# ---- memory_loader_flat ----
--- config.mk ---
export PLATFORM = sky130hd
export DESIGN_NAME = memory_loader_flat
export DESIGN_NICKNAME = d
export VERILOG_FILES = /design/src/rtl/memory_loader_if.sv /design/src/rtl/memory_loader.sv /design/src/flat_wrapper.sv
export SDC_FILE = /design/constraint.sdc
export NUM_CORES = 1
export LEC_CHECK = 0
export CORE_ASPECT_RATIO = 1.5
export CORE_UTILIZATION = 36
export DETAILED_ROUTE_END_ITERATION = 7
export PLACE_DENSITY_LB_ADDON = 0.2
export SLEW_MARGIN = 0
export SYNTH_ARGS = -nofsm -noshare
export SYNTH_HDL_FRONTEND = slang
export SYNTH_SLANG_ARGS = --single-unit
--- constraint.sdc ---
create_clock -name Clock -period 1.4 [get_ports Clock]
set_input_delay 0.28 -clock Clock [delete_from_list [all_inputs] [get_ports Clock]]
set_output_delay 0.28 -clock Clock [all_outputs]
set_load 0.05 [all_outputs]
--- src/rtl/memory_loader_if.sv ---
// Handshake, accumulator-side and memory-side signals of memory_loader.
// master = the loader itself; slave = the surrounding upstream/accumulator/memory.
interface memory_loader_if #(
  parameter int AW    = 5,
  parameter int WIDTH = 16
);
  logic             Start;
  logic             InValid;
  logic [WIDTH-1:0] InData;
  logic             InReady;
  logic             TopReset;
  logic             TopReady;
  logic [AW-1:0]    TopAddress;
  logic             TopReadEnable;
  logic             TopWriteEnable;
  logic [WIDTH-1:0] TopDataIN;
  logic [AW-1:0]    MemAddress;
  logic             MemReadEnable;
  logic             MemWriteEnable;
  logic [WIDTH-1:0] MemDataIN;
  logic             Done;
  logic [WIDTH-1:0] Checksum;

  modport master (
    input  Start, InValid, InData, TopReady, TopAddress,
           TopReadEnable, TopWriteEnable, TopDataIN,
    output InReady, TopReset, MemAddress, MemReadEnable,
           MemWriteEnable, MemDataIN, Done, Checksum
  );

  modport slave (
    output Start, InValid, InData, TopReady, TopAddress,
           TopReadEnable, TopWriteEnable, TopDataIN,
    input  InReady, TopReset, MemAddress, MemReadEnable,
           MemWriteEnable, MemDataIN, Done, Checksum
  );
endinterface

--- src/rtl/memory_loader.sv ---
// Loads DEPTH words into the shared data memory, then runs the accumulator and reclaims the port.
// Optional feature: define LOADER_CHECKSUM_EN to enable the running sum of loaded words.
module memory_loader #(
  parameter int DEPTH = 32,
  parameter int AW    = 5,
  parameter int WIDTH = 16
) (
  input  logic Clock,
  input  logic Reset,
  memory_loader_if.master bus
);

  typedef enum logic [2:0] {IDLE, LOAD, DRAIN, RUN, DONE} state_t;

  localparam logic [AW:0] LAST_IDX = (AW + 1)'(DEPTH - 1);

  state_t           state_reg, state_next;
  logic [AW:0]      cnt_reg, cnt_next;
  logic             wr_valid_reg;
  logic [AW-1:0]    wr_addr_reg;
  logic [WIDTH-1:0] wr_data_reg;
  logic             run_armed_reg;
  logic             top_reset_reg;
  logic             done_reg;
  logic             accept;
  logic             start_ok;

  assign accept   = (state_reg == LOAD) && bus.InValid;
  assign start_ok = bus.Start && ((state_reg == IDLE) || (state_reg == DONE));

  always_comb begin
    state_next = state_reg;
    cnt_next   = cnt_reg;
    case (state_reg)
      IDLE, DONE: begin
        if (start_ok) begin
          state_next = LOAD;
          cnt_next   = '0;
        end
      end
      LOAD: begin
        if (accept) begin
          cnt_next = cnt_reg + 1'b1;
          if (cnt_reg == LAST_IDX) state_next = DRAIN;
        end
      end
      DRAIN:   state_next = RUN;
      // run_armed_reg is low in the first RUN cycle so a stale Ready is ignored
      RUN:     if (run_armed_reg && bus.TopReady) state_next = DONE;
      default: state_next = IDLE;
    endcase
  end

  always_comb begin
    bus.InReady        = (state_reg == LOAD);
    bus.MemAddress     = '0;
    bus.MemReadEnable  = 1'b0;
    bus.MemWriteEnable = 1'b0;
    bus.MemDataIN      = '0;
    case (state_reg)
      LOAD, DRAIN: begin
        bus.MemAddress     = wr_addr_reg;
        bus.MemWriteEnable = wr_valid_reg;
        bus.MemDataIN      = wr_data_reg;
      end
      RUN: begin
        bus.MemAddress     = bus.TopAddress;
        bus.MemReadEnable  = bus.TopReadEnable;
        bus.MemWriteEnable = bus.TopWriteEnable;
        bus.MemDataIN      = bus.TopDataIN;
      end
      default: ;
    endcase
  end

  always_ff @(posedge Clock or posedge Reset) begin
    if (Reset) begin
      state_reg     <= IDLE;
      cnt_reg       <= '0;
      wr_valid_reg  <= 1'b0;
      wr_addr_reg   <= '0;
      wr_data_reg   <= '0;
      run_armed_reg <= 1'b0;
      top_reset_reg <= 1'b1;
      done_reg      <= 1'b0;
    end else begin
      state_reg     <= state_next;
      cnt_reg       <= cnt_next;
      wr_valid_reg  <= accept;
      if (accept) begin
        wr_addr_reg <= cnt_reg[AW-1:0];
        wr_data_reg <= bus.InData;
      end
      run_armed_reg <= (state_reg == RUN);
      // Registered so the accumulator reset and Done never glitch on state decode
      top_reset_reg <= (state_next != RUN);
      done_reg      <= (state_next == DONE);
    end
  end

  assign bus.TopReset = top_reset_reg;
  assign bus.Done     = done_reg;

`ifdef LOADER_CHECKSUM_EN
  logic [WIDTH-1:0] checksum_reg;

  always_ff @(posedge Clock or posedge Reset) begin
    if (Reset)         checksum_reg <= '0;
    else if (start_ok) checksum_reg <= '0;
    else if (accept)   checksum_reg <= checksum_reg + bus.InData;
  end

  assign bus.Checksum = checksum_reg;
`else
  assign bus.Checksum = '0;
`endif

endmodule

--- src/flat_wrapper.sv ---
// flat-port wrapper written by rule: the top's interface ports become plain ports
module memory_loader_flat 
#(
  parameter int DEPTH = 32,
  parameter int AW    = 5,
  parameter int WIDTH = 16
)
  (Clock, Reset, bus_Start, bus_InValid, bus_InData, bus_TopReady, bus_TopAddress, bus_TopReadEnable, bus_TopWriteEnable, bus_TopDataIN, bus_InReady, bus_TopReset, bus_MemAddress, bus_MemReadEnable, bus_MemWriteEnable, bus_MemDataIN, bus_Done, bus_Checksum);
  memory_loader_if #(.AW(AW), .WIDTH(WIDTH)) bus_i ();
  input  logic Clock;
  input  logic Reset;
  input wire logic [$bits(bus_i.Start)-1:0] bus_Start;
  input wire logic [$bits(bus_i.InValid)-1:0] bus_InValid;
  input wire logic [$bits(bus_i.InData)-1:0] bus_InData;
  input wire logic [$bits(bus_i.TopReady)-1:0] bus_TopReady;
  input wire logic [$bits(bus_i.TopAddress)-1:0] bus_TopAddress;
  input wire logic [$bits(bus_i.TopReadEnable)-1:0] bus_TopReadEnable;
  input wire logic [$bits(bus_i.TopWriteEnable)-1:0] bus_TopWriteEnable;
  input wire logic [$bits(bus_i.TopDataIN)-1:0] bus_TopDataIN;
  output wire logic [$bits(bus_i.InReady)-1:0] bus_InReady;
  output wire logic [$bits(bus_i.TopReset)-1:0] bus_TopReset;
  output wire logic [$bits(bus_i.MemAddress)-1:0] bus_MemAddress;
  output wire logic [$bits(bus_i.MemReadEnable)-1:0] bus_MemReadEnable;
  output wire logic [$bits(bus_i.MemWriteEnable)-1:0] bus_MemWriteEnable;
  output wire logic [$bits(bus_i.MemDataIN)-1:0] bus_MemDataIN;
  output wire logic [$bits(bus_i.Done)-1:0] bus_Done;
  output wire logic [$bits(bus_i.Checksum)-1:0] bus_Checksum;
  assign bus_i.Start = bus_Start;
  assign bus_i.InValid = bus_InValid;
  assign bus_i.InData = bus_InData;
  assign bus_i.TopReady = bus_TopReady;
  assign bus_i.TopAddress = bus_TopAddress;
  assign bus_i.TopReadEnable = bus_TopReadEnable;
  assign bus_i.TopWriteEnable = bus_TopWriteEnable;
  assign bus_i.TopDataIN = bus_TopDataIN;
  assign bus_InReady = bus_i.InReady;
  assign bus_TopReset = bus_i.TopReset;
  assign bus_MemAddress = bus_i.MemAddress;
  assign bus_MemReadEnable = bus_i.MemReadEnable;
  assign bus_MemWriteEnable = bus_i.MemWriteEnable;
  assign bus_MemDataIN = bus_i.MemDataIN;
  assign bus_Done = bus_i.Done;
  assign bus_Checksum = bus_i.Checksum;
  memory_loader #(.DEPTH(DEPTH), .AW(AW), .WIDTH(WIDTH)) u_core (.Clock(Clock), .Reset(Reset), .bus(bus_i));
endmodule
# ---- range_stack ----
===== config.mk =====
export PLATFORM = sky130hd
export DESIGN_NAME = range_stack
export DESIGN_NICKNAME = d
export VERILOG_FILES = /design/src/rtl/range_stack_pkg.sv /design/src/rtl/stack_mem.sv /design/src/rtl/range_stack.sv
export SDC_FILE = /design/constraint.sdc
export NUM_CORES = 1
export LEC_CHECK = 0
export CORE_UTILIZATION = 55
export CTS_BUF_LIST = sky130_fd_sc_hd__clkbuf_8
export CTS_CLUSTER_SIZE = 16
export DETAILED_ROUTE_END_ITERATION = 7
export GPL_ROUTABILITY_DRIVEN = 0
export PLACE_DENSITY = 0.8
export SLEW_MARGIN = 40
export SYNTH_ARGS = -nofsm -noshare
export SYNTH_HDL_FRONTEND = slang
export SYNTH_SLANG_ARGS = --single-unit

===== constraint.sdc =====
create_clock -name clk -period 4.67 [get_ports clk]
set_input_delay 0.467 -clock clk [delete_from_list [all_inputs] [get_ports clk]]
set_output_delay 0.467 -clock clk [all_outputs]
set_load 0.05 [all_outputs]

===== src/rtl/range_stack_pkg.sv =====
//------------------------------------------------------------------------------
// range_stack_pkg
// Default sizing constants and operation decode shared by the range_stack block.
// Revision: 1.0
//------------------------------------------------------------------------------
`default_nettype none

package range_stack_pkg;

  localparam int c_default_word_size = 16;
  localparam int c_default_depth     = 16;

  typedef enum logic [2:0] {
    OP_IDLE    = 3'd0,
    OP_PUSH    = 3'd1,
    OP_POP     = 3'd2,
    OP_REPLACE = 3'd3,
    OP_REJECT  = 3'd4
  } op_e;

  // A simultaneous push+pop on an empty stack degrades to a plain push.
  function automatic op_e decode_op(input logic push, input logic pop,
                                    input logic full, input logic empty);
    op_e op;
    op = OP_IDLE;
    if (push && pop && !empty)  op = OP_REPLACE;
    else if (push && !full)     op = OP_PUSH;
    else if (push)              op = OP_REJECT;
    else if (pop && !empty)     op = OP_POP;
    else if (pop)               op = OP_REJECT;
    return op;
  endfunction

endpackage

`default_nettype wire


===== src/rtl/stack_mem.sv =====
//------------------------------------------------------------------------------
// stack_mem
// Pair storage: synchronous write, asynchronous read, no reset on the array.
// Revision: 1.0
//------------------------------------------------------------------------------
`default_nettype none

module stack_mem #(
  parameter int WORD_SIZE = 16,
  parameter int DEPTH     = 16,
  parameter int ADDR_W    = $clog2(DEPTH)
) (
  input  logic                   clk,
  input  logic                   i_we,
  input  logic [ADDR_W-1:0]      i_waddr,
  input  logic [2*WORD_SIZE-1:0] i_wdata,
  input  logic [ADDR_W-1:0]      i_raddr,
  output logic [2*WORD_SIZE-1:0] o_rdata
);

  logic [2*WORD_SIZE-1:0] r_mem [DEPTH];

  always_ff @(posedge clk) begin
    if (i_we) begin
      r_mem[i_waddr] <= i_wdata;
    end
  end

  assign o_rdata = r_mem[i_raddr];

endmodule

`default_nettype wire


===== src/rtl/range_stack.sv =====
//------------------------------------------------------------------------------
// range_stack
// LIFO of word pairs with registered top-of-stack and sticky over/underflow.
// Revision: 1.0
//------------------------------------------------------------------------------
`default_nettype none

module range_stack
  import range_stack_pkg::*;
#(
  parameter int WORD_SIZE = c_default_word_size,
  parameter int DEPTH     = c_default_depth,
  parameter int PTR_W     = $clog2(DEPTH) + 1
) (
  input  logic                 clk,
  input  logic                 reset,
  input  logic                 push_en,
  input  logic                 pop_en,
  input  logic                 clear_err,
  input  logic [WORD_SIZE-1:0] data_in1,
  input  logic [WORD_SIZE-1:0] data_in2,
  output logic [WORD_SIZE-1:0] data_out1,
  output logic [WORD_SIZE-1:0] data_out2,
  output logic [PTR_W-1:0]     stack_pointer,
  output logic                 full,
  output logic                 empty,
  output logic                 overflow,
  output logic                 underflow
);

  localparam int               ADDR_W  = $clog2(DEPTH);
  localparam logic [PTR_W-1:0] c_depth = PTR_W'(DEPTH);
  localparam logic [PTR_W-1:0] c_one   = PTR_W'(1);

  logic [PTR_W-1:0]       r_sp;
  logic [2*WORD_SIZE-1:0] r_top;
  logic                   r_ovf;
  logic                   r_unf;

  op_e                    w_op;
  logic                   w_full;
  logic                   w_empty;
  logic                   w_we;
  logic                   w_set_ovf;
  logic                   w_set_unf;
  logic [ADDR_W-1:0]      w_waddr;
  logic [ADDR_W-1:0]      w_raddr;
  logic [2*WORD_SIZE-1:0] w_in_pair;
  logic [2*WORD_SIZE-1:0] w_rd_pair;

  assign w_full    = (r_sp == c_depth);
  assign w_empty   = (r_sp == '0);
  assign w_op      = decode_op(push_en, pop_en, w_full, w_empty);
  assign w_in_pair = {data_in2, data_in1};

  // Storage mirrors every entry including the top, so a pop refills from
  // the slot just below the current top (index sp-2) in the same edge.
  assign w_we      = (w_op == OP_PUSH) || (w_op == OP_REPLACE);
  assign w_waddr   = (w_op == OP_REPLACE) ? (r_sp[ADDR_W-1:0] - ADDR_W'(1))
                                          : r_sp[ADDR_W-1:0];
  assign w_raddr   = r_sp[ADDR_W-1:0] - ADDR_W'(2);
  assign w_set_ovf = (w_op == OP_REJECT) && push_en;
  assign w_set_unf = (w_op == OP_REJECT) && !push_en;

  stack_mem #(
    .WORD_SIZE (WORD_SIZE),
    .DEPTH     (DEPTH),
    .ADDR_W    (ADDR_W)
  ) u_mem (
    .clk     (clk),
    .i_we    (w_we),
    .i_waddr (w_waddr),
    .i_wdata (w_in_pair),
    .i_raddr (w_raddr),
    .o_rdata (w_rd_pair)
  );

  always_ff @(posedge clk or negedge reset) begin
    if (!reset) begin
      r_sp  <= '0;
      r_top <= '0;
      r_ovf <= 1'b0;
      r_unf <= 1'b0;
    end else begin
      case (w_op)
        OP_PUSH: begin
          r_sp  <= r_sp + c_one;
          r_top <= w_in_pair;
        end
        OP_POP: begin
          r_sp  <= r_sp - c_one;
          r_top <= (r_sp == c_one) ? '0 : w_rd_pair;
        end
        OP_REPLACE: begin
          r_top <= w_in_pair;
        end
        default: begin
        end
      endcase
      // Set wins over a coincident clear.
      r_ovf <= w_set_ovf | (r_ovf & ~clear_err);
      r_unf <= w_set_unf | (r_unf & ~clear_err);
    end
  end

  assign data_out1     = r_top[WORD_SIZE-1:0];
  assign data_out2     = r_top[2*WORD_SIZE-1:WORD_SIZE];
  assign stack_pointer = r_sp;
  assign full          = w_full;
  assign empty         = w_empty;
  assign overflow      = r_ovf;
  assign underflow     = r_unf;

endmodule

`default_nettype wire


# ---- core_mc ----
`config.mk`:
```
export PLATFORM = sky130hd
export DESIGN_NAME = core_mc
export DESIGN_NICKNAME = d
export VERILOG_FILES = /design/src/rtl/core_mc_pkg.sv /design/src/rtl/core_mc_alu.sv /design/src/rtl/core_mc.sv
export SDC_FILE = /design/constraint.sdc
export NUM_CORES = 1
export LEC_CHECK = 0
export ABC_AREA = 1
export CAP_MARGIN = 20
export CELL_PAD_IN_SITES_DETAIL_PLACEMENT = 2
export CELL_PAD_IN_SITES_GLOBAL_PLACEMENT = 2
export CORE_MARGIN = 2
export CORE_UTILIZATION = 35
export DETAILED_ROUTE_END_ITERATION = 8
export PLACE_DENSITY = 0.95
export SLEW_MARGIN = 40
export SYNTH_ARGS = -nofsm -noshare
export SYNTH_HDL_FRONTEND = slang
export SYNTH_SLANG_ARGS = --single-unit
export TNS_END_PERCENT = 30
```
`constraint.sdc`:
```
create_clock -name CLK -period 5.6 [get_ports CLK]
set_clock_uncertainty 0.05 [all_clocks]
set_input_delay 0.84 -clock CLK [delete_from_list [all_inputs] [get_ports CLK]]
set_output_delay 0.84 -clock CLK [all_outputs]
set_load 0.1 [all_outputs]
```
`src/rtl/core_mc_pkg.sv`:
```
// core_mc_pkg: opcodes, FSM state encoding and instruction field helpers for core_mc
package core_mc_pkg;
    localparam logic [3:0] OP_NOP  = 4'h0;
    localparam logic [3:0] OP_ADD  = 4'h1;
    localparam logic [3:0] OP_SUB  = 4'h2;
    localparam logic [3:0] OP_AND  = 4'h3;
    localparam logic [3:0] OP_OR   = 4'h4;
    localparam logic [3:0] OP_XOR  = 4'h5;
    localparam logic [3:0] OP_LD   = 4'h6;
    localparam logic [3:0] OP_ST   = 4'h7;
    localparam logic [3:0] OP_BR   = 4'h8;
    localparam logic [3:0] OP_BZ   = 4'h9;
    localparam logic [3:0] OP_BN   = 4'hA;
    localparam logic [3:0] OP_IN   = 4'hB;
    localparam logic [3:0] OP_OUT  = 4'hC;
    localparam logic [3:0] OP_HALT = 4'hF;

    typedef enum logic [2:0] {S_FETCH, S_EXEC, S_WAIT_IN, S_WAIT_OUT, S_HALT} state_t;

    // Instruction layout, MSB first: {op[3:0], isel, rid[rw-1:0], imm[dl-1:0]}
    function automatic int rid_lsb(int dl);
        return dl;
    endfunction

    function automatic int isel_bit(int dl, int rw);
        return dl + rw;
    endfunction

    function automatic int op_lsb(int dl, int rw);
        return dl + rw + 1;
    endfunction

    function automatic int ch_w(int n);
        return n > 1 ? $clog2(n) : 1;
    endfunction
endpackage

```
`src/rtl/core_mc_alu.sv`:
```
// core_mc_alu: combinational accumulator ALU
//   op_i  : opcode
//   acc_i : current accumulator
//   src_i : operand (immediate or register)
//   res_o : new accumulator value (acc_i unchanged for non-ALU opcodes)
module core_mc_alu
    import core_mc_pkg::*;
#(
    parameter int DATA_LEN = 8
) (
    input  logic [3:0]          op_i,
    input  logic [DATA_LEN-1:0] acc_i,
    input  logic [DATA_LEN-1:0] src_i,
    output logic [DATA_LEN-1:0] res_o
);
    always_comb
        res_o = op_i == OP_ADD ? acc_i + src_i :
                op_i == OP_SUB ? acc_i - src_i :
                op_i == OP_AND ? acc_i & src_i :
                op_i == OP_OR  ? acc_i | src_i :
                op_i == OP_XOR ? acc_i ^ src_i :
                op_i == OP_LD  ? src_i : acc_i;
endmodule

```
`src/rtl/core_mc.sv`:
```
// core_mc: multi-cycle parametrised accumulator core with PROM fetch and handshaked I/O channels
//   CLK, RST    : clock, asynchronous active-high reset
//   PC          : PROM fetch address
//   INSTR       : {op, isel, rid, imm}, qualified by INSTR_VALID
//   IPORT       : N_CH input channels of DATA_LEN-1 bits, IN_VALID/IN_READY per channel
//   OPORT       : N_CH registered output channels, OUT_VALID/OUT_READY per channel
//   HALTED      : core stopped on HALT
module core_mc
    import core_mc_pkg::*;
#(
    parameter int DATA_LEN = 8,
    parameter int REG_ID_W = 2,
    parameter int PC_LEN   = 8,
    parameter int N_CH     = 2,
    localparam int INSTR_LEN = 5 + REG_ID_W + DATA_LEN
) (
    input  logic                           CLK,
    input  logic                           RST,
    output logic [PC_LEN-1:0]              PC,
    input  logic [INSTR_LEN-1:0]           INSTR,
    input  logic                           INSTR_VALID,
    input  logic [N_CH*(DATA_LEN-1)-1:0]   IPORT,
    input  logic [N_CH-1:0]                IN_VALID,
    output logic [N_CH-1:0]                IN_READY,
    output logic [N_CH*(DATA_LEN-1)-1:0]   OPORT,
    output logic [N_CH-1:0]                OUT_VALID,
    input  logic [N_CH-1:0]                OUT_READY,
    output logic                           HALTED
);
    localparam int W    = DATA_LEN - 1;
    localparam int CH_W = ch_w(N_CH);
    localparam int OP_L = op_lsb(DATA_LEN, REG_ID_W);
    localparam int SEL  = isel_bit(DATA_LEN, REG_ID_W);
    localparam int RID  = rid_lsb(DATA_LEN);

    state_t                state_q, state_d;
    logic [PC_LEN-1:0]     pc_q, pc_d;
    logic [DATA_LEN-1:0]   acc_q, acc_d;
    logic [INSTR_LEN-1:0]  ir_q, ir_d;
    logic [DATA_LEN-1:0]   regs_q [2**REG_ID_W];
    logic [DATA_LEN-1:0]   regs_d [2**REG_ID_W];
    logic [N_CH*W-1:0]     oport_q, oport_d;
    logic [N_CH-1:0]       out_valid_q, out_valid_d;

    logic [3:0]            op;
    logic [REG_ID_W-1:0]   rid;
    logic [DATA_LEN-1:0]   imm, src, alu_res;
    logic [CH_W-1:0]       ch;
    logic                  ch_ok, in_ok, ov_c;
    logic [W-1:0]          in_sel;
    logic [N_CH-1:0]       ch_hot;
    logic [PC_LEN-1:0]     pc_inc;

    assign op     = ir_q[OP_L +: 4];
    assign rid    = ir_q[RID +: REG_ID_W];
    assign imm    = ir_q[DATA_LEN-1:0];
    assign src    = ir_q[SEL] ? imm : regs_q[rid];
    assign ch     = imm[CH_W-1:0];
    assign ch_ok  = int'(ch) < N_CH;
    assign pc_inc = pc_q + PC_LEN'(1);

    core_mc_alu #(.DATA_LEN(DATA_LEN)) u_alu (
        .op_i (op),
        .acc_i(acc_q),
        .src_i(src),
        .res_o(alu_res)
    );

    // Per-channel views selected by the latched channel index
    always_comb begin
        in_sel = '0;
        in_ok  = 1'b0;
        ov_c   = 1'b0;
        ch_hot = '0;
        for (int k = 0; k < N_CH; k++)
            if (ch == CH_W'(k)) begin
                in_sel    = IPORT[k*W +: W];
                in_ok     = IN_VALID[k];
                ov_c      = out_valid_q[k];
                ch_hot[k] = 1'b1;
            end
    end

    always_comb begin
        state_d = state_q;
        pc_d    = pc_q;
        acc_d   = acc_q;
        ir_d    = ir_q;
        regs_d  = regs_q;
        oport_d = oport_q;
        // Accepts retire in every state; a reload below overrides the clear
        out_valid_d = out_valid_q & ~OUT_READY;
        case (state_q)
            S_FETCH: if (INSTR_VALID) begin
                ir_d    = INSTR;
                state_d = S_EXEC;
            end
            S_EXEC: begin
                acc_d   = alu_res;
                pc_d    = pc_inc;
                state_d = S_FETCH;
                case (op)
                    OP_ST:   regs_d[rid] = acc_q;
                    OP_BR:   pc_d = imm[PC_LEN-1:0];
                    OP_BZ:   pc_d = acc_q == '0 ? imm[PC_LEN-1:0] : pc_inc;
                    OP_BN:   pc_d = acc_q[DATA_LEN-1] ? imm[PC_LEN-1:0] : pc_inc;
                    OP_IN:   if (ch_ok) begin pc_d = pc_q; state_d = S_WAIT_IN; end
                    OP_OUT:  if (ch_ok) begin pc_d = pc_q; state_d = S_WAIT_OUT; end
                    OP_HALT: begin pc_d = pc_q; state_d = S_HALT; end
                    default: ;
                endcase
            end
            S_WAIT_IN: if (in_ok) begin
                acc_d   = {in_sel[W-1], in_sel};
                pc_d    = pc_inc;
                state_d = S_FETCH;
            end
            S_WAIT_OUT: if (!ov_c) begin
                for (int k = 0; k < N_CH; k++)
                    if (ch_hot[k]) begin
                        oport_d[k*W +: W] = acc_q[W-1:0];
                        out_valid_d[k]    = 1'b1;
                    end
                pc_d    = pc_inc;
                state_d = S_FETCH;
            end
            default: ;
        endcase
    end

    always_ff @(posedge CLK or posedge RST)
        if (RST) begin
            state_q     <= S_FETCH;
            pc_q        <= '0;
            acc_q       <= '0;
            ir_q        <= '0;
            regs_q      <= '{default: '0};
            oport_q     <= '0;
            out_valid_q <= '0;
        end else begin
            state_q     <= state_d;
            pc_q        <= pc_d;
            acc_q       <= acc_d;
            ir_q        <= ir_d;
            regs_q      <= regs_d;
            oport_q     <= oport_d;
            out_valid_q <= out_valid_d;
        end

    assign PC        = pc_q;
    assign OPORT     = oport_q;
    assign OUT_VALID = out_valid_q;
    assign IN_READY  = (state_q == S_WAIT_IN && in_ok) ? ch_hot : '0;
    assign HALTED    = state_q == S_HALT;
endmodule

```
# ---- ddr3_bringup_sequencer ----
==> config.mk <==
export PLATFORM = sky130hd
export DESIGN_NAME = ddr3_bringup_sequencer
export DESIGN_NICKNAME = d
export VERILOG_FILES = /design/src/rtl/ddr3_bringup_sequencer.sv
export SDC_FILE = /design/constraint.sdc
export NUM_CORES = 1
export LEC_CHECK = 0
export CAP_MARGIN = 20
export CORE_ASPECT_RATIO = 0.7
export CORE_MARGIN = 8
export CORE_UTILIZATION = 40
export DETAILED_ROUTE_END_ITERATION = 10
export GPL_ROUTABILITY_DRIVEN = 1
export PLACE_DENSITY = 0.61
export SYNTH_ARGS = -nofsm -noshare
export SYNTH_HDL_FRONTEND = slang
export SYNTH_SLANG_ARGS = --single-unit
==> constraint.sdc <==
create_clock -name i_rclk -period 2.83 [get_ports i_rclk]
set_input_delay 0.283 -clock i_rclk [delete_from_list [all_inputs] [get_ports i_rclk]]
set_output_delay 0.283 -clock i_rclk [all_outputs]
set_load 0.1 [all_outputs]
==> src/rtl/ddr3_bringup_sequencer.sv <==
// DDR3 EMIF bring-up sequencer: POR hold, lock/calibration wait with timeout, bounded retries, staggered downstream resets.
// Define DDR3_BRINGUP_FAIL_CAUSE_EN to add the o_fail_cause output.
module ddr3_bringup_sequencer #(
   parameter int POR_CYCLES  = 10,
   parameter int CAL_TIMEOUT = 2000000,
   parameter int MAX_RETRIES = 3,
   parameter int N_STAGES    = 2,
   parameter int STAGE_GAP   = 16
) (
   input  logic                               i_rclk,
   input  logic                               i_reset_n,
   input  logic                               i_pll_locked,
   input  logic                               i_init_done,
   input  logic                               i_cal_success,
   input  logic                               i_cal_fail,
   input  logic                               i_rearm,
   output logic                               o_emif_reset_n,
   output logic [N_STAGES-1:0]                o_stage_reset_n,
   output logic                               o_ready,
   output logic                               o_error,
   output logic [$clog2(MAX_RETRIES+1)-1:0]   o_retry_cnt,
   output logic [2:0]                         o_state
`ifdef DDR3_BRINGUP_FAIL_CAUSE_EN
   ,
   output logic [1:0]                         o_fail_cause
`endif
);

   localparam int RW = $clog2(MAX_RETRIES + 1);
   localparam int PW = $clog2(POR_CYCLES + 1);
   localparam int TW = $clog2(CAL_TIMEOUT + 1);
   localparam int GW = (STAGE_GAP > 1) ? $clog2(STAGE_GAP) : 1;
   localparam int SW = (N_STAGES > 1) ? $clog2(N_STAGES) : 1;

   typedef enum logic [2:0] {
      ST_POR       = 3'd0,
      ST_WAIT_LOCK = 3'd1,
      ST_WAIT_CAL  = 3'd2,
      ST_RELEASE   = 3'd3,
      ST_RUN       = 3'd4,
      ST_FAIL      = 3'd5,
      ST_ERROR     = 3'd6
   } state_t;

   state_t              r_state;
   logic [PW-1:0]       r_porCnt;
   logic [TW-1:0]       r_toCnt;
   logic [GW-1:0]       r_gapCnt;
   logic [SW-1:0]       r_stageIdx;
   logic [RW-1:0]       r_retryCnt;
   logic                r_emifResetN;
   logic [N_STAGES-1:0] r_stageResetN;
   logic                r_ready;
   logic                r_error;
   logic [3:0]          r_syncMeta;
   logic [3:0]          r_syncOut;

   logic          w_lockS;
   logic          w_initS;
   logic          w_calOkS;
   logic          w_calFailS;
   logic          w_timeout;
   logic [TW-1:0] w_toNext;
   logic          w_failReq;
   logic [1:0]    w_failCause;

   assign w_lockS    = r_syncOut[0];
   assign w_initS    = r_syncOut[1];
   assign w_calOkS   = r_syncOut[2];
   assign w_calFailS = r_syncOut[3];

   // Timeout fires on the edge where the per-attempt count would reach CAL_TIMEOUT; the count saturates.
   assign w_timeout = (r_toCnt >= TW'(CAL_TIMEOUT - 1));
   assign w_toNext  = (r_toCnt == TW'(CAL_TIMEOUT)) ? r_toCnt : r_toCnt + 1'b1;

   // Two-flop synchronisers for the EMIF status inputs, which are asynchronous to rclk.
   always_ff @(posedge i_rclk) begin
      if (!i_reset_n) begin
         r_syncMeta <= '0;
         r_syncOut  <= '0;
      end else begin
         r_syncMeta <= {i_cal_fail, i_cal_success, i_init_done, i_pll_locked};
         r_syncOut  <= r_syncMeta;
      end
   end

   // Failure detection per state; cause priority is cal_fail, then lock lost, then timeout.
   always_comb begin
      w_failReq   = 1'b0;
      w_failCause = 2'd0;
      case (r_state)
         ST_WAIT_LOCK: begin
            if (w_timeout) begin
               w_failReq   = 1'b1;
               w_failCause = 2'd1;
            end
         end
         ST_WAIT_CAL: begin
            if (w_calFailS) begin
               w_failReq   = 1'b1;
               w_failCause = 2'd2;
            end else if (!w_lockS) begin
               w_failReq   = 1'b1;
               w_failCause = 2'd3;
            end else if (w_timeout) begin
               w_failReq   = 1'b1;
               w_failCause = 2'd1;
            end
         end
         ST_RELEASE, ST_RUN: begin
            if (w_calFailS) begin
               w_failReq   = 1'b1;
               w_failCause = 2'd2;
            end else if (!w_lockS) begin
               w_failReq   = 1'b1;
               w_failCause = 2'd3;
            end
         end
         default: ;
      endcase
   end

`ifdef DDR3_BRINGUP_FAIL_CAUSE_EN
   logic [1:0] r_failCause;
   assign o_fail_cause = r_failCause;
`else
   logic w_unusedCause;
   assign w_unusedCause = ^w_failCause;
`endif

   // Bring-up FSM; every output is registered alongside the state.
   always_ff @(posedge i_rclk) begin
      if (!i_reset_n) begin
         r_state       <= ST_POR;
         r_porCnt      <= '0;
         r_toCnt       <= '0;
         r_gapCnt      <= '0;
         r_stageIdx    <= '0;
         r_retryCnt    <= '0;
         r_emifResetN  <= 1'b0;
         r_stageResetN <= '0;
         r_ready       <= 1'b0;
         r_error       <= 1'b0;
`ifdef DDR3_BRINGUP_FAIL_CAUSE_EN
         r_failCause   <= 2'd0;
`endif
      end else if (w_failReq) begin
         r_state       <= ST_FAIL;
         r_emifResetN  <= 1'b0;
         r_stageResetN <= '0;
         r_ready       <= 1'b0;
`ifdef DDR3_BRINGUP_FAIL_CAUSE_EN
         r_failCause   <= w_failCause;
`endif
      end else begin
         case (r_state)
            ST_POR: begin
               r_toCnt <= '0;
               if (r_porCnt == PW'(POR_CYCLES - 1)) begin
                  r_porCnt     <= '0;
                  r_emifResetN <= 1'b1;
                  r_state      <= ST_WAIT_LOCK;
               end else begin
                  r_porCnt <= r_porCnt + 1'b1;
               end
            end
            ST_WAIT_LOCK: begin
               r_toCnt <= w_toNext;
               if (w_lockS) begin
                  r_state <= ST_WAIT_CAL;
               end
            end
            ST_WAIT_CAL: begin
               r_toCnt <= w_toNext;
               if (w_initS && w_calOkS) begin
                  r_state    <= ST_RELEASE;
                  r_gapCnt   <= '0;
                  r_stageIdx <= '0;
               end
            end
            ST_RELEASE: begin
               // The gap counter runs down so the next stage is released whenever it reads zero.
               if (r_gapCnt == '0) begin
                  r_stageResetN[r_stageIdx] <= 1'b1;
                  r_gapCnt                  <= GW'(STAGE_GAP - 1);
                  if (r_stageIdx == SW'(N_STAGES - 1)) begin
                     r_state <= ST_RUN;
                     r_ready <= 1'b1;
                  end else begin
                     r_stageIdx <= r_stageIdx + 1'b1;
                  end
               end else begin
                  r_gapCnt <= r_gapCnt - 1'b1;
               end
            end
            ST_RUN: ;
            ST_FAIL: begin
               r_porCnt <= '0;
               if (r_retryCnt < RW'(MAX_RETRIES)) begin
                  r_retryCnt <= r_retryCnt + 1'b1;
                  r_state    <= ST_POR;
               end else begin
                  r_state <= ST_ERROR;
                  r_error <= 1'b1;
               end
            end
            ST_ERROR: begin
               if (i_rearm) begin
                  r_retryCnt <= '0;
                  r_error    <= 1'b0;
                  r_porCnt   <= '0;
                  r_state    <= ST_POR;
`ifdef DDR3_BRINGUP_FAIL_CAUSE_EN
                  r_failCause <= 2'd0;
`endif
               end
            end
            default: r_state <= ST_POR;
         endcase
      end
   end

   assign o_emif_reset_n  = r_emifResetN;
   assign o_stage_reset_n = r_stageResetN;
   assign o_ready         = r_ready;
   assign o_error         = r_error;
   assign o_retry_cnt     = r_retryCnt;
   assign o_state         = r_state;

endmodule

Figure 1. Routed clock nets over the placement (memory_loader_flat).
Scale bar: 20 um.
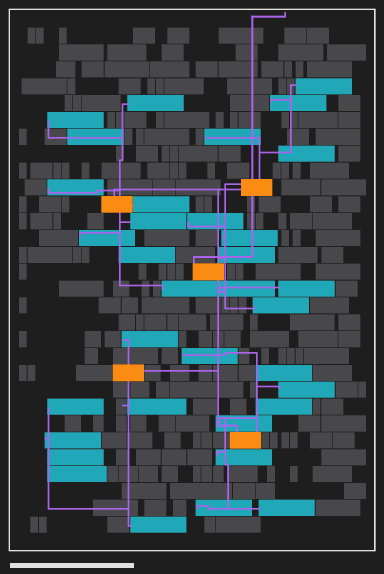
[clock wires] purple | length: 436 um
[flip-flops] cyan | count: 34
[cells driving clock nets] orange | count: 5
routed clock nets: 6
flops lie: spread over the die

Figure 2. Clock routing (memory_loader_flat).
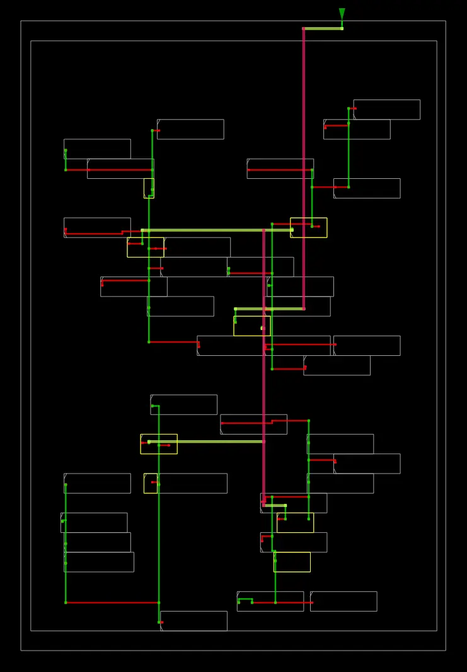
clock-net power: 0.744 mW
Late-Pin Clk Latency: 0.29 ns
CTS Buf Count: 5
Flops: 34

==> run_results.csv, memory_loader_flat <==
group,metric,value,unit
outcome,status,"finished with violations",
outcome,violations,"setup timing",
placement,hpwl,3640,um
final_timing,setup-violations-final,51,
global_routing,grt_start_max_net_pins,23,
critical_path,cp.buffers_inverters,2,
global_routing,grt_pass1_vias,1645,
cells_and_area,antennaDiodeCount,0,
routing,drt-met1-wl,1950,um
synth,top_logic_kind,"simple AND/OR/NAND/NOR gates",
clock_tree,cts_tree,"built",
critical_path,cp_top_family,"flip-flops",
global_routing,grt_use_total,20.8,%
power,power.leakage,1.57,nW
cells_and_area,comb_cells,139,
synth,synth-main-ff-cell,"dfrtp_1",
final_timing,final.setup.worst_slack,-0.454,ns
final_timing,period_used_share,132,%
critical_path,reg2reg_slack,-0.20,ns
global_routing,grt_overflow,0,
final_timing,fin_tns_setup,-12.15,ns
cells_and_area,area_delta_synth_final,86.5,%
critical_path,start_kind,"register",
global_routing,top_usage_layer,"met2",
cells_and_area,fill_cells,328,
cells_and_area,signal_buffers,94,
power,power-top-group,"combinational logic",
routing,first_iter_violations,29,
floorplanning,taps,64,
-- memory_loader_flat: how the worst max path moves through the flow --
stage / from / endpoint / slack, ns
floorplan: u_core.state_reg[1] / bus_MemAddress[1] / -0.13
global placement: bus_InValid / u_core.cnt_reg[5] / -0.27
detailed placement: bus_InValid / u_core.cnt_reg[5] / -0.31
CTS: u_core.state_reg[1] / bus_MemDataIN[1] / -0.43
global route: u_core.state_reg[1] / bus_MemDataIN[1] / -0.49
finish: u_core.state_reg[1] / bus_MemDataIN[1] / -0.45
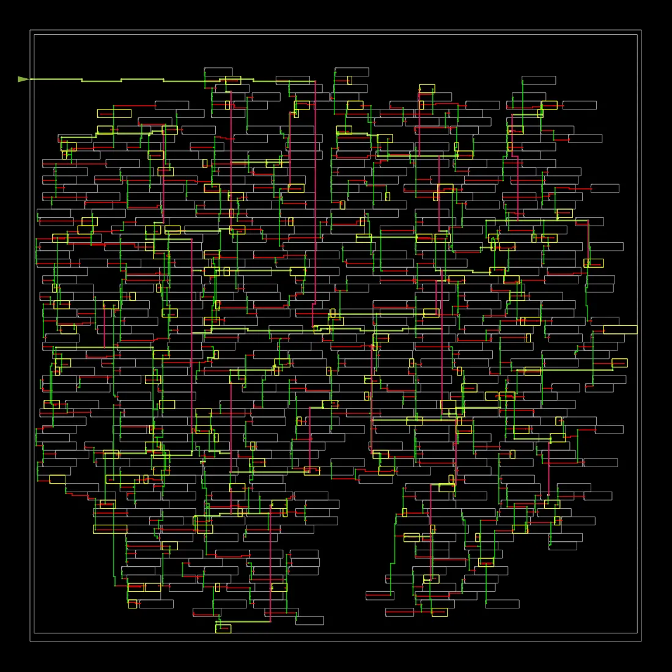
Figure 3: range_stack, clock routing.
Flops: 551
Late-Pin Clk Latency: 0.61 ns
clock-net power: 3.88 mW

Figure 4. Met4 routing (range_stack).
Supply wires on this layer in grey.
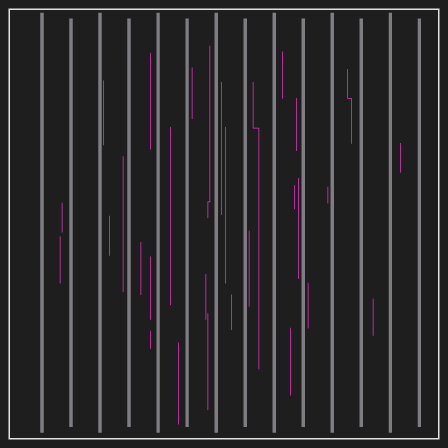
main direction: vertical
nets with wire on the layer: 18
longest straight run: 113 um
wire length on this layer: 1100 um

==> run_results.csv, range_stack <==
group,metric,value,unit
clock_tree,clockBufferDepth,3,
synth,synth.top_cell.area_share,71.3,%
floorplanning,die_area,40000,um2
global_routing,use_met3,4.37,%
final_timing,fin_tns_setup,0,ns
synth,syn-cell-area,21600,um2
final_timing,rsz0062_at_grt,"false",
routing,top_layer,"met4",
cells_and_area,seqCellArea,16400,um2
cells_and_area,clk_share,6.73,%
critical_path,cp_top_family,"simple AND/OR/NAND/NOR gates",
clock_tree,htreeDepth,3,
min_path,whs_path_depth,3,
min_path,hp-class,"input pin to register",
critical_path,startpoint,"stack_pointer[0]",
synth,ys_cells,1131,
routing,first_iter_violations,1069,
critical_path,start_kind,"register",
clock_tree,hold_buffers,1,
final_timing,final.setup.worst_slack,0.952,ns
synth,yosys-stat-area,21600,um2
power,seqPwrFrac,39.8,%
final_timing,tightest_slew,0.878,ns
floorplanning,pin_count,78,
routing,dr.pass1.iters,5,
critical_path,critPathMaxFanout,20,
placement,placed_cell_area,23100,um2
floorplanning,core_area,38600,um2
floorplanning,rows,72,
synth,edf_count,512,
final_timing,finClkSkew,0.0270,ns
power,power.leakage,8.32,nW
critical_path,slowest_stage,"nor2_4",
cells_and_area,fin_cells,1850,
outcome,status,"finished, final reports clean",
synth,synth-async-reset-ratio,7.08,%
routing,vias,11200,
power,power_switching,5.30,mW
==> range_stack: worst min-delay path, cell delays in order <==
cell	delay [ns]
clkdlybuf4s50_1	0.39
inv_1	0.07
a32o_1	0.12
==> range_stack: logic make-up (layout without fill, tap and decap cells) <==
| family | Yosys count | after routing | synth area share [%] |
|---|---|---|---|
| flops | 551 | 551 | 75.8 |
| simple gates | 245 | 245 | 4.63 |
| mux | 129 | 129 | 13.4 |
| compound gates | 121 | 121 | 3.84 |
| buf+inv | 73 | 274 | 1.73 |
| fa+ha+maj | 7 | 7 | 0.406 |
| xor+xnor | 5 | 5 | 0.203 |
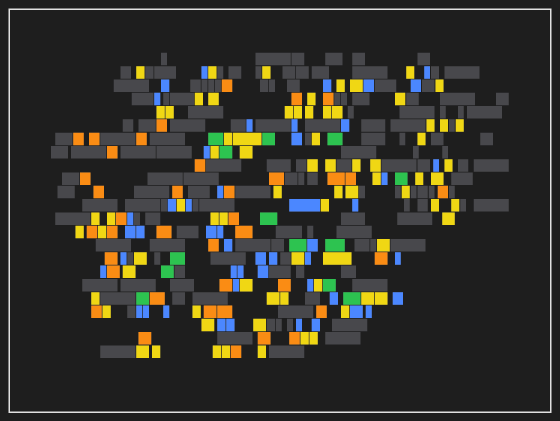
Figure 5: ddr3_bringup_sequencer, gate families picked out.
[inverting AOI/OAI gates] yellow | cells: 74
[AND-OR and OR-AND gates] green | cells: 13
[AND and OR gates] orange | cells: 38
[NAND gates] blue | cells: 48

==> run_results.csv, ddr3_bringup_sequencer <==
group,metric,value,unit
outcome,status,"finished, final reports clean",
cells_and_area,finalInstanceArea,2770,um2
final_timing,period_used_share,77.5,%
power,power-top-group,"sequential cells",
critical_path,cp.buffers_inverters,0,
floorplanning,die_area,9070,um2
global_routing,grt_pass1_vias,1860,
synth,synth.cellmix.simpleShare,29.4,%
cells_and_area,fin_cells,394,
cells_and_area,lay_top_count,"dfxtp_1",
cells_and_area,final_cell_mix,"dfxtp_1 (48), a21oi_1 (30), nand2_1 (26), nor2_1 (22), o21ai_0 (19)",
global_routing,grt_overflow,0,
clock_tree,cts-root-buf,"clkbuf_8",
final_timing,setup-violations-final,0,
global_routing,grt_start_max_net_pins,33,
synth,synth-async-reset-ratio,0,%
floorplanning,die_height,82.1,um
synth,syn_inst,304,
synth,yosys_warnings,0,
clock_tree,post_cts_resized,0,
final_timing,holdWs,0.439,ns
synth,largest_area_cell,"dfxtp_1",
clock_tree,cts_tree,"built",
critical_path,required,3.01,ns
placement,placed_cell_area,2680,um2
critical_path,cp_common_cell,"nor2_1",
floorplanning,fp_util,40.8,%
min_path,hp-class,"register to register",
floorplanning,die_w,110,um
routing,drt.antenna.violating_nets,0,
final_timing,fin_crit,2.19,ns
critical_path,cp_top_family,"AND-OR/OR-AND gates",
final_timing,clock.fmax,456,MHz
synth,synth-main-ff-cell,"dfxtp_1",
critical_path,cp_slowest_stage_delay,0.51,ns
critical_path,reg2reg_slack,0.64,ns
floorplanning,pin_count,17,
final_timing,slew_headroom,56.8,%
power,power_switching,0.558,mW
global_routing,met1_usage,18.7,%
critical_path,cp-endpoint,"o_emif_reset_n",
routing,top_layer,"met4",
placement,place.gp.congestion,0.797,
critical_path,crit_cells,6,
run,cap_violations,0,
ddr3_bringup_sequencer: area by class of cell:
type | count | area, um2
Clock inverter | 1 | 8.76
Timing Repair Buffer | 20 | 165
Fill cell | 624 | 3350
Sequential cell | 48 | 961
Clock buffer | 6 | 82.6
Inverter | 13 | 48.8
Multi-Input combinational cell | 228 | 1410
Tap cell | 78 | 97.6
ddr3_bringup_sequencer: state kept, by name, indices dropped and copies added (netlist names), 2 cells and up:
register / cells
r_toCnt: 21
r_gapCnt: 4
r_porCnt: 4
r_syncMeta: 4
r_syncOut: 4
o_state: 3
o_retry_cnt: 2
o_stage_reset_n: 2
Figure 6. Sequential cells grouped by signal name (core_mc).
Other sequential cells in the stronger grey, the rest of the logic in the fainter grey.
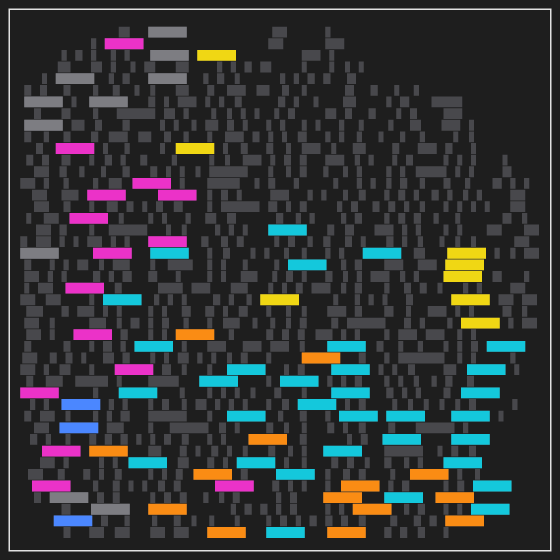
[`state_q`] blue | sequential cells: 3
[`ir_q`] magenta | sequential cells: 15
[`regs_q`] cyan | sequential cells: 32
[`acc_q`] yellow | sequential cells: 8
[`OPORT`] orange | sequential cells: 14
not coloured: 10

Figure 7. Met4 routing (core_mc).
Supply wires on this layer in grey.
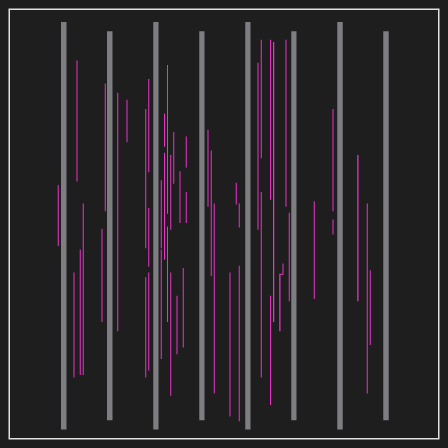
share of all routed wire: 6.6%
main direction: vertical
wire length on this layer: 1560 um
longest straight run: 82.3 um

==> run_results.csv, core_mc <==
group,metric,value,unit
cells_and_area,area_delta_synth_final,18.6,%
cells_and_area,nonClkBufAreaFrac,8.07,%
critical_path,r2r_start,"ir_q[9]",
power,power_density,725,nW/um2
clock_tree,hold_buffers,0,
critical_path,cp_top_family,"simple AND/OR/NAND/NOR gates",
power,internal_power,1.83,mW
cells_and_area,num-clock-buffers,9,
clock_tree,cts.sinks,82,
final_timing,period_used_share,67.0,%
outcome,status,"finished, final reports clean",
critical_path,endpoint_kind,"register",
critical_path,cp_common_cell,"nand2_1",
cells_and_area,n_all_inverters,93,
critical_path,startpoint,"ir_q[9]",
power,power.leakage,3.10,nW
power,seq-power,1.10,mW
power,power_clock,0.658,mW
floorplanning,die_area,15900,um2
critical_path,reg2reg_slack,1.85,ns
clock_tree,clk_pin_slew_worst_paths,0.08,ns
global_routing,use_met3,4.55,%
routing,drt-met1-wl,9230,um
-- core_mc: per-stage QoR --
stage	util [%]	hold slack, ns	cells
after detailed placement	40.3	0.433	954
after CTS	42.4	0.460	970
after global routing	42.5	0.485	971
after floorplan	-	0.403	724
final	42.5	0.466	971
after global placement	41.2	0.417	954
-- core_mc: logic make-up after synthesis --
family / Yosys count / share of synthesized area (%)
mux: 5 / 1.08
flops: 82 / 39.3
compound gates: 146 / 15.2
fa+ha+maj: 27 / 6.75
xor+xnor: 7 / 1.17
buf+inv: 110 / 8.26
simple gates: 347 / 28.3

# ---- fetch_ctrl ----
Figure 8. Met4 routing (fetch_ctrl).
Supply wires on this layer in grey.
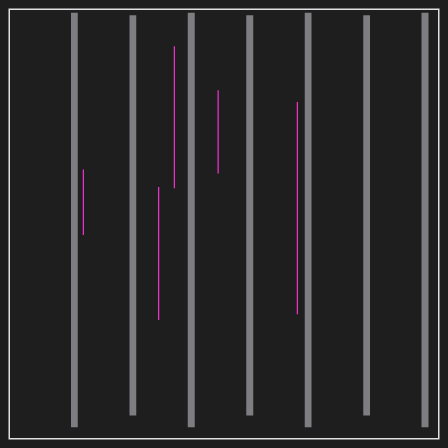

### src/rtl/fetch_pkg.sv
// Shared types for the instruction-fetch sequencer: FSM states, fetch granule
// and the default prefetch-queue entry layout.
package fetch_pkg;

    localparam int unsigned INSTR_BYTES  = 4;
    localparam int unsigned DEF_ADDR_W   = 8;
    localparam int unsigned DEF_INSTR_W  = 32;

    typedef enum logic [1:0] {
        IDLE,
        FETCH,
        DRAIN,
        DONE
    } fetch_state_e;

    typedef struct packed {
        logic [DEF_ADDR_W-1:0]  pc;
        logic [DEF_INSTR_W-1:0] instr;
    } fetch_entry_t;

endpackage

### src/rtl/fetch_queue.sv
// Prefetch FIFO of {pc, instr} entries; flush empties it in one cycle and wins
// over a same-cycle push or pop. QDEPTH must be a power of two.
module fetch_queue
    import fetch_pkg::*;
#(
    parameter type         entry_t = fetch_entry_t,
    parameter int unsigned QDEPTH  = 2
) (
    input  logic   clk,
    input  logic   rst_n,
    input  logic   push,
    input  logic   pop,
    input  logic   flush,
    input  entry_t wdata,
    output logic   full,
    output logic   empty,
    output entry_t head
);

    localparam int unsigned PTR_W = $clog2(QDEPTH);
    localparam int unsigned CNT_W = PTR_W + 1;

    entry_t           mem_q [QDEPTH];
    entry_t           mem_d [QDEPTH];
    logic [PTR_W-1:0] wr_ptr_q, wr_ptr_d;
    logic [PTR_W-1:0] rd_ptr_q, rd_ptr_d;
    logic [CNT_W-1:0] cnt_q, cnt_d;
    logic             do_push, do_pop;

    assign full  = (cnt_q == CNT_W'(QDEPTH));
    assign empty = (cnt_q == '0);
    assign head  = mem_q[rd_ptr_q];

    always_comb begin
        mem_d    = mem_q;
        wr_ptr_d = wr_ptr_q;
        rd_ptr_d = rd_ptr_q;
        cnt_d    = cnt_q;
        do_push  = push && !full;
        do_pop   = pop && !empty;
        if (flush) begin
            wr_ptr_d = '0;
            rd_ptr_d = '0;
            cnt_d    = '0;
        end else begin
            if (do_push) begin
                mem_d[wr_ptr_q] = wdata;
                wr_ptr_d        = wr_ptr_q + PTR_W'(1);
            end
            if (do_pop) begin
                rd_ptr_d = rd_ptr_q + PTR_W'(1);
            end
            case ({do_push, do_pop})
                2'b10:   cnt_d = cnt_q + CNT_W'(1);
                2'b01:   cnt_d = cnt_q - CNT_W'(1);
                default: cnt_d = cnt_q;
            endcase
        end
    end

    always_ff @(posedge clk or negedge rst_n) begin
        if (!rst_n) begin
            for (int unsigned i = 0; i < QDEPTH; i++) begin
                mem_q[i] <= '0;
            end
            wr_ptr_q <= '0;
            rd_ptr_q <= '0;
            cnt_q    <= '0;
        end else begin
            mem_q    <= mem_d;
            wr_ptr_q <= wr_ptr_d;
            rd_ptr_q <= rd_ptr_d;
            cnt_q    <= cnt_d;
        end
    end

endmodule

### src/rtl/fetch_ctrl.sv
// Instruction-fetch sequencer: owns the PC, fills the prefetch queue and hands
// instructions to decode. Define FETCH_STALL_CNT_EN to build the stall counter.
module fetch_ctrl
    import fetch_pkg::*;
#(
    parameter int unsigned ADDR_W   = 8,
    parameter int unsigned INSTR_W  = 32,
    parameter int unsigned QDEPTH   = 2,
    parameter int unsigned PROG_END = 88
) (
    input  logic               clk,
    input  logic               rst_n,
    input  logic               start,
    output logic [ADDR_W-1:0]  inst_address,
    input  logic [INSTR_W-1:0] instruction,
    output logic               out_valid,
    input  logic               out_ready,
    output logic [INSTR_W-1:0] out_instr,
    output logic [ADDR_W-1:0]  out_pc,
    input  logic               redirect_valid,
    input  logic [ADDR_W-1:0]  redirect_pc,
    output logic               busy,
    output logic               done,
    output logic [15:0]        stall_cnt
);

    typedef struct packed {
        logic [ADDR_W-1:0]  pc;
        logic [INSTR_W-1:0] instr;
    } entry_t;

    // End tests are done one bit wider so PROG_END = 2^ADDR_W sees the carry.
    localparam logic [ADDR_W:0] PROG_END_X = (ADDR_W + 1)'(PROG_END);

    fetch_state_e      state_q, state_d;
    logic [ADDR_W-1:0] pc_q, pc_d;
    logic [ADDR_W:0]   pc_inc;
    logic [ADDR_W-1:0] redir_tgt;
    logic              push, pop, flush, q_full, q_empty;
    logic              stall, start_ok;
    entry_t            wdata, head;

    assign pc_inc    = {1'b0, pc_q} + (ADDR_W + 1)'(INSTR_BYTES);
    assign redir_tgt = {redirect_pc[ADDR_W-1:2], 2'b00};
    assign pop       = !q_empty && out_ready;
    assign wdata     = {pc_q, instruction};

    always_comb begin
        state_d  = state_q;
        pc_d     = pc_q;
        push     = 1'b0;
        flush    = 1'b0;
        stall    = 1'b0;
        start_ok = 1'b0;
        if (redirect_valid && (state_q == FETCH || state_q == DRAIN)) begin
            flush   = 1'b1;
            pc_d    = redir_tgt;
            state_d = ({1'b0, redir_tgt} < PROG_END_X) ? FETCH : DRAIN;
        end else begin
            unique case (state_q)
                IDLE, DONE: begin
                    if (start) begin
                        state_d  = FETCH;
                        pc_d     = '0;
                        start_ok = 1'b1;
                    end
                end
                FETCH: begin
                    if (!q_full) begin
                        push = 1'b1;
                        pc_d = pc_inc[ADDR_W-1:0];
                        if (pc_inc >= PROG_END_X) state_d = DRAIN;
                    end else begin
                        stall = 1'b1;
                    end
                end
                DRAIN: begin
                    if (q_empty) state_d = DONE;
                end
                default: state_d = IDLE;
            endcase
        end
    end

    always_ff @(posedge clk or negedge rst_n) begin
        if (!rst_n) begin
            state_q <= IDLE;
            pc_q    <= '0;
        end else begin
            state_q <= state_d;
            pc_q    <= pc_d;
        end
    end

    fetch_queue #(
        .entry_t (entry_t),
        .QDEPTH  (QDEPTH)
    ) u_queue (
        .clk   (clk),
        .rst_n (rst_n),
        .push  (push),
        .pop   (pop),
        .flush (flush),
        .wdata (wdata),
        .full  (q_full),
        .empty (q_empty),
        .head  (head)
    );

    assign inst_address = pc_q;
    assign out_valid    = !q_empty;
    assign out_instr    = head.instr;
    assign out_pc       = head.pc;
    assign busy         = (state_q == FETCH) || (state_q == DRAIN);
    assign done         = (state_q == DONE);

`ifdef FETCH_STALL_CNT_EN
    logic [15:0] stall_cnt_q, stall_cnt_d;

    always_comb begin
        stall_cnt_d = stall_cnt_q;
        if (start_ok) begin
            stall_cnt_d = '0;
        end else if (stall && stall_cnt_q != '1) begin
            stall_cnt_d = stall_cnt_q + 16'd1;
        end
    end

    always_ff @(posedge clk or negedge rst_n) begin
        if (!rst_n) stall_cnt_q <= '0;
        else        stall_cnt_q <= stall_cnt_d;
    end

    assign stall_cnt = stall_cnt_q;

    logic unused_bits;
    assign unused_bits = ^redirect_pc[1:0];
`else
    assign stall_cnt = '0;

    logic unused_bits;
    assign unused_bits = stall ^ start_ok ^ (^redirect_pc[1:0]);
`endif

endmodule

### config.mk
export PLATFORM = sky130hd
export DESIGN_NAME = fetch_ctrl
export DESIGN_NICKNAME = d
export VERILOG_FILES = /design/src/rtl/fetch_pkg.sv /design/src/rtl/fetch_queue.sv /design/src/rtl/fetch_ctrl.sv
export SDC_FILE = /design/constraint.sdc
export NUM_CORES = 1
export LEC_CHECK = 0
export CORE_UTILIZATION = 50
export CTS_CLUSTER_DIAMETER = 100
export DETAILED_ROUTE_END_ITERATION = 16
export PLACE_DENSITY = 0.8
export SLEW_MARGIN = 20
export SYNTH_ARGS = -nofsm -noshare
export SYNTH_HDL_FRONTEND = slang
export SYNTH_HIERARCHICAL = 1
export SYNTH_SLANG_ARGS = --single-unit
### constraint.sdc
create_clock -name clk -period 3.87 [get_ports clk]
set_clock_uncertainty 0.15 [all_clocks]
set_input_delay 0.774 -clock clk [delete_from_list [all_inputs] [get_ports clk]]
set_output_delay 0.774 -clock clk [all_outputs]
set_load 0.01 [all_outputs]
# ---- dir_input_cond ----
==> src/rtl/dir_pkg.sv <==
// Shared types and direction indices for the direction-button conditioner.
package dir_pkg;

  typedef enum logic {IDLE, HELD} cond_state_t;

  localparam int unsigned DIR_N = 0;
  localparam int unsigned DIR_S = 1;
  localparam int unsigned DIR_E = 2;
  localparam int unsigned DIR_W = 3;

  typedef logic [3:0] dir_vec_t;

  // True when exactly one button is down.
  function automatic logic is_single(dir_vec_t v);
    return (v != '0) && ((v & (v - 4'd1)) == '0);
  endfunction

endpackage

==> src/rtl/btn_debounce.sv <==
// Two-flop synchroniser plus mismatch counter for a single raw button.
module btn_debounce #(
  parameter int unsigned DEBOUNCE_CYCLES = 4,
  parameter int unsigned CNT_W           = $clog2(DEBOUNCE_CYCLES + 1)
) (
  input  logic clk,
  input  logic reset,
  input  logic btn_raw_i,
  output logic level_o
);

  localparam logic [CNT_W-1:0] CntLast = CNT_W'(DEBOUNCE_CYCLES - 1);

  logic [1:0]       sync_q;
  logic             level_q, level_d;
  logic [CNT_W-1:0] cnt_q, cnt_d;

  always_comb begin
    level_d = level_q;
    cnt_d   = cnt_q;
    if (sync_q[1] == level_q) begin
      cnt_d = '0;
    end else if (cnt_q == CntLast) begin
      level_d = ~level_q;
      cnt_d   = '0;
    end else begin
      cnt_d = cnt_q + CNT_W'(1);
    end
  end

  always_ff @(posedge clk) begin
    if (reset) begin
      sync_q  <= '0;
      level_q <= 1'b0;
      cnt_q   <= '0;
    end else begin
      sync_q  <= {sync_q[0], btn_raw_i};
      level_q <= level_d;
      cnt_q   <= cnt_d;
    end
  end

  assign level_o = level_q;

endmodule

==> src/rtl/dir_input_cond.sv <==
// Turns four bouncy direction buttons into clean, exclusive one-cycle move pulses.
// Define AUTO_REPEAT_EN to re-emit the held direction every REPEAT_CYCLES cycles.
module dir_input_cond
  import dir_pkg::*;
#(
  parameter int unsigned DEBOUNCE_CYCLES = 4,
  parameter int unsigned CNT_W           = $clog2(DEBOUNCE_CYCLES + 1),
  parameter int unsigned REPEAT_CYCLES   = 8
) (
  input  logic clk,
  input  logic reset,
  input  logic btn_n,
  input  logic btn_s,
  input  logic btn_e,
  input  logic btn_w,
  output logic n,
  output logic s,
  output logic e,
  output logic w,
  output logic conflict,
  output logic held
);

  dir_vec_t    deb;
  cond_state_t state_q, state_d;
  dir_vec_t    dir_q, dir_d;
  logic        conflict_q, conflict_d;
  logic        rpt_fire;
  dir_vec_t    rpt_dir;

  btn_debounce #(.DEBOUNCE_CYCLES(DEBOUNCE_CYCLES), .CNT_W(CNT_W)) u_deb_n (
    .clk(clk), .reset(reset), .btn_raw_i(btn_n), .level_o(deb[DIR_N])
  );
  btn_debounce #(.DEBOUNCE_CYCLES(DEBOUNCE_CYCLES), .CNT_W(CNT_W)) u_deb_s (
    .clk(clk), .reset(reset), .btn_raw_i(btn_s), .level_o(deb[DIR_S])
  );
  btn_debounce #(.DEBOUNCE_CYCLES(DEBOUNCE_CYCLES), .CNT_W(CNT_W)) u_deb_e (
    .clk(clk), .reset(reset), .btn_raw_i(btn_e), .level_o(deb[DIR_E])
  );
  btn_debounce #(.DEBOUNCE_CYCLES(DEBOUNCE_CYCLES), .CNT_W(CNT_W)) u_deb_w (
    .clk(clk), .reset(reset), .btn_raw_i(btn_w), .level_o(deb[DIR_W])
  );

`ifdef AUTO_REPEAT_EN
  localparam int unsigned RptW = $clog2(REPEAT_CYCLES + 1);
  localparam logic [RptW-1:0] RptLast = RptW'(REPEAT_CYCLES - 1);

  logic [RptW-1:0] rpt_cnt_q, rpt_cnt_d;
  dir_vec_t        rpt_dir_q, rpt_dir_d;
  logic            rpt_ok_q, rpt_ok_d;

  // Repeats are armed only by a single-button entry and die on any chord change.
  always_comb begin
    rpt_cnt_d = rpt_cnt_q;
    rpt_dir_d = rpt_dir_q;
    rpt_ok_d  = rpt_ok_q;
    rpt_fire  = 1'b0;
    if (state_q == IDLE) begin
      rpt_cnt_d = '0;
      rpt_dir_d = deb;
      rpt_ok_d  = is_single(deb);
    end else if (rpt_ok_q && (deb == rpt_dir_q)) begin
      if (rpt_cnt_q == RptLast) begin
        rpt_fire  = 1'b1;
        rpt_cnt_d = '0;
      end else begin
        rpt_cnt_d = rpt_cnt_q + RptW'(1);
      end
    end else begin
      rpt_ok_d  = 1'b0;
      rpt_cnt_d = '0;
    end
  end

  always_ff @(posedge clk) begin
    if (reset) begin
      rpt_cnt_q <= '0;
      rpt_dir_q <= '0;
      rpt_ok_q  <= 1'b0;
    end else begin
      rpt_cnt_q <= rpt_cnt_d;
      rpt_dir_q <= rpt_dir_d;
      rpt_ok_q  <= rpt_ok_d;
    end
  end

  assign rpt_dir = rpt_dir_q;
`else
  logic unused_repeat_cfg;
  assign unused_repeat_cfg = ^REPEAT_CYCLES;
  assign rpt_fire = 1'b0;
  assign rpt_dir  = '0;
`endif

  always_comb begin
    state_d    = state_q;
    dir_d      = '0;
    conflict_d = 1'b0;
    unique case (state_q)
      IDLE: begin
        if (deb != '0) begin
          state_d = HELD;
          if (is_single(deb)) dir_d = deb;
          else conflict_d = 1'b1;
        end
      end
      HELD: begin
        if (deb == '0) state_d = IDLE;
        else if (rpt_fire) dir_d = rpt_dir;
      end
      default: state_d = IDLE;
    endcase
  end

  always_ff @(posedge clk) begin
    if (reset) begin
      state_q    <= IDLE;
      dir_q      <= '0;
      conflict_q <= 1'b0;
    end else begin
      state_q    <= state_d;
      dir_q      <= dir_d;
      conflict_q <= conflict_d;
    end
  end

  assign n        = dir_q[DIR_N];
  assign s        = dir_q[DIR_S];
  assign e        = dir_q[DIR_E];
  assign w        = dir_q[DIR_W];
  assign conflict = conflict_q;
  assign held     = (state_q == HELD);

endmodule

==> config.mk <==
export PLATFORM = sky130hd
export DESIGN_NAME = dir_input_cond
export DESIGN_NICKNAME = d
export VERILOG_FILES = /design/src/rtl/dir_pkg.sv /design/src/rtl/btn_debounce.sv /design/src/rtl/dir_input_cond.sv
export SDC_FILE = /design/constraint.sdc
export NUM_CORES = 1
export LEC_CHECK = 0
export ABC_CLOCK_PERIOD_IN_PS = 1600
export CAP_MARGIN = 20
export CORE_MARGIN = 1.5
export CORE_UTILIZATION = 52
export DETAILED_ROUTE_END_ITERATION = 8
export GPL_TIMING_DRIVEN = 1
export PLACE_DENSITY = 0.75
export RECOVER_POWER = 100
export SKIP_LAST_GASP = 1
export SLEW_MARGIN = 30
export SYNTH_ARGS = -nofsm -noshare
export SYNTH_HDL_FRONTEND = slang
export SYNTH_HIERARCHICAL = 1
export SYNTH_SLANG_ARGS = --single-unit
==> constraint.sdc <==
create_clock -name clk -period 1.6 [get_ports clk]
set_input_delay 0.16 -clock clk [delete_from_list [all_inputs] [get_ports clk]]
set_output_delay 0.16 -clock clk [all_outputs]
set_load 0.005 [all_outputs]

==> gallery <==
Sequential cells grouped by signal name.
Other sequential cells in the stronger grey, the rest of the logic in the fainter grey.
Plate I
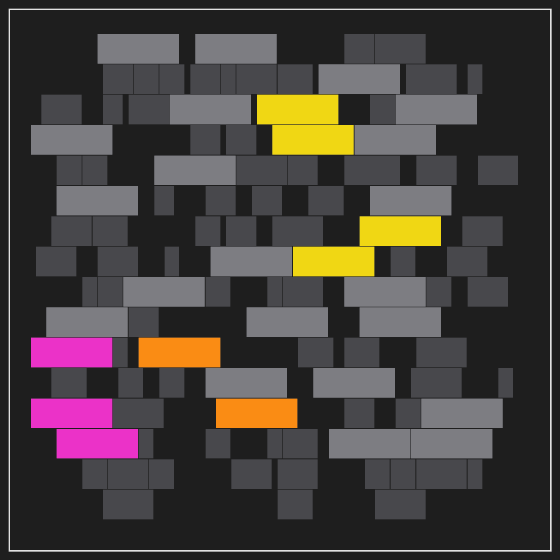
Plate II
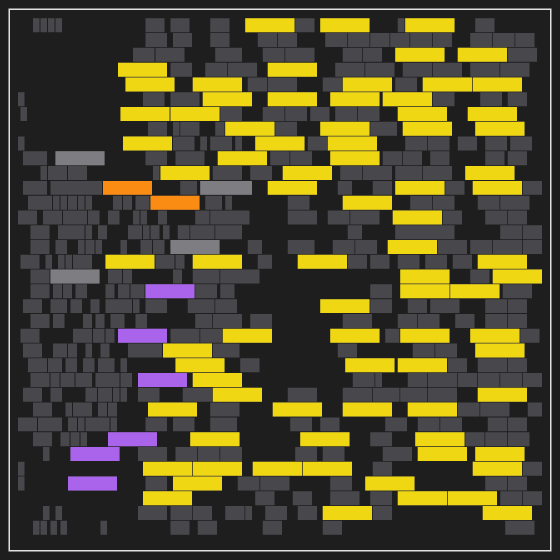
Plate II comes from fetch_ctrl.
Plate I comes from dir_input_cond.

Key to Plate II:
[`u_queue/mem_q`] yellow | sequential cells: 80
[`u_queue/cnt_q`] orange | sequential cells: 2
[`inst_address`] purple | sequential cells: 6

Figure 9. Clock routing (fetch_ctrl).
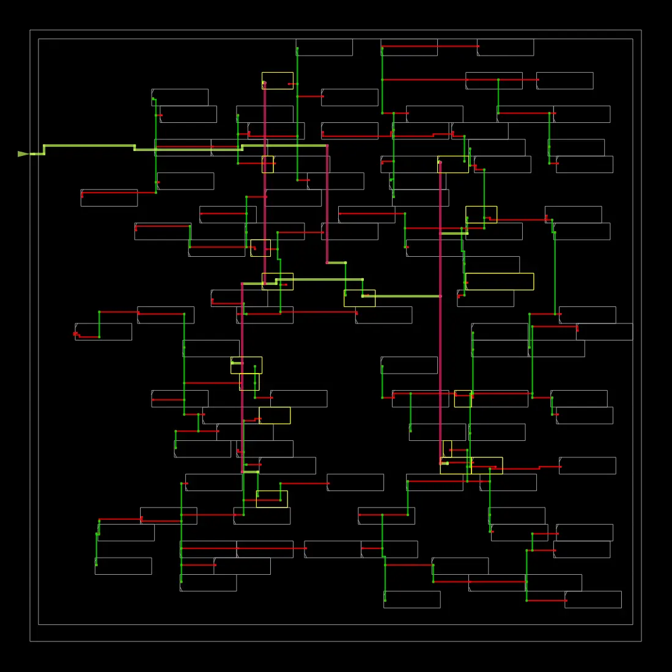
Late-Pin Clk Latency: 0.35 ns
clkbuf count: 11
clock-net power: 0.655 mW
CTS Buf Count: 9
Flops: 92

Notes on Figure 8 above:
nets with wire on the layer: 3
longest straight run: 49.0 um
share of all routed wire: 1.6%

==> run_results.csv, fetch_ctrl <==
group,metric,value,unit
synth,mux_share,32.2,%
placement,hpwl,6290,um
placement,io_buffers,91,
global_routing,met1_usage,24.7,%
floorplanning,core_area,9200,um2
cells_and_area,nonClkBufAreaFrac,16.9,%
synth,syn-cell-area,4740,um2
outcome,status,"finished, final reports clean",
floorplanning,taps,111,
power,p_clk_share,13.9,%
cells_and_area,fin_cells,560,
global_routing,grt_use_total,19.6,%
routing,viasPerCell,5.33,
final_timing,slew_headroom,51.7,%
cells_and_area,finalInstanceArea,5890,um2
clock_tree,htreeDepth,3,
placement,dp_slack,0.461,ns
synth,ys_ff,92,
power,seq-power,1.71,mW
floorplanning,rows,35,
cells_and_area,drive_gt1_share,34.1,%
synth,area_leaders,"dfrtp_1 (49%), mux2_2 (18%), mux2_4 (13%)",
clock_tree,cts_tree,"built",
final_timing,rsz0062_at_grt,"false",
synth,synth_top_cell_by_count,"dfrtp_1",
clock_tree,cts_setup_buffers,0,
routing,drc,0,
synth,common_cells,"dfrtp_1 (92), mux2_2 (76), mux2_4 (40), buf_4 (20), nor2_1 (12)",
cells_and_area,antennaDiodeCount,0,
cells_and_area,final_cell_mix,"dfrtp_1 (91), clkdlybuf4s50_1 (90), mux2_2 (76), mux2_4 (40), conb_1 (22)",
final_timing,final.setup.worst_slack,0.712,ns
cells_and_area,logic_area,2230,um2
synth,largest_area_cell,"dfrtp_1",
synth,syn_inst,348,
power,sw_frac_of_total,32.7,%
==> fetch_ctrl: worst max-delay path, cell delays in order (launching register included) <==
cell             delay, ns
dfrtp_2               0.71
buf_4                 0.30
mux2_2                0.36
clkdlybuf4s50_1       0.51
==> fetch_ctrl: state kept, by name, summed over array words and instances (netlist names) <==
signal,flops
state_q,2
inst_address,6
u_queue/mem_q,80
u_queue/cnt_q,2
u_queue/rd_ptr_q,1
u_queue/wr_ptr_q,1
Figure 10. Cells by drive strength (dir_input_cond).
Scale bar: 10 um.
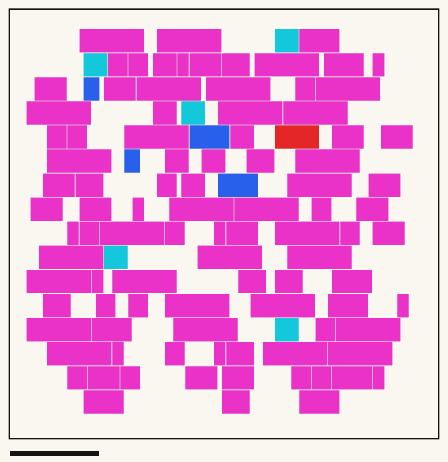
[drive 6 and up] red | cells: 1 | share: 0.95% | most used: clkbuf_8
[drive 3 to 4] cyan | cells: 5 | share: 4.8% | most used: clkbuf_4
[drive 2] blue | cells: 4 | share: 3.8% | most used: nor3b_2
[drive 1 or less] magenta | cells: 95 | share: 90% | most used: dfxtp_1

==> run_results.csv, dir_input_cond <==
group,metric,value,unit
cells_and_area,logic_area,412,um2
floorplanning,taps,27,
power,p_clk_share,36.1,%
cells_and_area,fill_cells,186,
floorplanning,fp_util,55.1,%
critical_path,critPathMaxFanout,4,
synth,avgSynthCellArea,12.6,um2
outcome,status,"finished, final reports clean",
cells_and_area,signal_buffers,12,
critical_path,cp_slowest_stage_delay,0.58,ns
synth,synth-compound-area-share,1.40,%
routing,drt_wl_total,1680,um
cells_and_area,largest_reg_flops,4,
critical_path,slowest_stage,"dlygate4sd3_1",
critical_path,cp.buffers_inverters,1,
final_timing,fin_crit,1.43,ns
power,vdd_ir_drop_max,0.000650,V
min_path,holdPathEnd,"u_deb_n/sync_q[0]",
final_timing,fin_tns_setup,0,ns
cells_and_area,comb_cells,51,
routing,drt-met1-wl,732,um
final_timing,period_used_share,89.4,%
synth,synth-async-reset-ratio,0,%
global_routing,grt_start_max_net_pins,26,
final_timing,rsz0062_at_grt,"false",
critical_path,endpoint_kind,"output pin",
critical_path,required,1.44,ns
placement,hpwl,1180,um
synth,synth_top_cell_by_count,"dfxtp_1",
## dir_input_cond: through the flow
step | setup slack [ns] | instances | hold WS [ns] | instance area, um2 | power (mW)
detailed placement | 0.178 | 124 | 0.422 | 1220 | 0.829
finish | 0.170 | 132 | 0.385 | 1240 | 1.26
CTS | 0.190 | 132 | 0.374 | 1280 | 1.28
global placement | 0.218 | 124 | 0.415 | 1220 | 0.826
floorplan | 0.458 | 85 | 0.232 | 1070 | 0.801
global route | 0.114 | 132 | 0.385 | 1240 | 1.30

# ---- ttt_referee ----
`config.mk`:
```
export PLATFORM = sky130hd
export DESIGN_NAME = ttt_referee
export DESIGN_NICKNAME = d
export VERILOG_FILES = /design/src/rtl/ttt_referee.sv
export SDC_FILE = /design/constraint.sdc
export NUM_CORES = 1
export LEC_CHECK = 0
export ABC_AREA = 1
export ABC_CLOCK_PERIOD_IN_PS = 6100
export CAP_MARGIN = 0
export CORE_MARGIN = 3
export CORE_UTILIZATION = 38
export DETAILED_ROUTE_END_ITERATION = 12
export PLACE_DENSITY = 0.57
export SLEW_MARGIN = 15
export SYNTH_ARGS = -nofsm -noshare
export SYNTH_HDL_FRONTEND = slang
export SYNTH_SLANG_ARGS = --single-unit
```
`constraint.sdc`:
```
create_clock -name clk -period 6.1 [get_ports clk]
set_input_delay 0.61 -clock clk [delete_from_list [all_inputs] [get_ports clk]]
set_output_delay 0.61 -clock clk [all_outputs]
set_load 0.03 [all_outputs]
```
`src/rtl/ttt_referee.sv`:
```
// ttt_referee: judges a tic-tac-toe board after each committed move.
// The nine square statuses are snapshotted on a move, the eight win lines are
// scanned one per clock, and the result (win, draw or next turn) is reported.
module ttt_referee #(
   parameter logic [2:0] P1_MARK   = 3'd1,
   parameter logic [2:0] P2_MARK   = 3'd2,
   parameter int unsigned MAX_MOVES = 9
) (
   input  logic       clk,
   input  logic       clr,
   input  logic       new_game,
   input  logic       move_done,
   input  logic [2:0] square_1,
   input  logic [2:0] square_2,
   input  logic [2:0] square_3,
   input  logic [2:0] square_4,
   input  logic [2:0] square_5,
   input  logic [2:0] square_6,
   input  logic [2:0] square_7,
   input  logic [2:0] square_8,
   input  logic [2:0] square_9,
   output logic       player_turn,
   output logic       busy,
   output logic       game_over,
   output logic [1:0] winner,
   output logic [3:0] win_line,
   output logic [3:0] move_count,
   output logic       move_ignored
);

   localparam logic [3:0] MAX_CNT = 4'(MAX_MOVES);

   typedef enum logic [1:0] {
      ST_PLAY   = 2'd0,
      ST_SCAN   = 2'd1,
      ST_UPDATE = 2'd2,
      ST_OVER   = 2'd3
   } state_t;

   state_t          state_q, state_d;
   logic [8:0][2:0] snap_q, snap_d;
   logic [2:0]      line_idx_q, line_idx_d;
   logic            player_turn_q, player_turn_d;
   logic [1:0]      winner_q, winner_d;
   logic [3:0]      win_line_q, win_line_d;
   logic [3:0]      move_count_q, move_count_d;
   logic            move_ignored_q, move_ignored_d;

   logic [8:0][2:0] squares_s;
   logic [1:0]      hit_s;

   // Returns 1 or 2 when line idx holds three matching player marks, else 0.
   // Codes other than the two player marks never form a line.
   function automatic logic [1:0] judge_line(input logic [8:0][2:0] snap,
                                             input logic [2:0]      idx);
      logic [2:0] a, b, c;
      case (idx)
         3'd0:    begin a = snap[0]; b = snap[1]; c = snap[2]; end
         3'd1:    begin a = snap[3]; b = snap[4]; c = snap[5]; end
         3'd2:    begin a = snap[6]; b = snap[7]; c = snap[8]; end
         3'd3:    begin a = snap[0]; b = snap[3]; c = snap[6]; end
         3'd4:    begin a = snap[1]; b = snap[4]; c = snap[7]; end
         3'd5:    begin a = snap[2]; b = snap[5]; c = snap[8]; end
         3'd6:    begin a = snap[0]; b = snap[4]; c = snap[8]; end
         3'd7:    begin a = snap[2]; b = snap[4]; c = snap[6]; end
         default: begin a = snap[2]; b = snap[4]; c = snap[6]; end
      endcase
      if ((a == b) && (b == c) && (a == P1_MARK)) begin
         judge_line = 2'd1;
      end else if ((a == b) && (b == c) && (a == P2_MARK)) begin
         judge_line = 2'd2;
      end else begin
         judge_line = 2'd0;
      end
   endfunction

   assign squares_s = {square_9, square_8, square_7, square_6, square_5,
                       square_4, square_3, square_2, square_1};
   assign hit_s     = judge_line(snap_q, line_idx_q);

   // State and datapath registers; clr returns everything to the idle game.
   always_ff @(posedge clk or posedge clr) begin
      if (clr) begin
         state_q        <= ST_PLAY;
         snap_q         <= '0;
         line_idx_q     <= 3'd0;
         player_turn_q  <= 1'b0;
         winner_q       <= 2'd0;
         win_line_q     <= 4'd0;
         move_count_q   <= 4'd0;
         move_ignored_q <= 1'b0;
      end else begin
         state_q        <= state_d;
         snap_q         <= snap_d;
         line_idx_q     <= line_idx_d;
         player_turn_q  <= player_turn_d;
         winner_q       <= winner_d;
         win_line_q     <= win_line_d;
         move_count_q   <= move_count_d;
         move_ignored_q <= move_ignored_d;
      end
   end

   // Next-state logic: accept moves in PLAY, scan lines, then decide turn/draw.
   always_comb begin
      state_d        = state_q;
      snap_d         = snap_q;
      line_idx_d     = line_idx_q;
      player_turn_d  = player_turn_q;
      winner_d       = winner_q;
      win_line_d     = win_line_q;
      move_count_d   = move_count_q;
      move_ignored_d = 1'b0;
      if (new_game) begin
         state_d       = ST_PLAY;
         snap_d        = '0;
         line_idx_d    = 3'd0;
         player_turn_d = 1'b0;
         winner_d      = 2'd0;
         win_line_d    = 4'd0;
         move_count_d  = 4'd0;
      end else begin
         case (state_q)
            ST_PLAY: begin
               if (move_done) begin
                  snap_d     = squares_s;
                  line_idx_d = 3'd0;
                  state_d    = ST_SCAN;
                  if (move_count_q < MAX_CNT) begin
                     move_count_d = move_count_q + 4'd1;
                  end else begin
                     move_count_d = move_count_q;
                  end
               end else begin
                  state_d = ST_PLAY;
               end
            end
            ST_SCAN: begin
               move_ignored_d = move_done;
               if (hit_s != 2'd0) begin
                  winner_d   = hit_s;
                  win_line_d = {1'b0, line_idx_q} + 4'd1;
                  state_d    = ST_OVER;
               end else if (line_idx_q == 3'd7) begin
                  state_d = ST_UPDATE;
               end else begin
                  line_idx_d = line_idx_q + 3'd1;
               end
            end
            ST_UPDATE: begin
               move_ignored_d = move_done;
               if (move_count_q == MAX_CNT) begin
                  winner_d   = 2'd3;
                  win_line_d = 4'd0;
                  state_d    = ST_OVER;
               end else begin
                  player_turn_d = ~player_turn_q;
                  state_d       = ST_PLAY;
               end
            end
            ST_OVER: begin
               move_ignored_d = move_done;
            end
            default: begin
               state_d = ST_PLAY;
            end
         endcase
      end
   end

   // Output decode: status flags come straight from the state register.
   always_comb begin
      busy      = 1'b0;
      game_over = 1'b0;
      case (state_q)
         ST_SCAN, ST_UPDATE: busy      = 1'b1;
         ST_OVER:            game_over = 1'b1;
         default: begin
            busy      = 1'b0;
            game_over = 1'b0;
         end
      endcase
   end

   assign player_turn  = player_turn_q;
   assign winner       = winner_q;
   assign win_line     = win_line_q;
   assign move_count   = move_count_q;
   assign move_ignored = move_ignored_q;

endmodule

```
# ---- acc_sequencer_flat ----
## src/rtl/acc_sequencer_if.sv

```systemverilog
// Command, array-beat and accumulator-control bundle for acc_sequencer.
// ACC_SEQ_ABORT_EN adds the abort input.
interface acc_sequencer_if #(
  parameter int unsigned ADDR_W = 4,
  parameter int unsigned CNT_W  = 8
);
  logic              cmd_valid;
  logic              cmd_ready;
  logic [CNT_W-1:0]  cmd_num_tiles;
  logic [CNT_W-1:0]  cmd_tile_len;
  logic [ADDR_W-1:0] cmd_base_addr;
  logic              array_valid;
  logic              buf_full;
  logic              acc_reset;
  logic              acc_enable;
  logic              store_output;
  logic [ADDR_W-1:0] op_buffer_address;
  logic              busy;
  logic              done;

`ifdef ACC_SEQ_ABORT_EN
  logic              abort;

  modport master (
    output cmd_valid, cmd_num_tiles, cmd_tile_len, cmd_base_addr,
    output array_valid, buf_full, abort,
    input  cmd_ready, acc_reset, acc_enable, store_output,
    input  op_buffer_address, busy, done
  );

  modport slave (
    input  cmd_valid, cmd_num_tiles, cmd_tile_len, cmd_base_addr,
    input  array_valid, buf_full, abort,
    output cmd_ready, acc_reset, acc_enable, store_output,
    output op_buffer_address, busy, done
  );
`else
  modport master (
    output cmd_valid, cmd_num_tiles, cmd_tile_len, cmd_base_addr,
    output array_valid, buf_full,
    input  cmd_ready, acc_reset, acc_enable, store_output,
    input  op_buffer_address, busy, done
  );

  modport slave (
    input  cmd_valid, cmd_num_tiles, cmd_tile_len, cmd_base_addr,
    input  array_valid, buf_full,
    output cmd_ready, acc_reset, acc_enable, store_output,
    output op_buffer_address, busy, done
  );
`endif
endinterface

```

## src/rtl/acc_sequencer.sv

```systemverilog
// Per-tile clear/accumulate/drain/store sequencer for the column accumulator bank.
// Optional feature: define ACC_SEQ_ABORT_EN to enable the abort input.
module acc_sequencer #(
  parameter int unsigned ADDR_W       = 4,
  parameter int unsigned CNT_W        = 8,
  parameter int unsigned DRAIN_CYCLES = 2
) (
  input logic           clk,
  input logic           rst,
  acc_sequencer_if.slave bus
);

  localparam int unsigned DRN_W = (DRAIN_CYCLES > 1) ? $clog2(DRAIN_CYCLES) : 1;

  typedef enum logic [2:0] {
    S_IDLE  = 3'd0,
    S_CLEAR = 3'd1,
    S_ACCUM = 3'd2,
    S_DRAIN = 3'd3,
    S_STORE = 3'd4,
    S_DONE  = 3'd5
  } state_t;

  state_t            state;
  state_t            state_nxt;
  logic [CNT_W-1:0]  num_tiles;
  logic [CNT_W-1:0]  tile_len;
  logic [CNT_W-1:0]  tile_cnt;
  logic [CNT_W-1:0]  beat_cnt;
  logic [DRN_W-1:0]  drain_cnt;
  logic [ADDR_W-1:0] cur_addr;
  logic [ADDR_W-1:0] op_addr;
  logic              abort_pulse;
  logic              abort_now;
  logic              drain_last;
  logic              last_beat;
  logic              last_tile;
  logic              store_fire;

`ifdef ACC_SEQ_ABORT_EN
  assign abort_now = bus.abort && (state != S_IDLE);
`else
  assign abort_now = 1'b0;
`endif

  assign drain_last = (drain_cnt == DRN_W'(DRAIN_CYCLES - 1));
  assign last_beat  = bus.array_valid && (beat_cnt == tile_len - CNT_W'(1));
  assign last_tile  = (tile_cnt == num_tiles - CNT_W'(1));
  assign store_fire = (state == S_STORE) && !bus.buf_full && !abort_now;

  // State register
  always_ff @(posedge clk or posedge rst) begin
    if (rst) state <= S_IDLE;
    else     state <= state_nxt;
  end

  // Next-state decode; abort overrides every non-idle transition
  always_comb begin
    state_nxt = state;
    case (state)
      S_IDLE:  if (bus.cmd_valid)
                 state_nxt = (bus.cmd_num_tiles == CNT_W'(0)) ? S_DONE : S_CLEAR;
      S_CLEAR: state_nxt = (tile_len == CNT_W'(0)) ? S_DRAIN : S_ACCUM;
      S_ACCUM: if (last_beat) state_nxt = S_DRAIN;
      S_DRAIN: if (drain_last) state_nxt = S_STORE;
      S_STORE: if (!bus.buf_full) state_nxt = last_tile ? S_DONE : S_CLEAR;
      S_DONE:  state_nxt = S_IDLE;
      default: state_nxt = S_IDLE;
    endcase
    if (abort_now) state_nxt = S_IDLE;
  end

  // Output decode from registered state and counters
  always_comb begin
    bus.cmd_ready         = 1'b0;
    bus.busy              = 1'b1;
    bus.done              = 1'b0;
    bus.acc_reset         = abort_pulse;
    bus.acc_enable        = 1'b0;
    bus.store_output      = store_fire;
    bus.op_buffer_address = op_addr;
    case (state)
      S_IDLE:  begin bus.cmd_ready = 1'b1; bus.busy = 1'b0; end
      S_CLEAR: bus.acc_reset  = 1'b1;
      S_ACCUM: bus.acc_enable = bus.array_valid;
      S_DONE:  bus.done       = 1'b1;
      default: ;
    endcase
  end

  // Job fields, counters and store address
  always_ff @(posedge clk or posedge rst) begin
    if (rst) begin
      num_tiles   <= '0;
      tile_len    <= '0;
      tile_cnt    <= '0;
      beat_cnt    <= '0;
      drain_cnt   <= '0;
      cur_addr    <= '0;
      op_addr     <= '0;
      abort_pulse <= 1'b0;
    end else begin
      abort_pulse <= abort_now;
      case (state)
        S_IDLE: if (bus.cmd_valid) begin
          num_tiles <= bus.cmd_num_tiles;
          tile_len  <= bus.cmd_tile_len;
          cur_addr  <= bus.cmd_base_addr;
          tile_cnt  <= '0;
        end
        S_CLEAR: begin
          beat_cnt  <= '0;
          drain_cnt <= '0;
        end
        S_ACCUM: if (bus.array_valid) beat_cnt <= beat_cnt + CNT_W'(1);
        S_DRAIN: begin
          if (drain_last) op_addr   <= cur_addr;
          else            drain_cnt <= drain_cnt + DRN_W'(1);
        end
        S_STORE: if (store_fire) begin
          cur_addr <= cur_addr + ADDR_W'(1);
          tile_cnt <= tile_cnt + CNT_W'(1);
        end
        default: ;
      endcase
    end
  end

endmodule
```

## src/flat_wrapper.sv

```systemverilog
// flat-port wrapper written by rule: the top's interface ports become plain ports
module acc_sequencer_flat 
#(
  parameter int unsigned ADDR_W       = 4,
  parameter int unsigned CNT_W        = 8,
  parameter int unsigned DRAIN_CYCLES = 2
)
  (clk, rst, bus_cmd_valid, bus_cmd_num_tiles, bus_cmd_tile_len, bus_cmd_base_addr, bus_array_valid, bus_buf_full, bus_cmd_ready, bus_acc_reset, bus_acc_enable, bus_store_output, bus_op_buffer_address, bus_busy, bus_done);
  acc_sequencer_if #(.ADDR_W(ADDR_W), .CNT_W(CNT_W)) bus_i ();
  input logic clk;
  input logic rst;
  input wire logic [$bits(bus_i.cmd_valid)-1:0] bus_cmd_valid;
  input wire logic [$bits(bus_i.cmd_num_tiles)-1:0] bus_cmd_num_tiles;
  input wire logic [$bits(bus_i.cmd_tile_len)-1:0] bus_cmd_tile_len;
  input wire logic [$bits(bus_i.cmd_base_addr)-1:0] bus_cmd_base_addr;
  input wire logic [$bits(bus_i.array_valid)-1:0] bus_array_valid;
  input wire logic [$bits(bus_i.buf_full)-1:0] bus_buf_full;
  output wire logic [$bits(bus_i.cmd_ready)-1:0] bus_cmd_ready;
  output wire logic [$bits(bus_i.acc_reset)-1:0] bus_acc_reset;
  output wire logic [$bits(bus_i.acc_enable)-1:0] bus_acc_enable;
  output wire logic [$bits(bus_i.store_output)-1:0] bus_store_output;
  output wire logic [$bits(bus_i.op_buffer_address)-1:0] bus_op_buffer_address;
  output wire logic [$bits(bus_i.busy)-1:0] bus_busy;
  output wire logic [$bits(bus_i.done)-1:0] bus_done;
  assign bus_i.cmd_valid = bus_cmd_valid;
  assign bus_i.cmd_num_tiles = bus_cmd_num_tiles;
  assign bus_i.cmd_tile_len = bus_cmd_tile_len;
  assign bus_i.cmd_base_addr = bus_cmd_base_addr;
  assign bus_i.array_valid = bus_array_valid;
  assign bus_i.buf_full = bus_buf_full;
  assign bus_cmd_ready = bus_i.cmd_ready;
  assign bus_acc_reset = bus_i.acc_reset;
  assign bus_acc_enable = bus_i.acc_enable;
  assign bus_store_output = bus_i.store_output;
  assign bus_op_buffer_address = bus_i.op_buffer_address;
  assign bus_busy = bus_i.busy;
  assign bus_done = bus_i.done;
  acc_sequencer #(.ADDR_W(ADDR_W), .CNT_W(CNT_W), .DRAIN_CYCLES(DRAIN_CYCLES)) u_core (.clk(clk), .rst(rst), .bus(bus_i));
endmodule
```

## config.mk

```make
export PLATFORM = sky130hd
export DESIGN_NAME = acc_sequencer_flat
export DESIGN_NICKNAME = d
export VERILOG_FILES = /design/src/rtl/acc_sequencer_if.sv /design/src/rtl/acc_sequencer.sv /design/src/flat_wrapper.sv
export SDC_FILE = /design/constraint.sdc
export NUM_CORES = 1
export LEC_CHECK = 0
export CORE_MARGIN = 1.5
export CORE_UTILIZATION = 50
export CTS_BUF_LIST = sky130_fd_sc_hd__clkbuf_8
export CTS_CLUSTER_SIZE = 10
export DETAILED_ROUTE_END_ITERATION = 7
export PLACE_DENSITY = 0.73
export SYNTH_ARGS = -nofsm -noshare
export SYNTH_HDL_FRONTEND = slang
export SYNTH_SLANG_ARGS = --single-unit
```

## constraint.sdc

```tcl
create_clock -name clk -period 3.4 [get_ports clk]
set_input_delay 0.51 -clock clk [delete_from_list [all_inputs] [get_ports clk]]
set_output_delay 0.51 -clock clk [all_outputs]
set_load 0.05 [all_outputs]
```

# ---- sphere_hit_scheduler ----
<file path="src/rtl/sphere_hit_scheduler_pkg.sv">
// Shared types and default sizing for the sphere-hit scheduler and its best-hit tracker.
package sphere_hit_scheduler_pkg;

  localparam int DEF_MAX_SPHERES = 16;
  localparam int DEF_IDX_W       = $clog2(DEF_MAX_SPHERES);
  localparam int DEF_T_W         = 32;
  localparam int DEF_HIT_LAT     = 4;

  localparam logic [DEF_T_W-1:0] T_FAR = '1;

  typedef logic [DEF_IDX_W-1:0] SphereIndex;

  typedef enum logic [1:0] {
    S_IDLE  = 2'd0,
    S_ISSUE = 2'd1,
    S_DRAIN = 2'd2,
    S_DONE  = 2'd3
  } SchedState;

endpackage

</file>
<file path="src/rtl/sphere_hit_scheduler_hit_best_tracker.sv">
// Keeps the closest (or, in any-hit mode, the first) hit seen for the current ray.
module hit_best_tracker #(
  parameter int T_W   = 32,
  parameter int IDX_W = 4
) (
  input  logic             clk,
  input  logic             resetn,
  input  logic             clear_i,
  input  logic             any_hit_i,
  input  logic             merge_i,
  input  logic             hit_i,
  input  logic [T_W-1:0]   t_i,
  input  logic [IDX_W-1:0] idx_i,
  output logic             freeze_o,
  output logic             best_hit_o,
  output logic [T_W-1:0]   best_t_o,
  output logic [IDX_W-1:0] best_idx_o
);

  logic             best_hit_q, best_hit_d;
  logic [T_W-1:0]   best_t_q, best_t_d;
  logic [IDX_W-1:0] best_idx_q, best_idx_d;
  logic             frozen_q, frozen_d;
  logic             take;

  // Strict less-than: returns arrive in index order, so a tie keeps the lower index.
  always_comb begin
    take     = merge_i & hit_i & ~frozen_q & (~best_hit_q | (t_i < best_t_q));
    freeze_o = merge_i & hit_i & any_hit_i & ~frozen_q;
  end

  always_comb begin
    best_hit_d = best_hit_q;
    best_t_d   = best_t_q;
    best_idx_d = best_idx_q;
    frozen_d   = frozen_q | freeze_o;
    if (clear_i) begin
      best_hit_d = 1'b0;
      best_t_d   = '1;
      best_idx_d = '0;
      frozen_d   = 1'b0;
    end else if (take) begin
      best_hit_d = 1'b1;
      best_t_d   = t_i;
      best_idx_d = idx_i;
    end
  end

  always_ff @(posedge clk or negedge resetn) begin
    if (!resetn) begin
      best_hit_q <= 1'b0;
      best_t_q   <= '1;
      best_idx_q <= '0;
      frozen_q   <= 1'b0;
    end else begin
      best_hit_q <= best_hit_d;
      best_t_q   <= best_t_d;
      best_idx_q <= best_idx_d;
      frozen_q   <= frozen_d;
    end
  end

  assign best_hit_o = best_hit_q;
  assign best_t_o   = best_t_q;
  assign best_idx_o = best_idx_q;

endmodule

</file>
<file path="src/rtl/sphere_hit_scheduler.sv">
// Streams one ray's sphere list into the pipelined hit unit and reports the best hit.
module sphere_hit_scheduler
  import sphere_hit_scheduler_pkg::*;
#(
  parameter int MAX_SPHERES = DEF_MAX_SPHERES,
  parameter int IDX_W       = $clog2(MAX_SPHERES),
  parameter int T_W         = DEF_T_W,
  parameter int HIT_LAT     = DEF_HIT_LAT
) (
  input  logic             clk,
  input  logic             resetn,
  input  logic             ray_valid,
  output logic             ray_ready,
  input  logic             ray_any_hit,
  input  logic [IDX_W:0]   num_spheres,
  output logic             sph_rd_en,
  output logic [IDX_W-1:0] sph_rd_addr,
  output logic             hit_issue,
  output logic [IDX_W-1:0] hit_issue_idx,
  input  logic             hit_ret_valid,
  input  logic             hit_ret_hit,
  input  logic [T_W-1:0]   hit_ret_t,
  input  logic [IDX_W-1:0] hit_ret_idx,
  output logic             res_valid,
  input  logic             res_ready,
  output logic             res_hit,
  output logic [T_W-1:0]   res_t,
  output logic [IDX_W-1:0] res_idx,
  output logic             err
);

  localparam int OUT_W = $clog2(HIT_LAT + 3);
  localparam logic [IDX_W:0] MAX_NUM = (IDX_W + 1)'(MAX_SPHERES);

  SchedState        state_q, state_d;
  logic             any_hit_q, any_hit_d;
  logic [IDX_W:0]   num_q, num_d;
  logic [IDX_W-1:0] issue_ptr_q, issue_ptr_d;
  logic [OUT_W-1:0] outstanding_q, outstanding_d;
  logic             hit_issue_q;
  logic [IDX_W-1:0] hit_issue_idx_q;
  logic             err_q, err_d;

  logic             accept;
  logic             ret_accept;
  logic             merge;
  logic             freeze;
  logic             last_issue;
  logic [IDX_W:0]   num_clamped;

  always_comb begin
    accept      = ray_valid & ray_ready;
    ret_accept  = hit_ret_valid & (outstanding_q != '0);
    merge       = ret_accept & ((state_q == S_ISSUE) | (state_q == S_DRAIN));
    last_issue  = ({1'b0, issue_ptr_q} == (num_q - 1'b1));
    num_clamped = (num_spheres > MAX_NUM) ? MAX_NUM : num_spheres;
  end

  always_ff @(posedge clk or negedge resetn) begin
    if (!resetn) begin
      state_q <= S_IDLE;
    end else begin
      state_q <= state_d;
    end
  end

  always_comb begin
    state_d = state_q;
    case (state_q)
      S_IDLE:  if (accept) state_d = (num_clamped == '0) ? S_DONE : S_ISSUE;
      S_ISSUE: if (freeze || last_issue) state_d = S_DRAIN;
      S_DRAIN: if (outstanding_d == '0) state_d = S_DONE;
      S_DONE:  if (res_ready) state_d = S_IDLE;
      default: state_d = S_IDLE;
    endcase
  end

  // A freezing hit suppresses the read in the very cycle it returns.
  always_comb begin
    ray_ready = 1'b0;
    sph_rd_en = 1'b0;
    res_valid = 1'b0;
    case (state_q)
      S_IDLE:  ray_ready = 1'b1;
      S_ISSUE: sph_rd_en = ~freeze;
      S_DONE:  res_valid = 1'b1;
      default: ;
    endcase
  end

  always_comb begin
    any_hit_d     = any_hit_q;
    num_d         = num_q;
    issue_ptr_d   = issue_ptr_q;
    outstanding_d = outstanding_q;
    err_d         = err_q | (hit_ret_valid & (outstanding_q == '0));
    if (accept) begin
      any_hit_d     = ray_any_hit;
      num_d         = num_clamped;
      issue_ptr_d   = '0;
      outstanding_d = '0;
    end else begin
      if (sph_rd_en) issue_ptr_d = issue_ptr_q + 1'b1;
      case ({sph_rd_en, ret_accept})
        2'b10:   outstanding_d = outstanding_q + 1'b1;
        2'b01:   outstanding_d = outstanding_q - 1'b1;
        default: outstanding_d = outstanding_q;
      endcase
    end
  end

  always_ff @(posedge clk or negedge resetn) begin
    if (!resetn) begin
      any_hit_q       <= 1'b0;
      num_q           <= '0;
      issue_ptr_q     <= '0;
      outstanding_q   <= '0;
      hit_issue_q     <= 1'b0;
      hit_issue_idx_q <= '0;
      err_q           <= 1'b0;
    end else begin
      any_hit_q       <= any_hit_d;
      num_q           <= num_d;
      issue_ptr_q     <= issue_ptr_d;
      outstanding_q   <= outstanding_d;
      hit_issue_q     <= sph_rd_en;
      hit_issue_idx_q <= issue_ptr_q;
      err_q           <= err_d;
    end
  end

  assign sph_rd_addr   = issue_ptr_q;
  assign hit_issue     = hit_issue_q;
  assign hit_issue_idx = hit_issue_idx_q;
  assign err           = err_q;

  hit_best_tracker #(
    .T_W  (T_W),
    .IDX_W(IDX_W)
  ) u_tracker (
    .clk       (clk),
    .resetn    (resetn),
    .clear_i   (accept),
    .any_hit_i (any_hit_q),
    .merge_i   (merge),
    .hit_i     (hit_ret_hit),
    .t_i       (hit_ret_t),
    .idx_i     (hit_ret_idx),
    .freeze_o  (freeze),
    .best_hit_o(res_hit),
    .best_t_o  (res_t),
    .best_idx_o(res_idx)
  );

endmodule

</file>
<file path="config.mk">
export PLATFORM = sky130hd
export DESIGN_NAME = sphere_hit_scheduler
export DESIGN_NICKNAME = d
export VERILOG_FILES = /design/src/rtl/sphere_hit_scheduler_pkg.sv /design/src/rtl/sphere_hit_scheduler_hit_best_tracker.sv /design/src/rtl/sphere_hit_scheduler.sv
export SDC_FILE = /design/constraint.sdc
export NUM_CORES = 1
export LEC_CHECK = 0
export ABC_CLOCK_PERIOD_IN_PS = 4300
export CORE_MARGIN = 1
export CORE_UTILIZATION = 64
export CTS_BUF_LIST = sky130_fd_sc_hd__clkbuf_4 sky130_fd_sc_hd__clkbuf_8 sky130_fd_sc_hd__clkbuf_16
export CTS_CLUSTER_DIAMETER = 80
export DETAILED_ROUTE_END_ITERATION = 8
export DONT_BUFFER_PORTS = 1
export PLACE_DENSITY = 0.8
export SLEW_MARGIN = 20
export SYNTH_ARGS = -nofsm -noshare
export SYNTH_HDL_FRONTEND = slang
export SYNTH_SLANG_ARGS = --single-unit
</file>
<file path="constraint.sdc">
create_clock -name clk -period 4.3 [get_ports clk]
set_input_delay 0.645 -clock clk [delete_from_list [all_inputs] [get_ports clk]]
set_output_delay 0.645 -clock clk [all_outputs]
set_load 0.05 [all_outputs]
</file>
# ---- rx_frame_ctrl ----
==> src/rtl/rx_frame_pkg.sv <==
// rx_frame_pkg: shared types for the receive frame sequencer.
// Bank lifecycle, sequencer states and the queued frame descriptor.
package rx_frame_pkg;

  // Descriptor length field; sized to the default receiver index width.
  localparam int LEN_W = 14;

  typedef enum logic [1:0] {
    FREE,
    FILLING,
    QUEUED,
    HELD
  } bank_state_t;

  typedef enum logic [1:0] {
    IDLE,
    RECV,
    DROP,
    COMMIT
  } fsm_t;

  typedef struct packed {
    logic             bank;
    logic [LEN_W-1:0] len;
    logic [7:0]       div;
  } desc_t;

endpackage

==> src/rtl/rx_desc_fifo.sv <==
// rx_desc_fifo: two-entry descriptor queue with valid/ready on both sides.
// Push and pop in the same cycle both take effect.
module rx_desc_fifo
  import rx_frame_pkg::*;
(
  input  logic  clk,
  input  logic  rst,
  input  logic  in_valid,
  output logic  in_ready,
  input  desc_t in_desc,
  output logic  out_valid,
  input  logic  out_ready,
  output desc_t out_desc
);

  desc_t      mem [2];
  logic       wr_ptr;
  logic       rd_ptr;
  logic [1:0] count;
  logic       push;
  logic       pop;

  assign in_ready  = count != 2'd2;
  assign out_valid = count != 2'd0;
  assign push      = in_valid && in_ready;
  assign pop       = out_valid && out_ready;
  assign out_desc  = mem[rd_ptr];

  always_ff @(posedge clk) begin
    if (rst) begin
      mem[0] <= '0;
      mem[1] <= '0;
      wr_ptr <= 1'b0;
      rd_ptr <= 1'b0;
      count  <= 2'd0;
    end else begin
      if (push) begin
        mem[wr_ptr] <= in_desc;
        wr_ptr      <= ~wr_ptr;
      end
      if (pop) rd_ptr <= ~rd_ptr;
      count <= count + {1'b0, push} - {1'b0, pop};
    end
  end

endmodule

==> src/rtl/rx_frame_ctrl.sv <==
// rx_frame_ctrl: steers receiver bytes into a ping-pong frame buffer.
// Queues finished frames, drops bad or unbuffered ones and counts them.
module rx_frame_ctrl
  import rx_frame_pkg::*;
#(
  parameter int AW      = 14,
  parameter int MAX_LEN = 4096,
  parameter int MIN_LEN = 1,
  parameter int CW      = 16
) (
  input  logic                       rxclk,
  input  logic                       rst,
  input  logic                       rx_active,
  input  logic [AW-1:0]              rx_addr,
  input  logic [7:0]                 rx_data,
  input  logic [7:0]                 rx_div,
  output logic                       wr_en,
  output logic                       wr_bank,
  output logic [$clog2(MAX_LEN)-1:0] wr_addr,
  output logic [7:0]                 wr_data,
  output logic                       frm_valid,
  input  logic                       frm_ready,
  output logic                       frm_bank,
  output logic [AW-1:0]              frm_len,
  output logic [7:0]                 frm_div,
  input  logic                       rel,
  input  logic                       rel_bank,
  output logic [CW-1:0]              drop_cnt,
  output logic [CW-1:0]              frm_cnt
);

  localparam int WAW = $clog2(MAX_LEN);
  localparam logic [AW-1:0] MAX_A = AW'(MAX_LEN);
  localparam logic [AW-1:0] MIN_A = AW'(MIN_LEN);

  fsm_t        state_q;
  fsm_t        state_d;
  bank_state_t bank_st [2];
  logic        last_bank;
  logic        cur_bank;
  logic        hdr_seen;
  logic        ovf;
  logic [AW-1:0] len;
  logic [7:0]  div_q;

  logic  free0;
  logic  free1;
  logic  take;
  logic  take_bank;
  logic  commit;
  logic  drop_inc;
  logic  proc;
  logic  hdr_in;
  logic  ovf_in;
  logic  do_wr;
  logic  keep;
  logic  push;
  logic  pop;
  logic  fifo_ready;
  desc_t in_desc;
  desc_t head;

  assign free0 = bank_st[0] == FREE;
  assign free1 = bank_st[1] == FREE;

  always_comb begin
    state_d   = state_q;
    take      = 1'b0;
    take_bank = ~last_bank;
    commit    = 1'b0;
    drop_inc  = 1'b0;
    unique case (state_q)
      IDLE: begin
        if (rx_active) begin
          if (free0 || free1) begin
            take      = 1'b1;
            take_bank = (free0 && free1) ? ~last_bank : free1;
            state_d   = RECV;
          end else begin
            state_d = DROP;
          end
        end
      end
      RECV: if (!rx_active) state_d = COMMIT;
      DROP: begin
        if (!rx_active) begin
          drop_inc = 1'b1;
          state_d  = IDLE;
        end
      end
      COMMIT: begin
        commit  = 1'b1;
        state_d = IDLE;
      end
      default: state_d = IDLE;
    endcase
  end

  // The bank-claiming cycle already carries the first receiver sample.
  assign proc   = (state_q == RECV) || take;
  assign hdr_in = hdr_seen && !take;
  assign ovf_in = ovf && !take;
  assign do_wr  = proc && hdr_in && !ovf_in
                  && rx_addr != '0 && rx_addr <= MAX_A;

  assign keep    = !ovf && hdr_seen && len >= MIN_A && fifo_ready;
  assign push    = commit && keep;
  assign pop     = frm_valid && frm_ready;
  assign in_desc = '{bank: cur_bank, len: LEN_W'(len), div: div_q};

  always_ff @(posedge rxclk) begin
    if (rst) begin
      state_q    <= IDLE;
      bank_st[0] <= FREE;
      bank_st[1] <= FREE;
      last_bank  <= 1'b1;
      cur_bank   <= 1'b0;
      hdr_seen   <= 1'b0;
      ovf        <= 1'b0;
      len        <= '0;
      div_q      <= '0;
      wr_en      <= 1'b0;
      wr_bank    <= 1'b0;
      wr_addr    <= '0;
      wr_data    <= '0;
      drop_cnt   <= '0;
      frm_cnt    <= '0;
    end else begin
      state_q <= state_d;
      wr_en   <= do_wr;
      if (take) begin
        cur_bank <= take_bank;
        len      <= '0;
      end
      if (proc) begin
        hdr_seen <= hdr_in || rx_addr == '0;
        ovf      <= ovf_in || (hdr_in && rx_addr > MAX_A);
        if (rx_addr == '0) div_q <= rx_div;
      end
      if (do_wr) begin
        wr_bank <= cur_bank;
        wr_addr <= WAW'(rx_addr - AW'(1));
        wr_data <= rx_data;
        len     <= rx_addr;
      end
      if (push) begin
        last_bank <= cur_bank;
        frm_cnt   <= frm_cnt + 1'b1;
      end
      if ((drop_inc || (commit && !keep)) && drop_cnt != '1)
        drop_cnt <= drop_cnt + 1'b1;
      // Each event fires only from a distinct source state.
      for (int b = 0; b < 2; b++) begin
        if (take && take_bank == 1'(b)) bank_st[b] <= FILLING;
        if (commit && cur_bank == 1'(b))
          bank_st[b] <= keep ? QUEUED : FREE;
        if (pop && head.bank == 1'(b)) bank_st[b] <= HELD;
        if (rel && rel_bank == 1'(b) && bank_st[b] == HELD)
          bank_st[b] <= FREE;
      end
    end
  end

  rx_desc_fifo u_fifo (
    .clk       (rxclk),
    .rst       (rst),
    .in_valid  (push),
    .in_ready  (fifo_ready),
    .in_desc   (in_desc),
    .out_valid (frm_valid),
    .out_ready (frm_ready),
    .out_desc  (head)
  );

  assign frm_bank = head.bank;
  assign frm_len  = AW'(head.len);
  assign frm_div  = head.div;

endmodule

==> config.mk <==
export PLATFORM = sky130hd
export DESIGN_NAME = rx_frame_ctrl
export DESIGN_NICKNAME = d
export VERILOG_FILES = /design/src/rtl/rx_frame_pkg.sv /design/src/rtl/rx_desc_fifo.sv /design/src/rtl/rx_frame_ctrl.sv
export SDC_FILE = /design/constraint.sdc
export NUM_CORES = 1
export LEC_CHECK = 0
export ABC_AREA = 1
export CAP_MARGIN = 20
export CORE_MARGIN = 3
export CORE_UTILIZATION = 55
export CTS_BUF_LIST = sky130_fd_sc_hd__clkbuf_4
export CTS_CLUSTER_SIZE = 14
export DETAILED_ROUTE_END_ITERATION = 8
export PLACE_DENSITY = 0.82
export SYNTH_ARGS = -nofsm -noshare
export SYNTH_HDL_FRONTEND = slang
export SYNTH_HIERARCHICAL = 1
export SYNTH_SLANG_ARGS = --single-unit
==> constraint.sdc <==
create_clock -name rxclk -period 3.4 [get_ports rxclk]
set_input_delay 0.68 -clock rxclk [delete_from_list [all_inputs] [get_ports rxclk]]
set_output_delay 0.68 -clock rxclk [all_outputs]
set_load 0.01 [all_outputs]
Figure 11. Clock routing (rx_frame_ctrl).
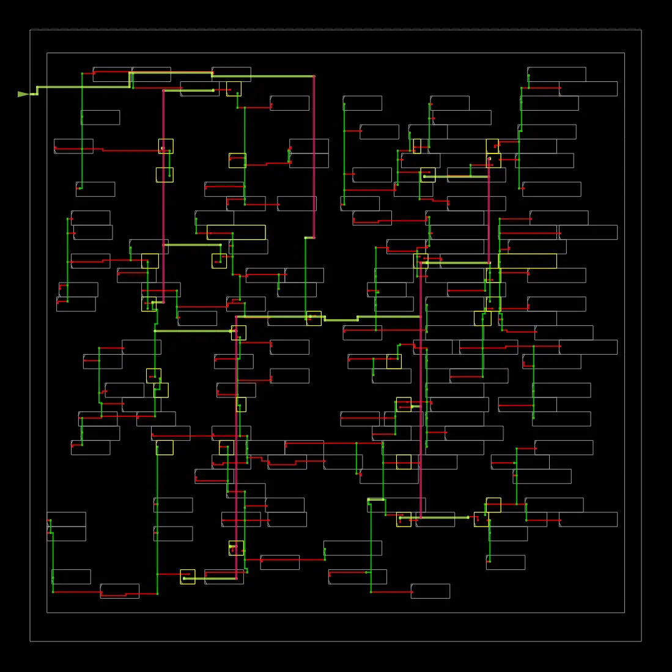
CTS Buf Count: 17
Worst Skew: 0.0176 ns
Late-Pin Clk Latency: 0.55 ns
Flops: 137

==> run_results.csv, rx_frame_ctrl <==
group,metric,value,unit
outcome,status,"finished, final reports clean",
final_timing,clock.fmax,365,MHz
clock_tree,cts_tree,"built",
clock_tree,cts.sinks,137,
critical_path,cp_slowest_stage_delay,0.49,ns
floorplanning,die_w,116,um
cells_and_area,seqCellArea,3240,um2
power,power,3.17,mW
synth,yosys_warnings,6,
synth,ys_sh_xor,3.17,%
clock_tree,cts_setup_buffers,0,
critical_path,cp_data_arrival_time,2.06,ns
critical_path,cp.buffers_inverters,2,
cells_and_area,nets,962,
cells_and_area,sh_seq_area,40.1,%
global_routing,met1_usage,30.3,%
critical_path,endpoint_kind,"output pin",
global_routing,grt_pass1_vias,5204,
rx_frame_ctrl: per-stage QoR:
step                      cells  setup slack [ns]
final                      1078             0.657
after global routing       1078             0.567
after CTS                  1078             0.601
after detailed placement   1046             0.587
after global placement     1046             0.663
after floorplan             813             0.966
rx_frame_ctrl: power by group through the flow:
stage / Combinational [mW] / Clock, mW / Sequential (mW)
2_1_floorplan: 0.202 / 0 / 1.79
3_3_place_gp: 0.345 / 0 / 1.79
3_5_place_dp: 0.348 / 0 / 1.79
4_1_cts: 0.350 / 1.08 / 1.76
5_1_grt: 0.383 / 1.16 / 1.76
6_report: 0.348 / 1.07 / 1.76
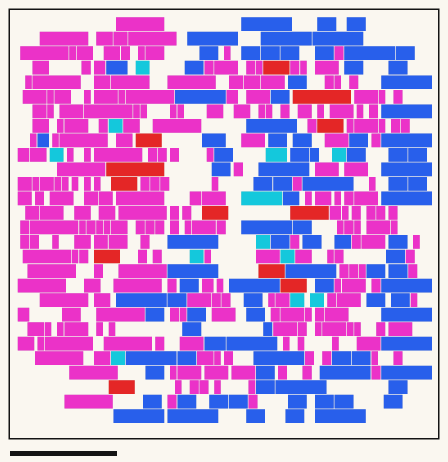
Figure 12: sphere_hit_scheduler, cells by drive strength.
Scale bar: 20 um.
[drive 2] blue | cells: 100 | share: 26% | most used: nand3_2
[drive 1 or less] magenta | cells: 264 | share: 68% | most used: inv_1
[drive 6 and up] red | cells: 12 | share: 3.1% | most used: clkbuf_8
[drive 3 to 4] cyan | cells: 12 | share: 3.1% | most used: buf_4

Figure 13. Routed clock nets over the placement (sphere_hit_scheduler).
Scale bar: 20 um.
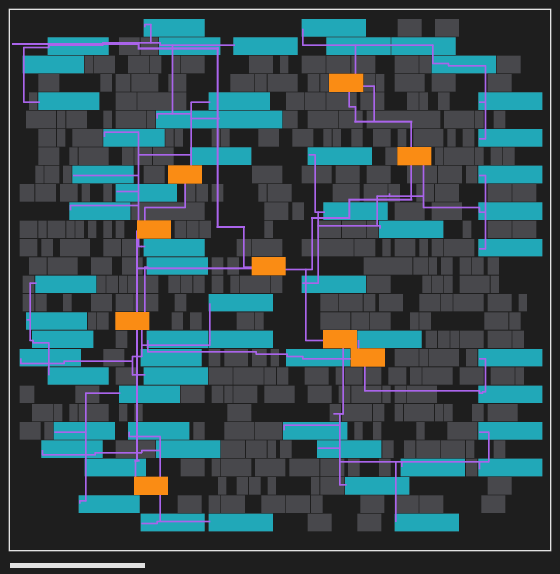
[flip-flops] cyan | count: 59
[cells driving clock nets] orange | count: 9
[clock wires] purple | length: 794 um
routed clock nets: 10
flops lie: spread over the die

==> run_results.csv, sphere_hit_scheduler <==
group,metric,value,unit
synth,synth.net_count,470,
synth,yosys_warnings,0,
floorplanning,die_area,6430,um2
critical_path,slowest_stage,"fa_1",
cells_and_area,antennaDiodeCount,0,
cells_and_area,lay_top_count,"nand3_2",
floorplanning,pin_count,98,
power,seq-power,1.90,mW
final_timing,hold_viol,0,
routing,wl_met2,4500,um
critical_path,r2r_end,"state_q[1]",
synth,synth-compound-area-share,13.7,%
power,p_clk_share,14.1,%
final_timing,slew_headroom,46.2,%
placement,dp_slack,0.769,ns
synth,top_logic_kind,"simple AND/OR/NAND/NOR gates",
final_timing,clock.fmax,277,MHz
final_timing,fin_tns_setup,0,ns
final_timing,finClkSkew,0.00593,ns
critical_path,cp_slowest_stage_delay,0.39,ns
power,internal_power,1.90,mW
clock_tree,cts-root-buf,"clkbuf_8",
routing,drt_wl_total,8730,um
cells_and_area,finalInstanceArea,4130,um2
critical_path,critPathMaxFanout,8,
cells_and_area,largest_reg_flops,32,
cells_and_area,logic_area,2080,um2
synth,yosys-stat-area,3910,um2
placement,placed_cell_area,3890,um2
global_routing,grt_use_total,29.2,%
global_routing,top_usage_layer,"met2",
cells_and_area,area_delta_synth_final,5.63,%
routing,viasPerCell,6.16,
outcome,status,"finished, final reports clean",
placement,hpwl,6120,um
critical_path,cp-endpoint,"state_q[1]",
critical_path,endpoint_kind,"register",
synth,syn-cell-area,3910,um2
synth,area_leaders,"dfstp_2 (21%), dfrtp_1 (17%), nand3_2 (15%)",
## sphere_hit_scheduler: cell usage after synthesis, types with 5 or more instances
| library cell | instances |
|---|---|
| inv_1 | 40 |
| dfstp_2 | 32 |
| ha_1 | 38 |
| o21ai_0 | 15 |
| nand3b_1 | 5 |
| nand3_1 | 11 |
| xor2_1 | 8 |
| o21ai_1 | 30 |
| nand3_2 | 60 |
| clkbuf_1 | 6 |
| a21oi_1 | 16 |
| nand2_1 | 21 |
| dfrtp_1 | 27 |
| nor2_1 | 15 |
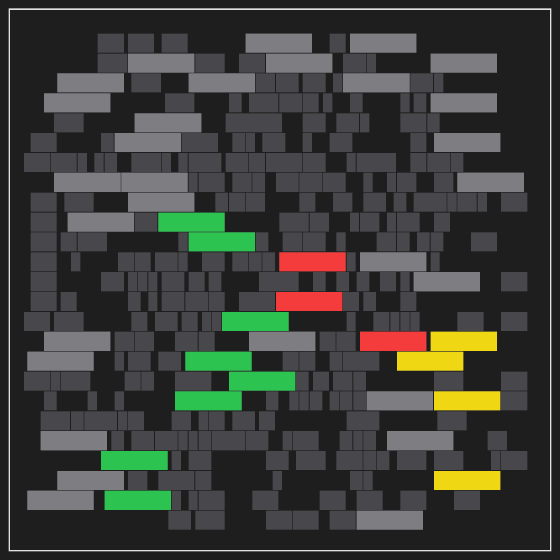
Figure 14: acc_sequencer_flat, sequential cells grouped by signal name.
Other sequential cells in the stronger grey, the rest of the logic in the fainter grey.
[`u_core.state`] red | sequential cells: 3
[`u_core.bus.op_buffer_address`] yellow | sequential cells: 4
[`u_core.tile_cnt`] green | sequential cells: 8
not coloured: 29

==> run_results.csv, acc_sequencer_flat <==
group,metric,value,unit
power,seqPwrFrac,37.6,%
clock_tree,clk_pin_slew_worst_paths,0.09,ns
cells_and_area,comb_cells,191,
cells_and_area,sequential_cell_total,44,
placement,placed_cell_area,2920,um2
global_routing,grt_pass1_wl,8790,um
critical_path,cp_data_arrival_time,2.52,ns
floorplanning,core_area,4790,um2
outcome,status,"finished, final reports clean",
clock_tree,cts_setup_buffers,0,
placement,place.gp.congestion,0.751,
critical_path,start_kind,"register",
synth,synth.top_cell.area_share,43.8,%
floorplanning,rows,25,
synth,synth-async-reset-ratio,100,%
power,internal_power,1.46,mW
placement,dpl.cell_count,353,
run,openroad.warnings,26,
power,power,2.57,mW
synth,area_leaders,"dfrtp_1 (44%), xnor2_1 (7.3%), mux2_2 (5.4%)",
synth,syn-cell-area,2510,um2
min_path,holdPathEnd,"u_core.bus.op_buffer_address[3]",
cells_and_area,sh_seq_area,36.6,%
cells_and_area,seqCellArea,1100,um2
synth,ys_seq_share,43.8,%
power,power-top-group,"combinational logic",
critical_path,r2r_end,"u_core.state[2]",
synth,synth.cellmix.simpleShare,17.8,%
synth,synth.net_count,290,
==> acc_sequencer_flat: state kept, by name, summed over array words and instances, names as in the netlist <==
signal                        cells
u_core.state                      3
u_core.beat_cnt                   8
u_core.tile_cnt                   8
u_core.num_tiles                  8
u_core.tile_len                   8
u_core.bus.op_buffer_address      4
u_core.drain_cnt                  1
u_core.cur_addr                   4
==> acc_sequencer_flat: worst max-delay path: stages, from the launching register on <==
cell,delay [ns]
dfrtp_1,0.50
nor2_2,0.29
nand2_1,0.26
nor2_1,0.30
clkdlybuf4s50_1,0.86
Figure 15. Cells by drive strength (ttt_referee).
Scale bar: 20 um.
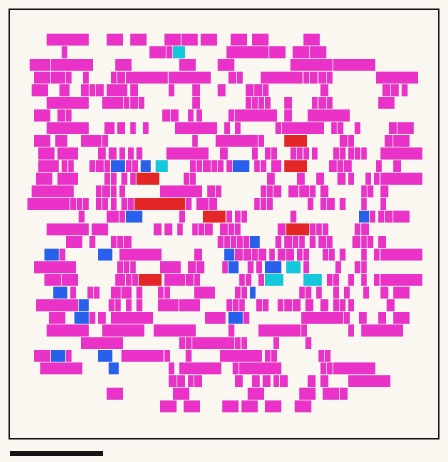
[drive 3 to 4] cyan | cells: 5 | share: 1.1% | most used: buf_4
[drive 2] blue | cells: 19 | share: 4.3% | most used: o21ai_2
[drive 1 or less] magenta | cells: 415 | share: 93% | most used: nand2_1
[drive 6 and up] red | cells: 7 | share: 1.6% | most used: clkbuf_8

Figure 16. Clock routing (ttt_referee).
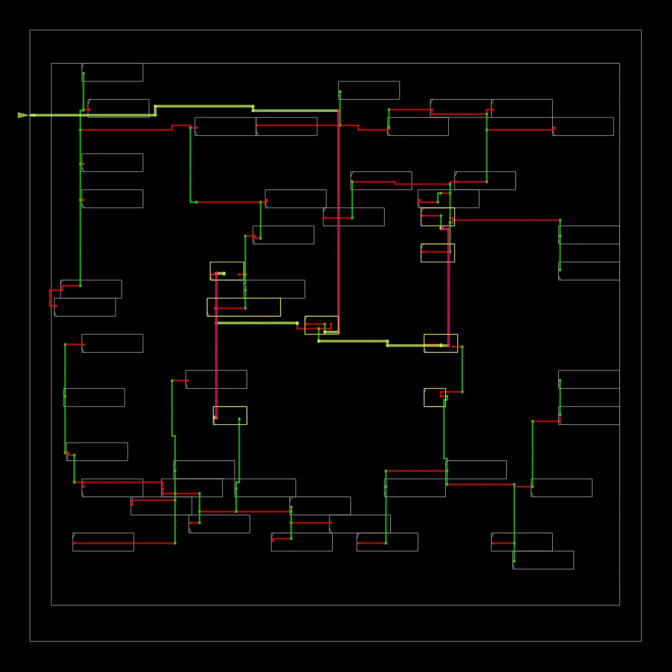
clkbuf count: 6
Flops: 44
Late-Pin Clk Latency: 0.30 ns
clock-net power: 0.243 mW

==> run_results.csv, ttt_referee <==
group,metric,value,unit
synth,largest_area_cell,"dfrtp_1",
floorplanning,die_height,92.1,um
critical_path,cp.buffers_inverters,3,
floorplanning,die_w,92.1,um
critical_path,endpoint_kind,"register",
cells_and_area,final_cell_mix,"nand2_1 (130), nand3_1 (59), clkdlybuf4s50_1 (44), dfrtp_1 (44), inv_1 (43)",
synth,mux_share,0,%
cells_and_area,lay_top_count,"nand2_1",
outcome,status,"finished, final reports clean",
cells_and_area,dominant-cell-class,"multi-input combinational cells",
final_timing,slew_headroom,36.5,%
clock_tree,htreeDepth,2,
synth,synth-main-ff-cell,"dfrtp_1",
cells_and_area,seqCellArea,1100,um2
clock_tree,cts_tree,"built",
critical_path,r2r_end,"winner[1]",
critical_path,cp_slowest_stage_delay,0.67,ns
min_path,holdPathEnd,"snap_q[14]",
cells_and_area,fill_cells,733,
routing,wl_met2,3420,um
cells_and_area,top_register,"snap_q",
clock_tree,cts_made_buffers,5,
cells_and_area,fin_cells,542,
routing,drt_wl_total,7210,um
critical_path,rr_worst_depth,16,
synth,yosys_warnings,0,
final_timing,finClkSkew,0.00868,ns
critical_path,cp_top_family,"simple AND/OR/NAND/NOR gates",
final_timing,hold_viol,0,
synth,adder_share,5.78,%
synth,synth_top_cell_by_count,"nand2_1",
cells_and_area,comb_cells,302,
final_timing,maxSlewViolCount,0,
final_timing,fin_crit,3.02,ns
cells_and_area,fin_util,49.4,%
min_path,whs_path_depth,2,
critical_path,critPathMaxFanout,15,
final_timing,fin_tns_setup,0,ns
min_path,min-delay-start,"snap_q[14]",
routing,viasPerCell,4.89,
clock_tree,cts_setup_buffers,0,
[ttt_referee: power by group]
group / internal, mW / total, mW / switching (mW) / leakage [nW]
combinational: 0.167 / 0.461 / 0.295 / 1.14
sequential: 0.347 / 0.398 / 0.0509 / 0.582
clock: 0.134 / 0.243 / 0.109 / 0.0614
[ttt_referee: logic make-up after synthesis]
kind of cell,Yosys count
and+or+nand+nor,254
buffers and inverters,57
DFF,44
AOI/OAI and AO/OA,34
adders and majority gates,13
xor gates and xnor gates,1


==> notes/layouts.md <==
Pictures saved along the way, in no particular order.

Gate families picked out.
panel A
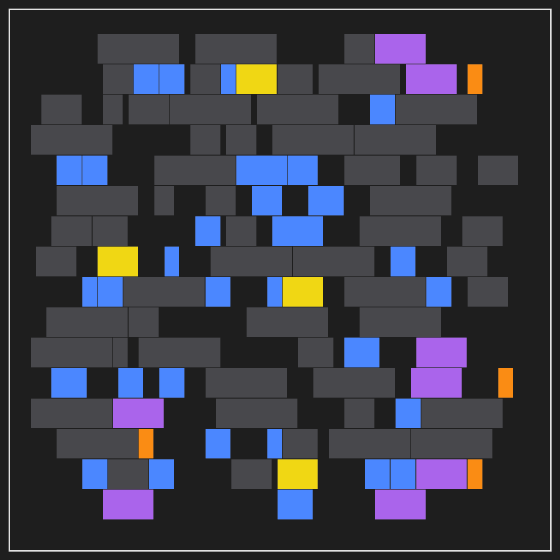
panel B
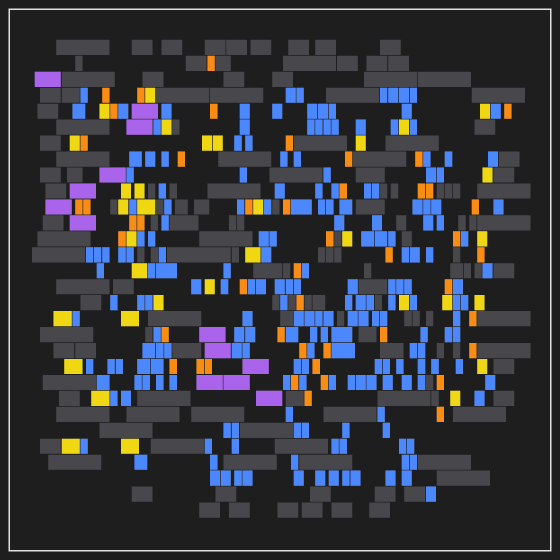
panel C
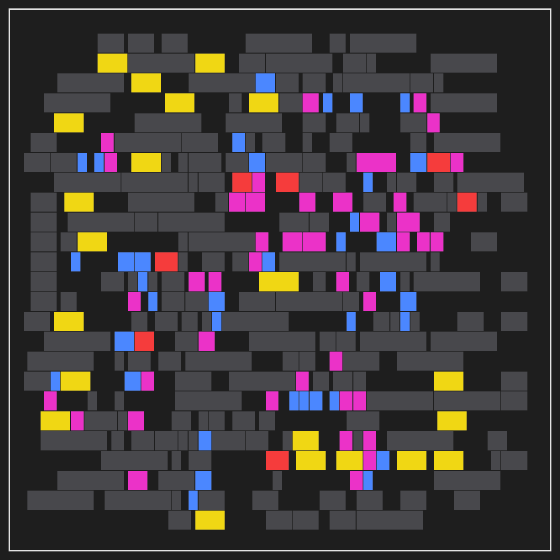
panel D
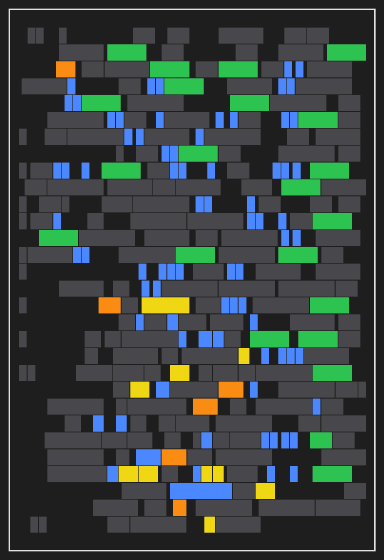
The one with the fewest cells is panel A.
panel B: ttt_referee
panel C: acc_sequencer_flat
panel D: memory_loader_flat
panel A: dir_input_cond

Key to panel A:
[inverters] orange | cells: 4
[adder and majority cells] purple | cells: 8
[multiplexers] yellow | cells: 4
[NOR gates] blue | cells: 31


## Gallery

Cells by drive strength.
image #1
Scale bar: 50 um.
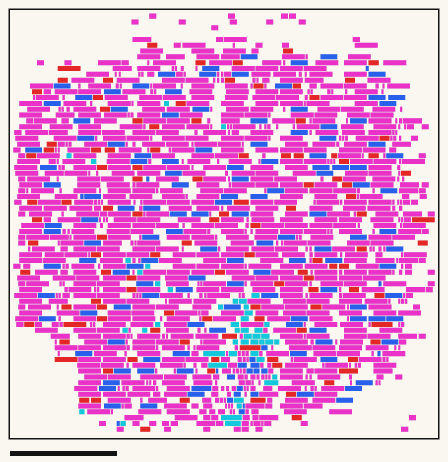
image #2
Scale bar: 20 um.
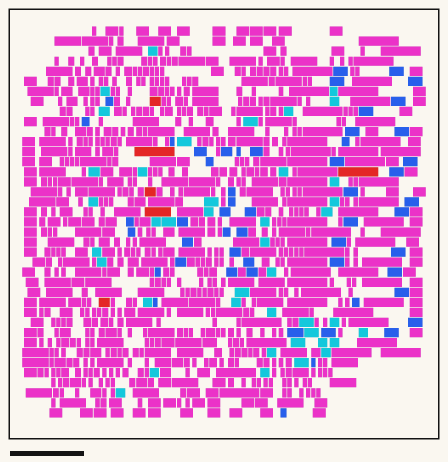
image #3
Scale bar: 20 um.
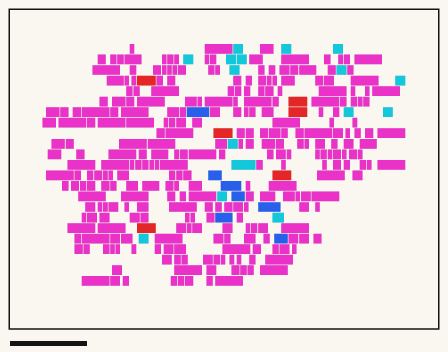
image #4
Scale bar: 20 um.
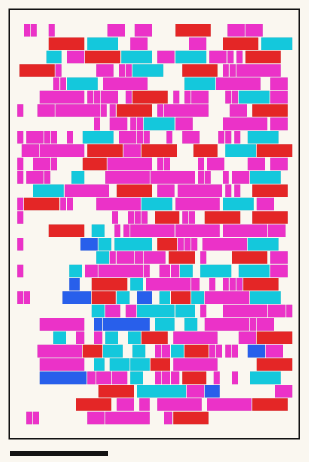
image #5
Scale bar: 20 um.
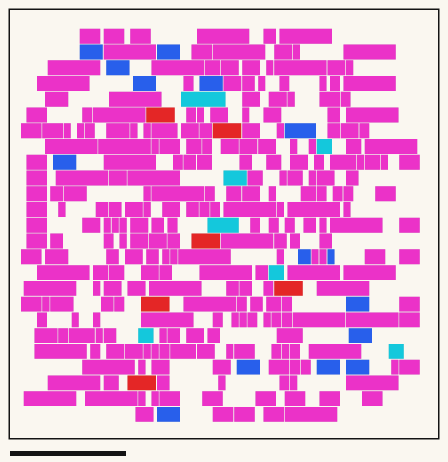
image #6
Scale bar: 20 um.
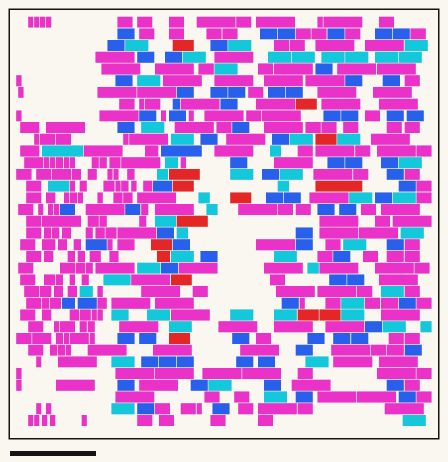
Image #6 comes from fetch_ctrl.
Image #4 comes from memory_loader_flat.
Image #5 comes from acc_sequencer_flat.
Image #2 comes from rx_frame_ctrl.
Image #1 comes from range_stack.
Image #3 comes from ddr3_bringup_sequencer.
The one with the most cells is image #1.
The one with the largest die is image #1.

Power is estimated from default activity; no workload was simulated.
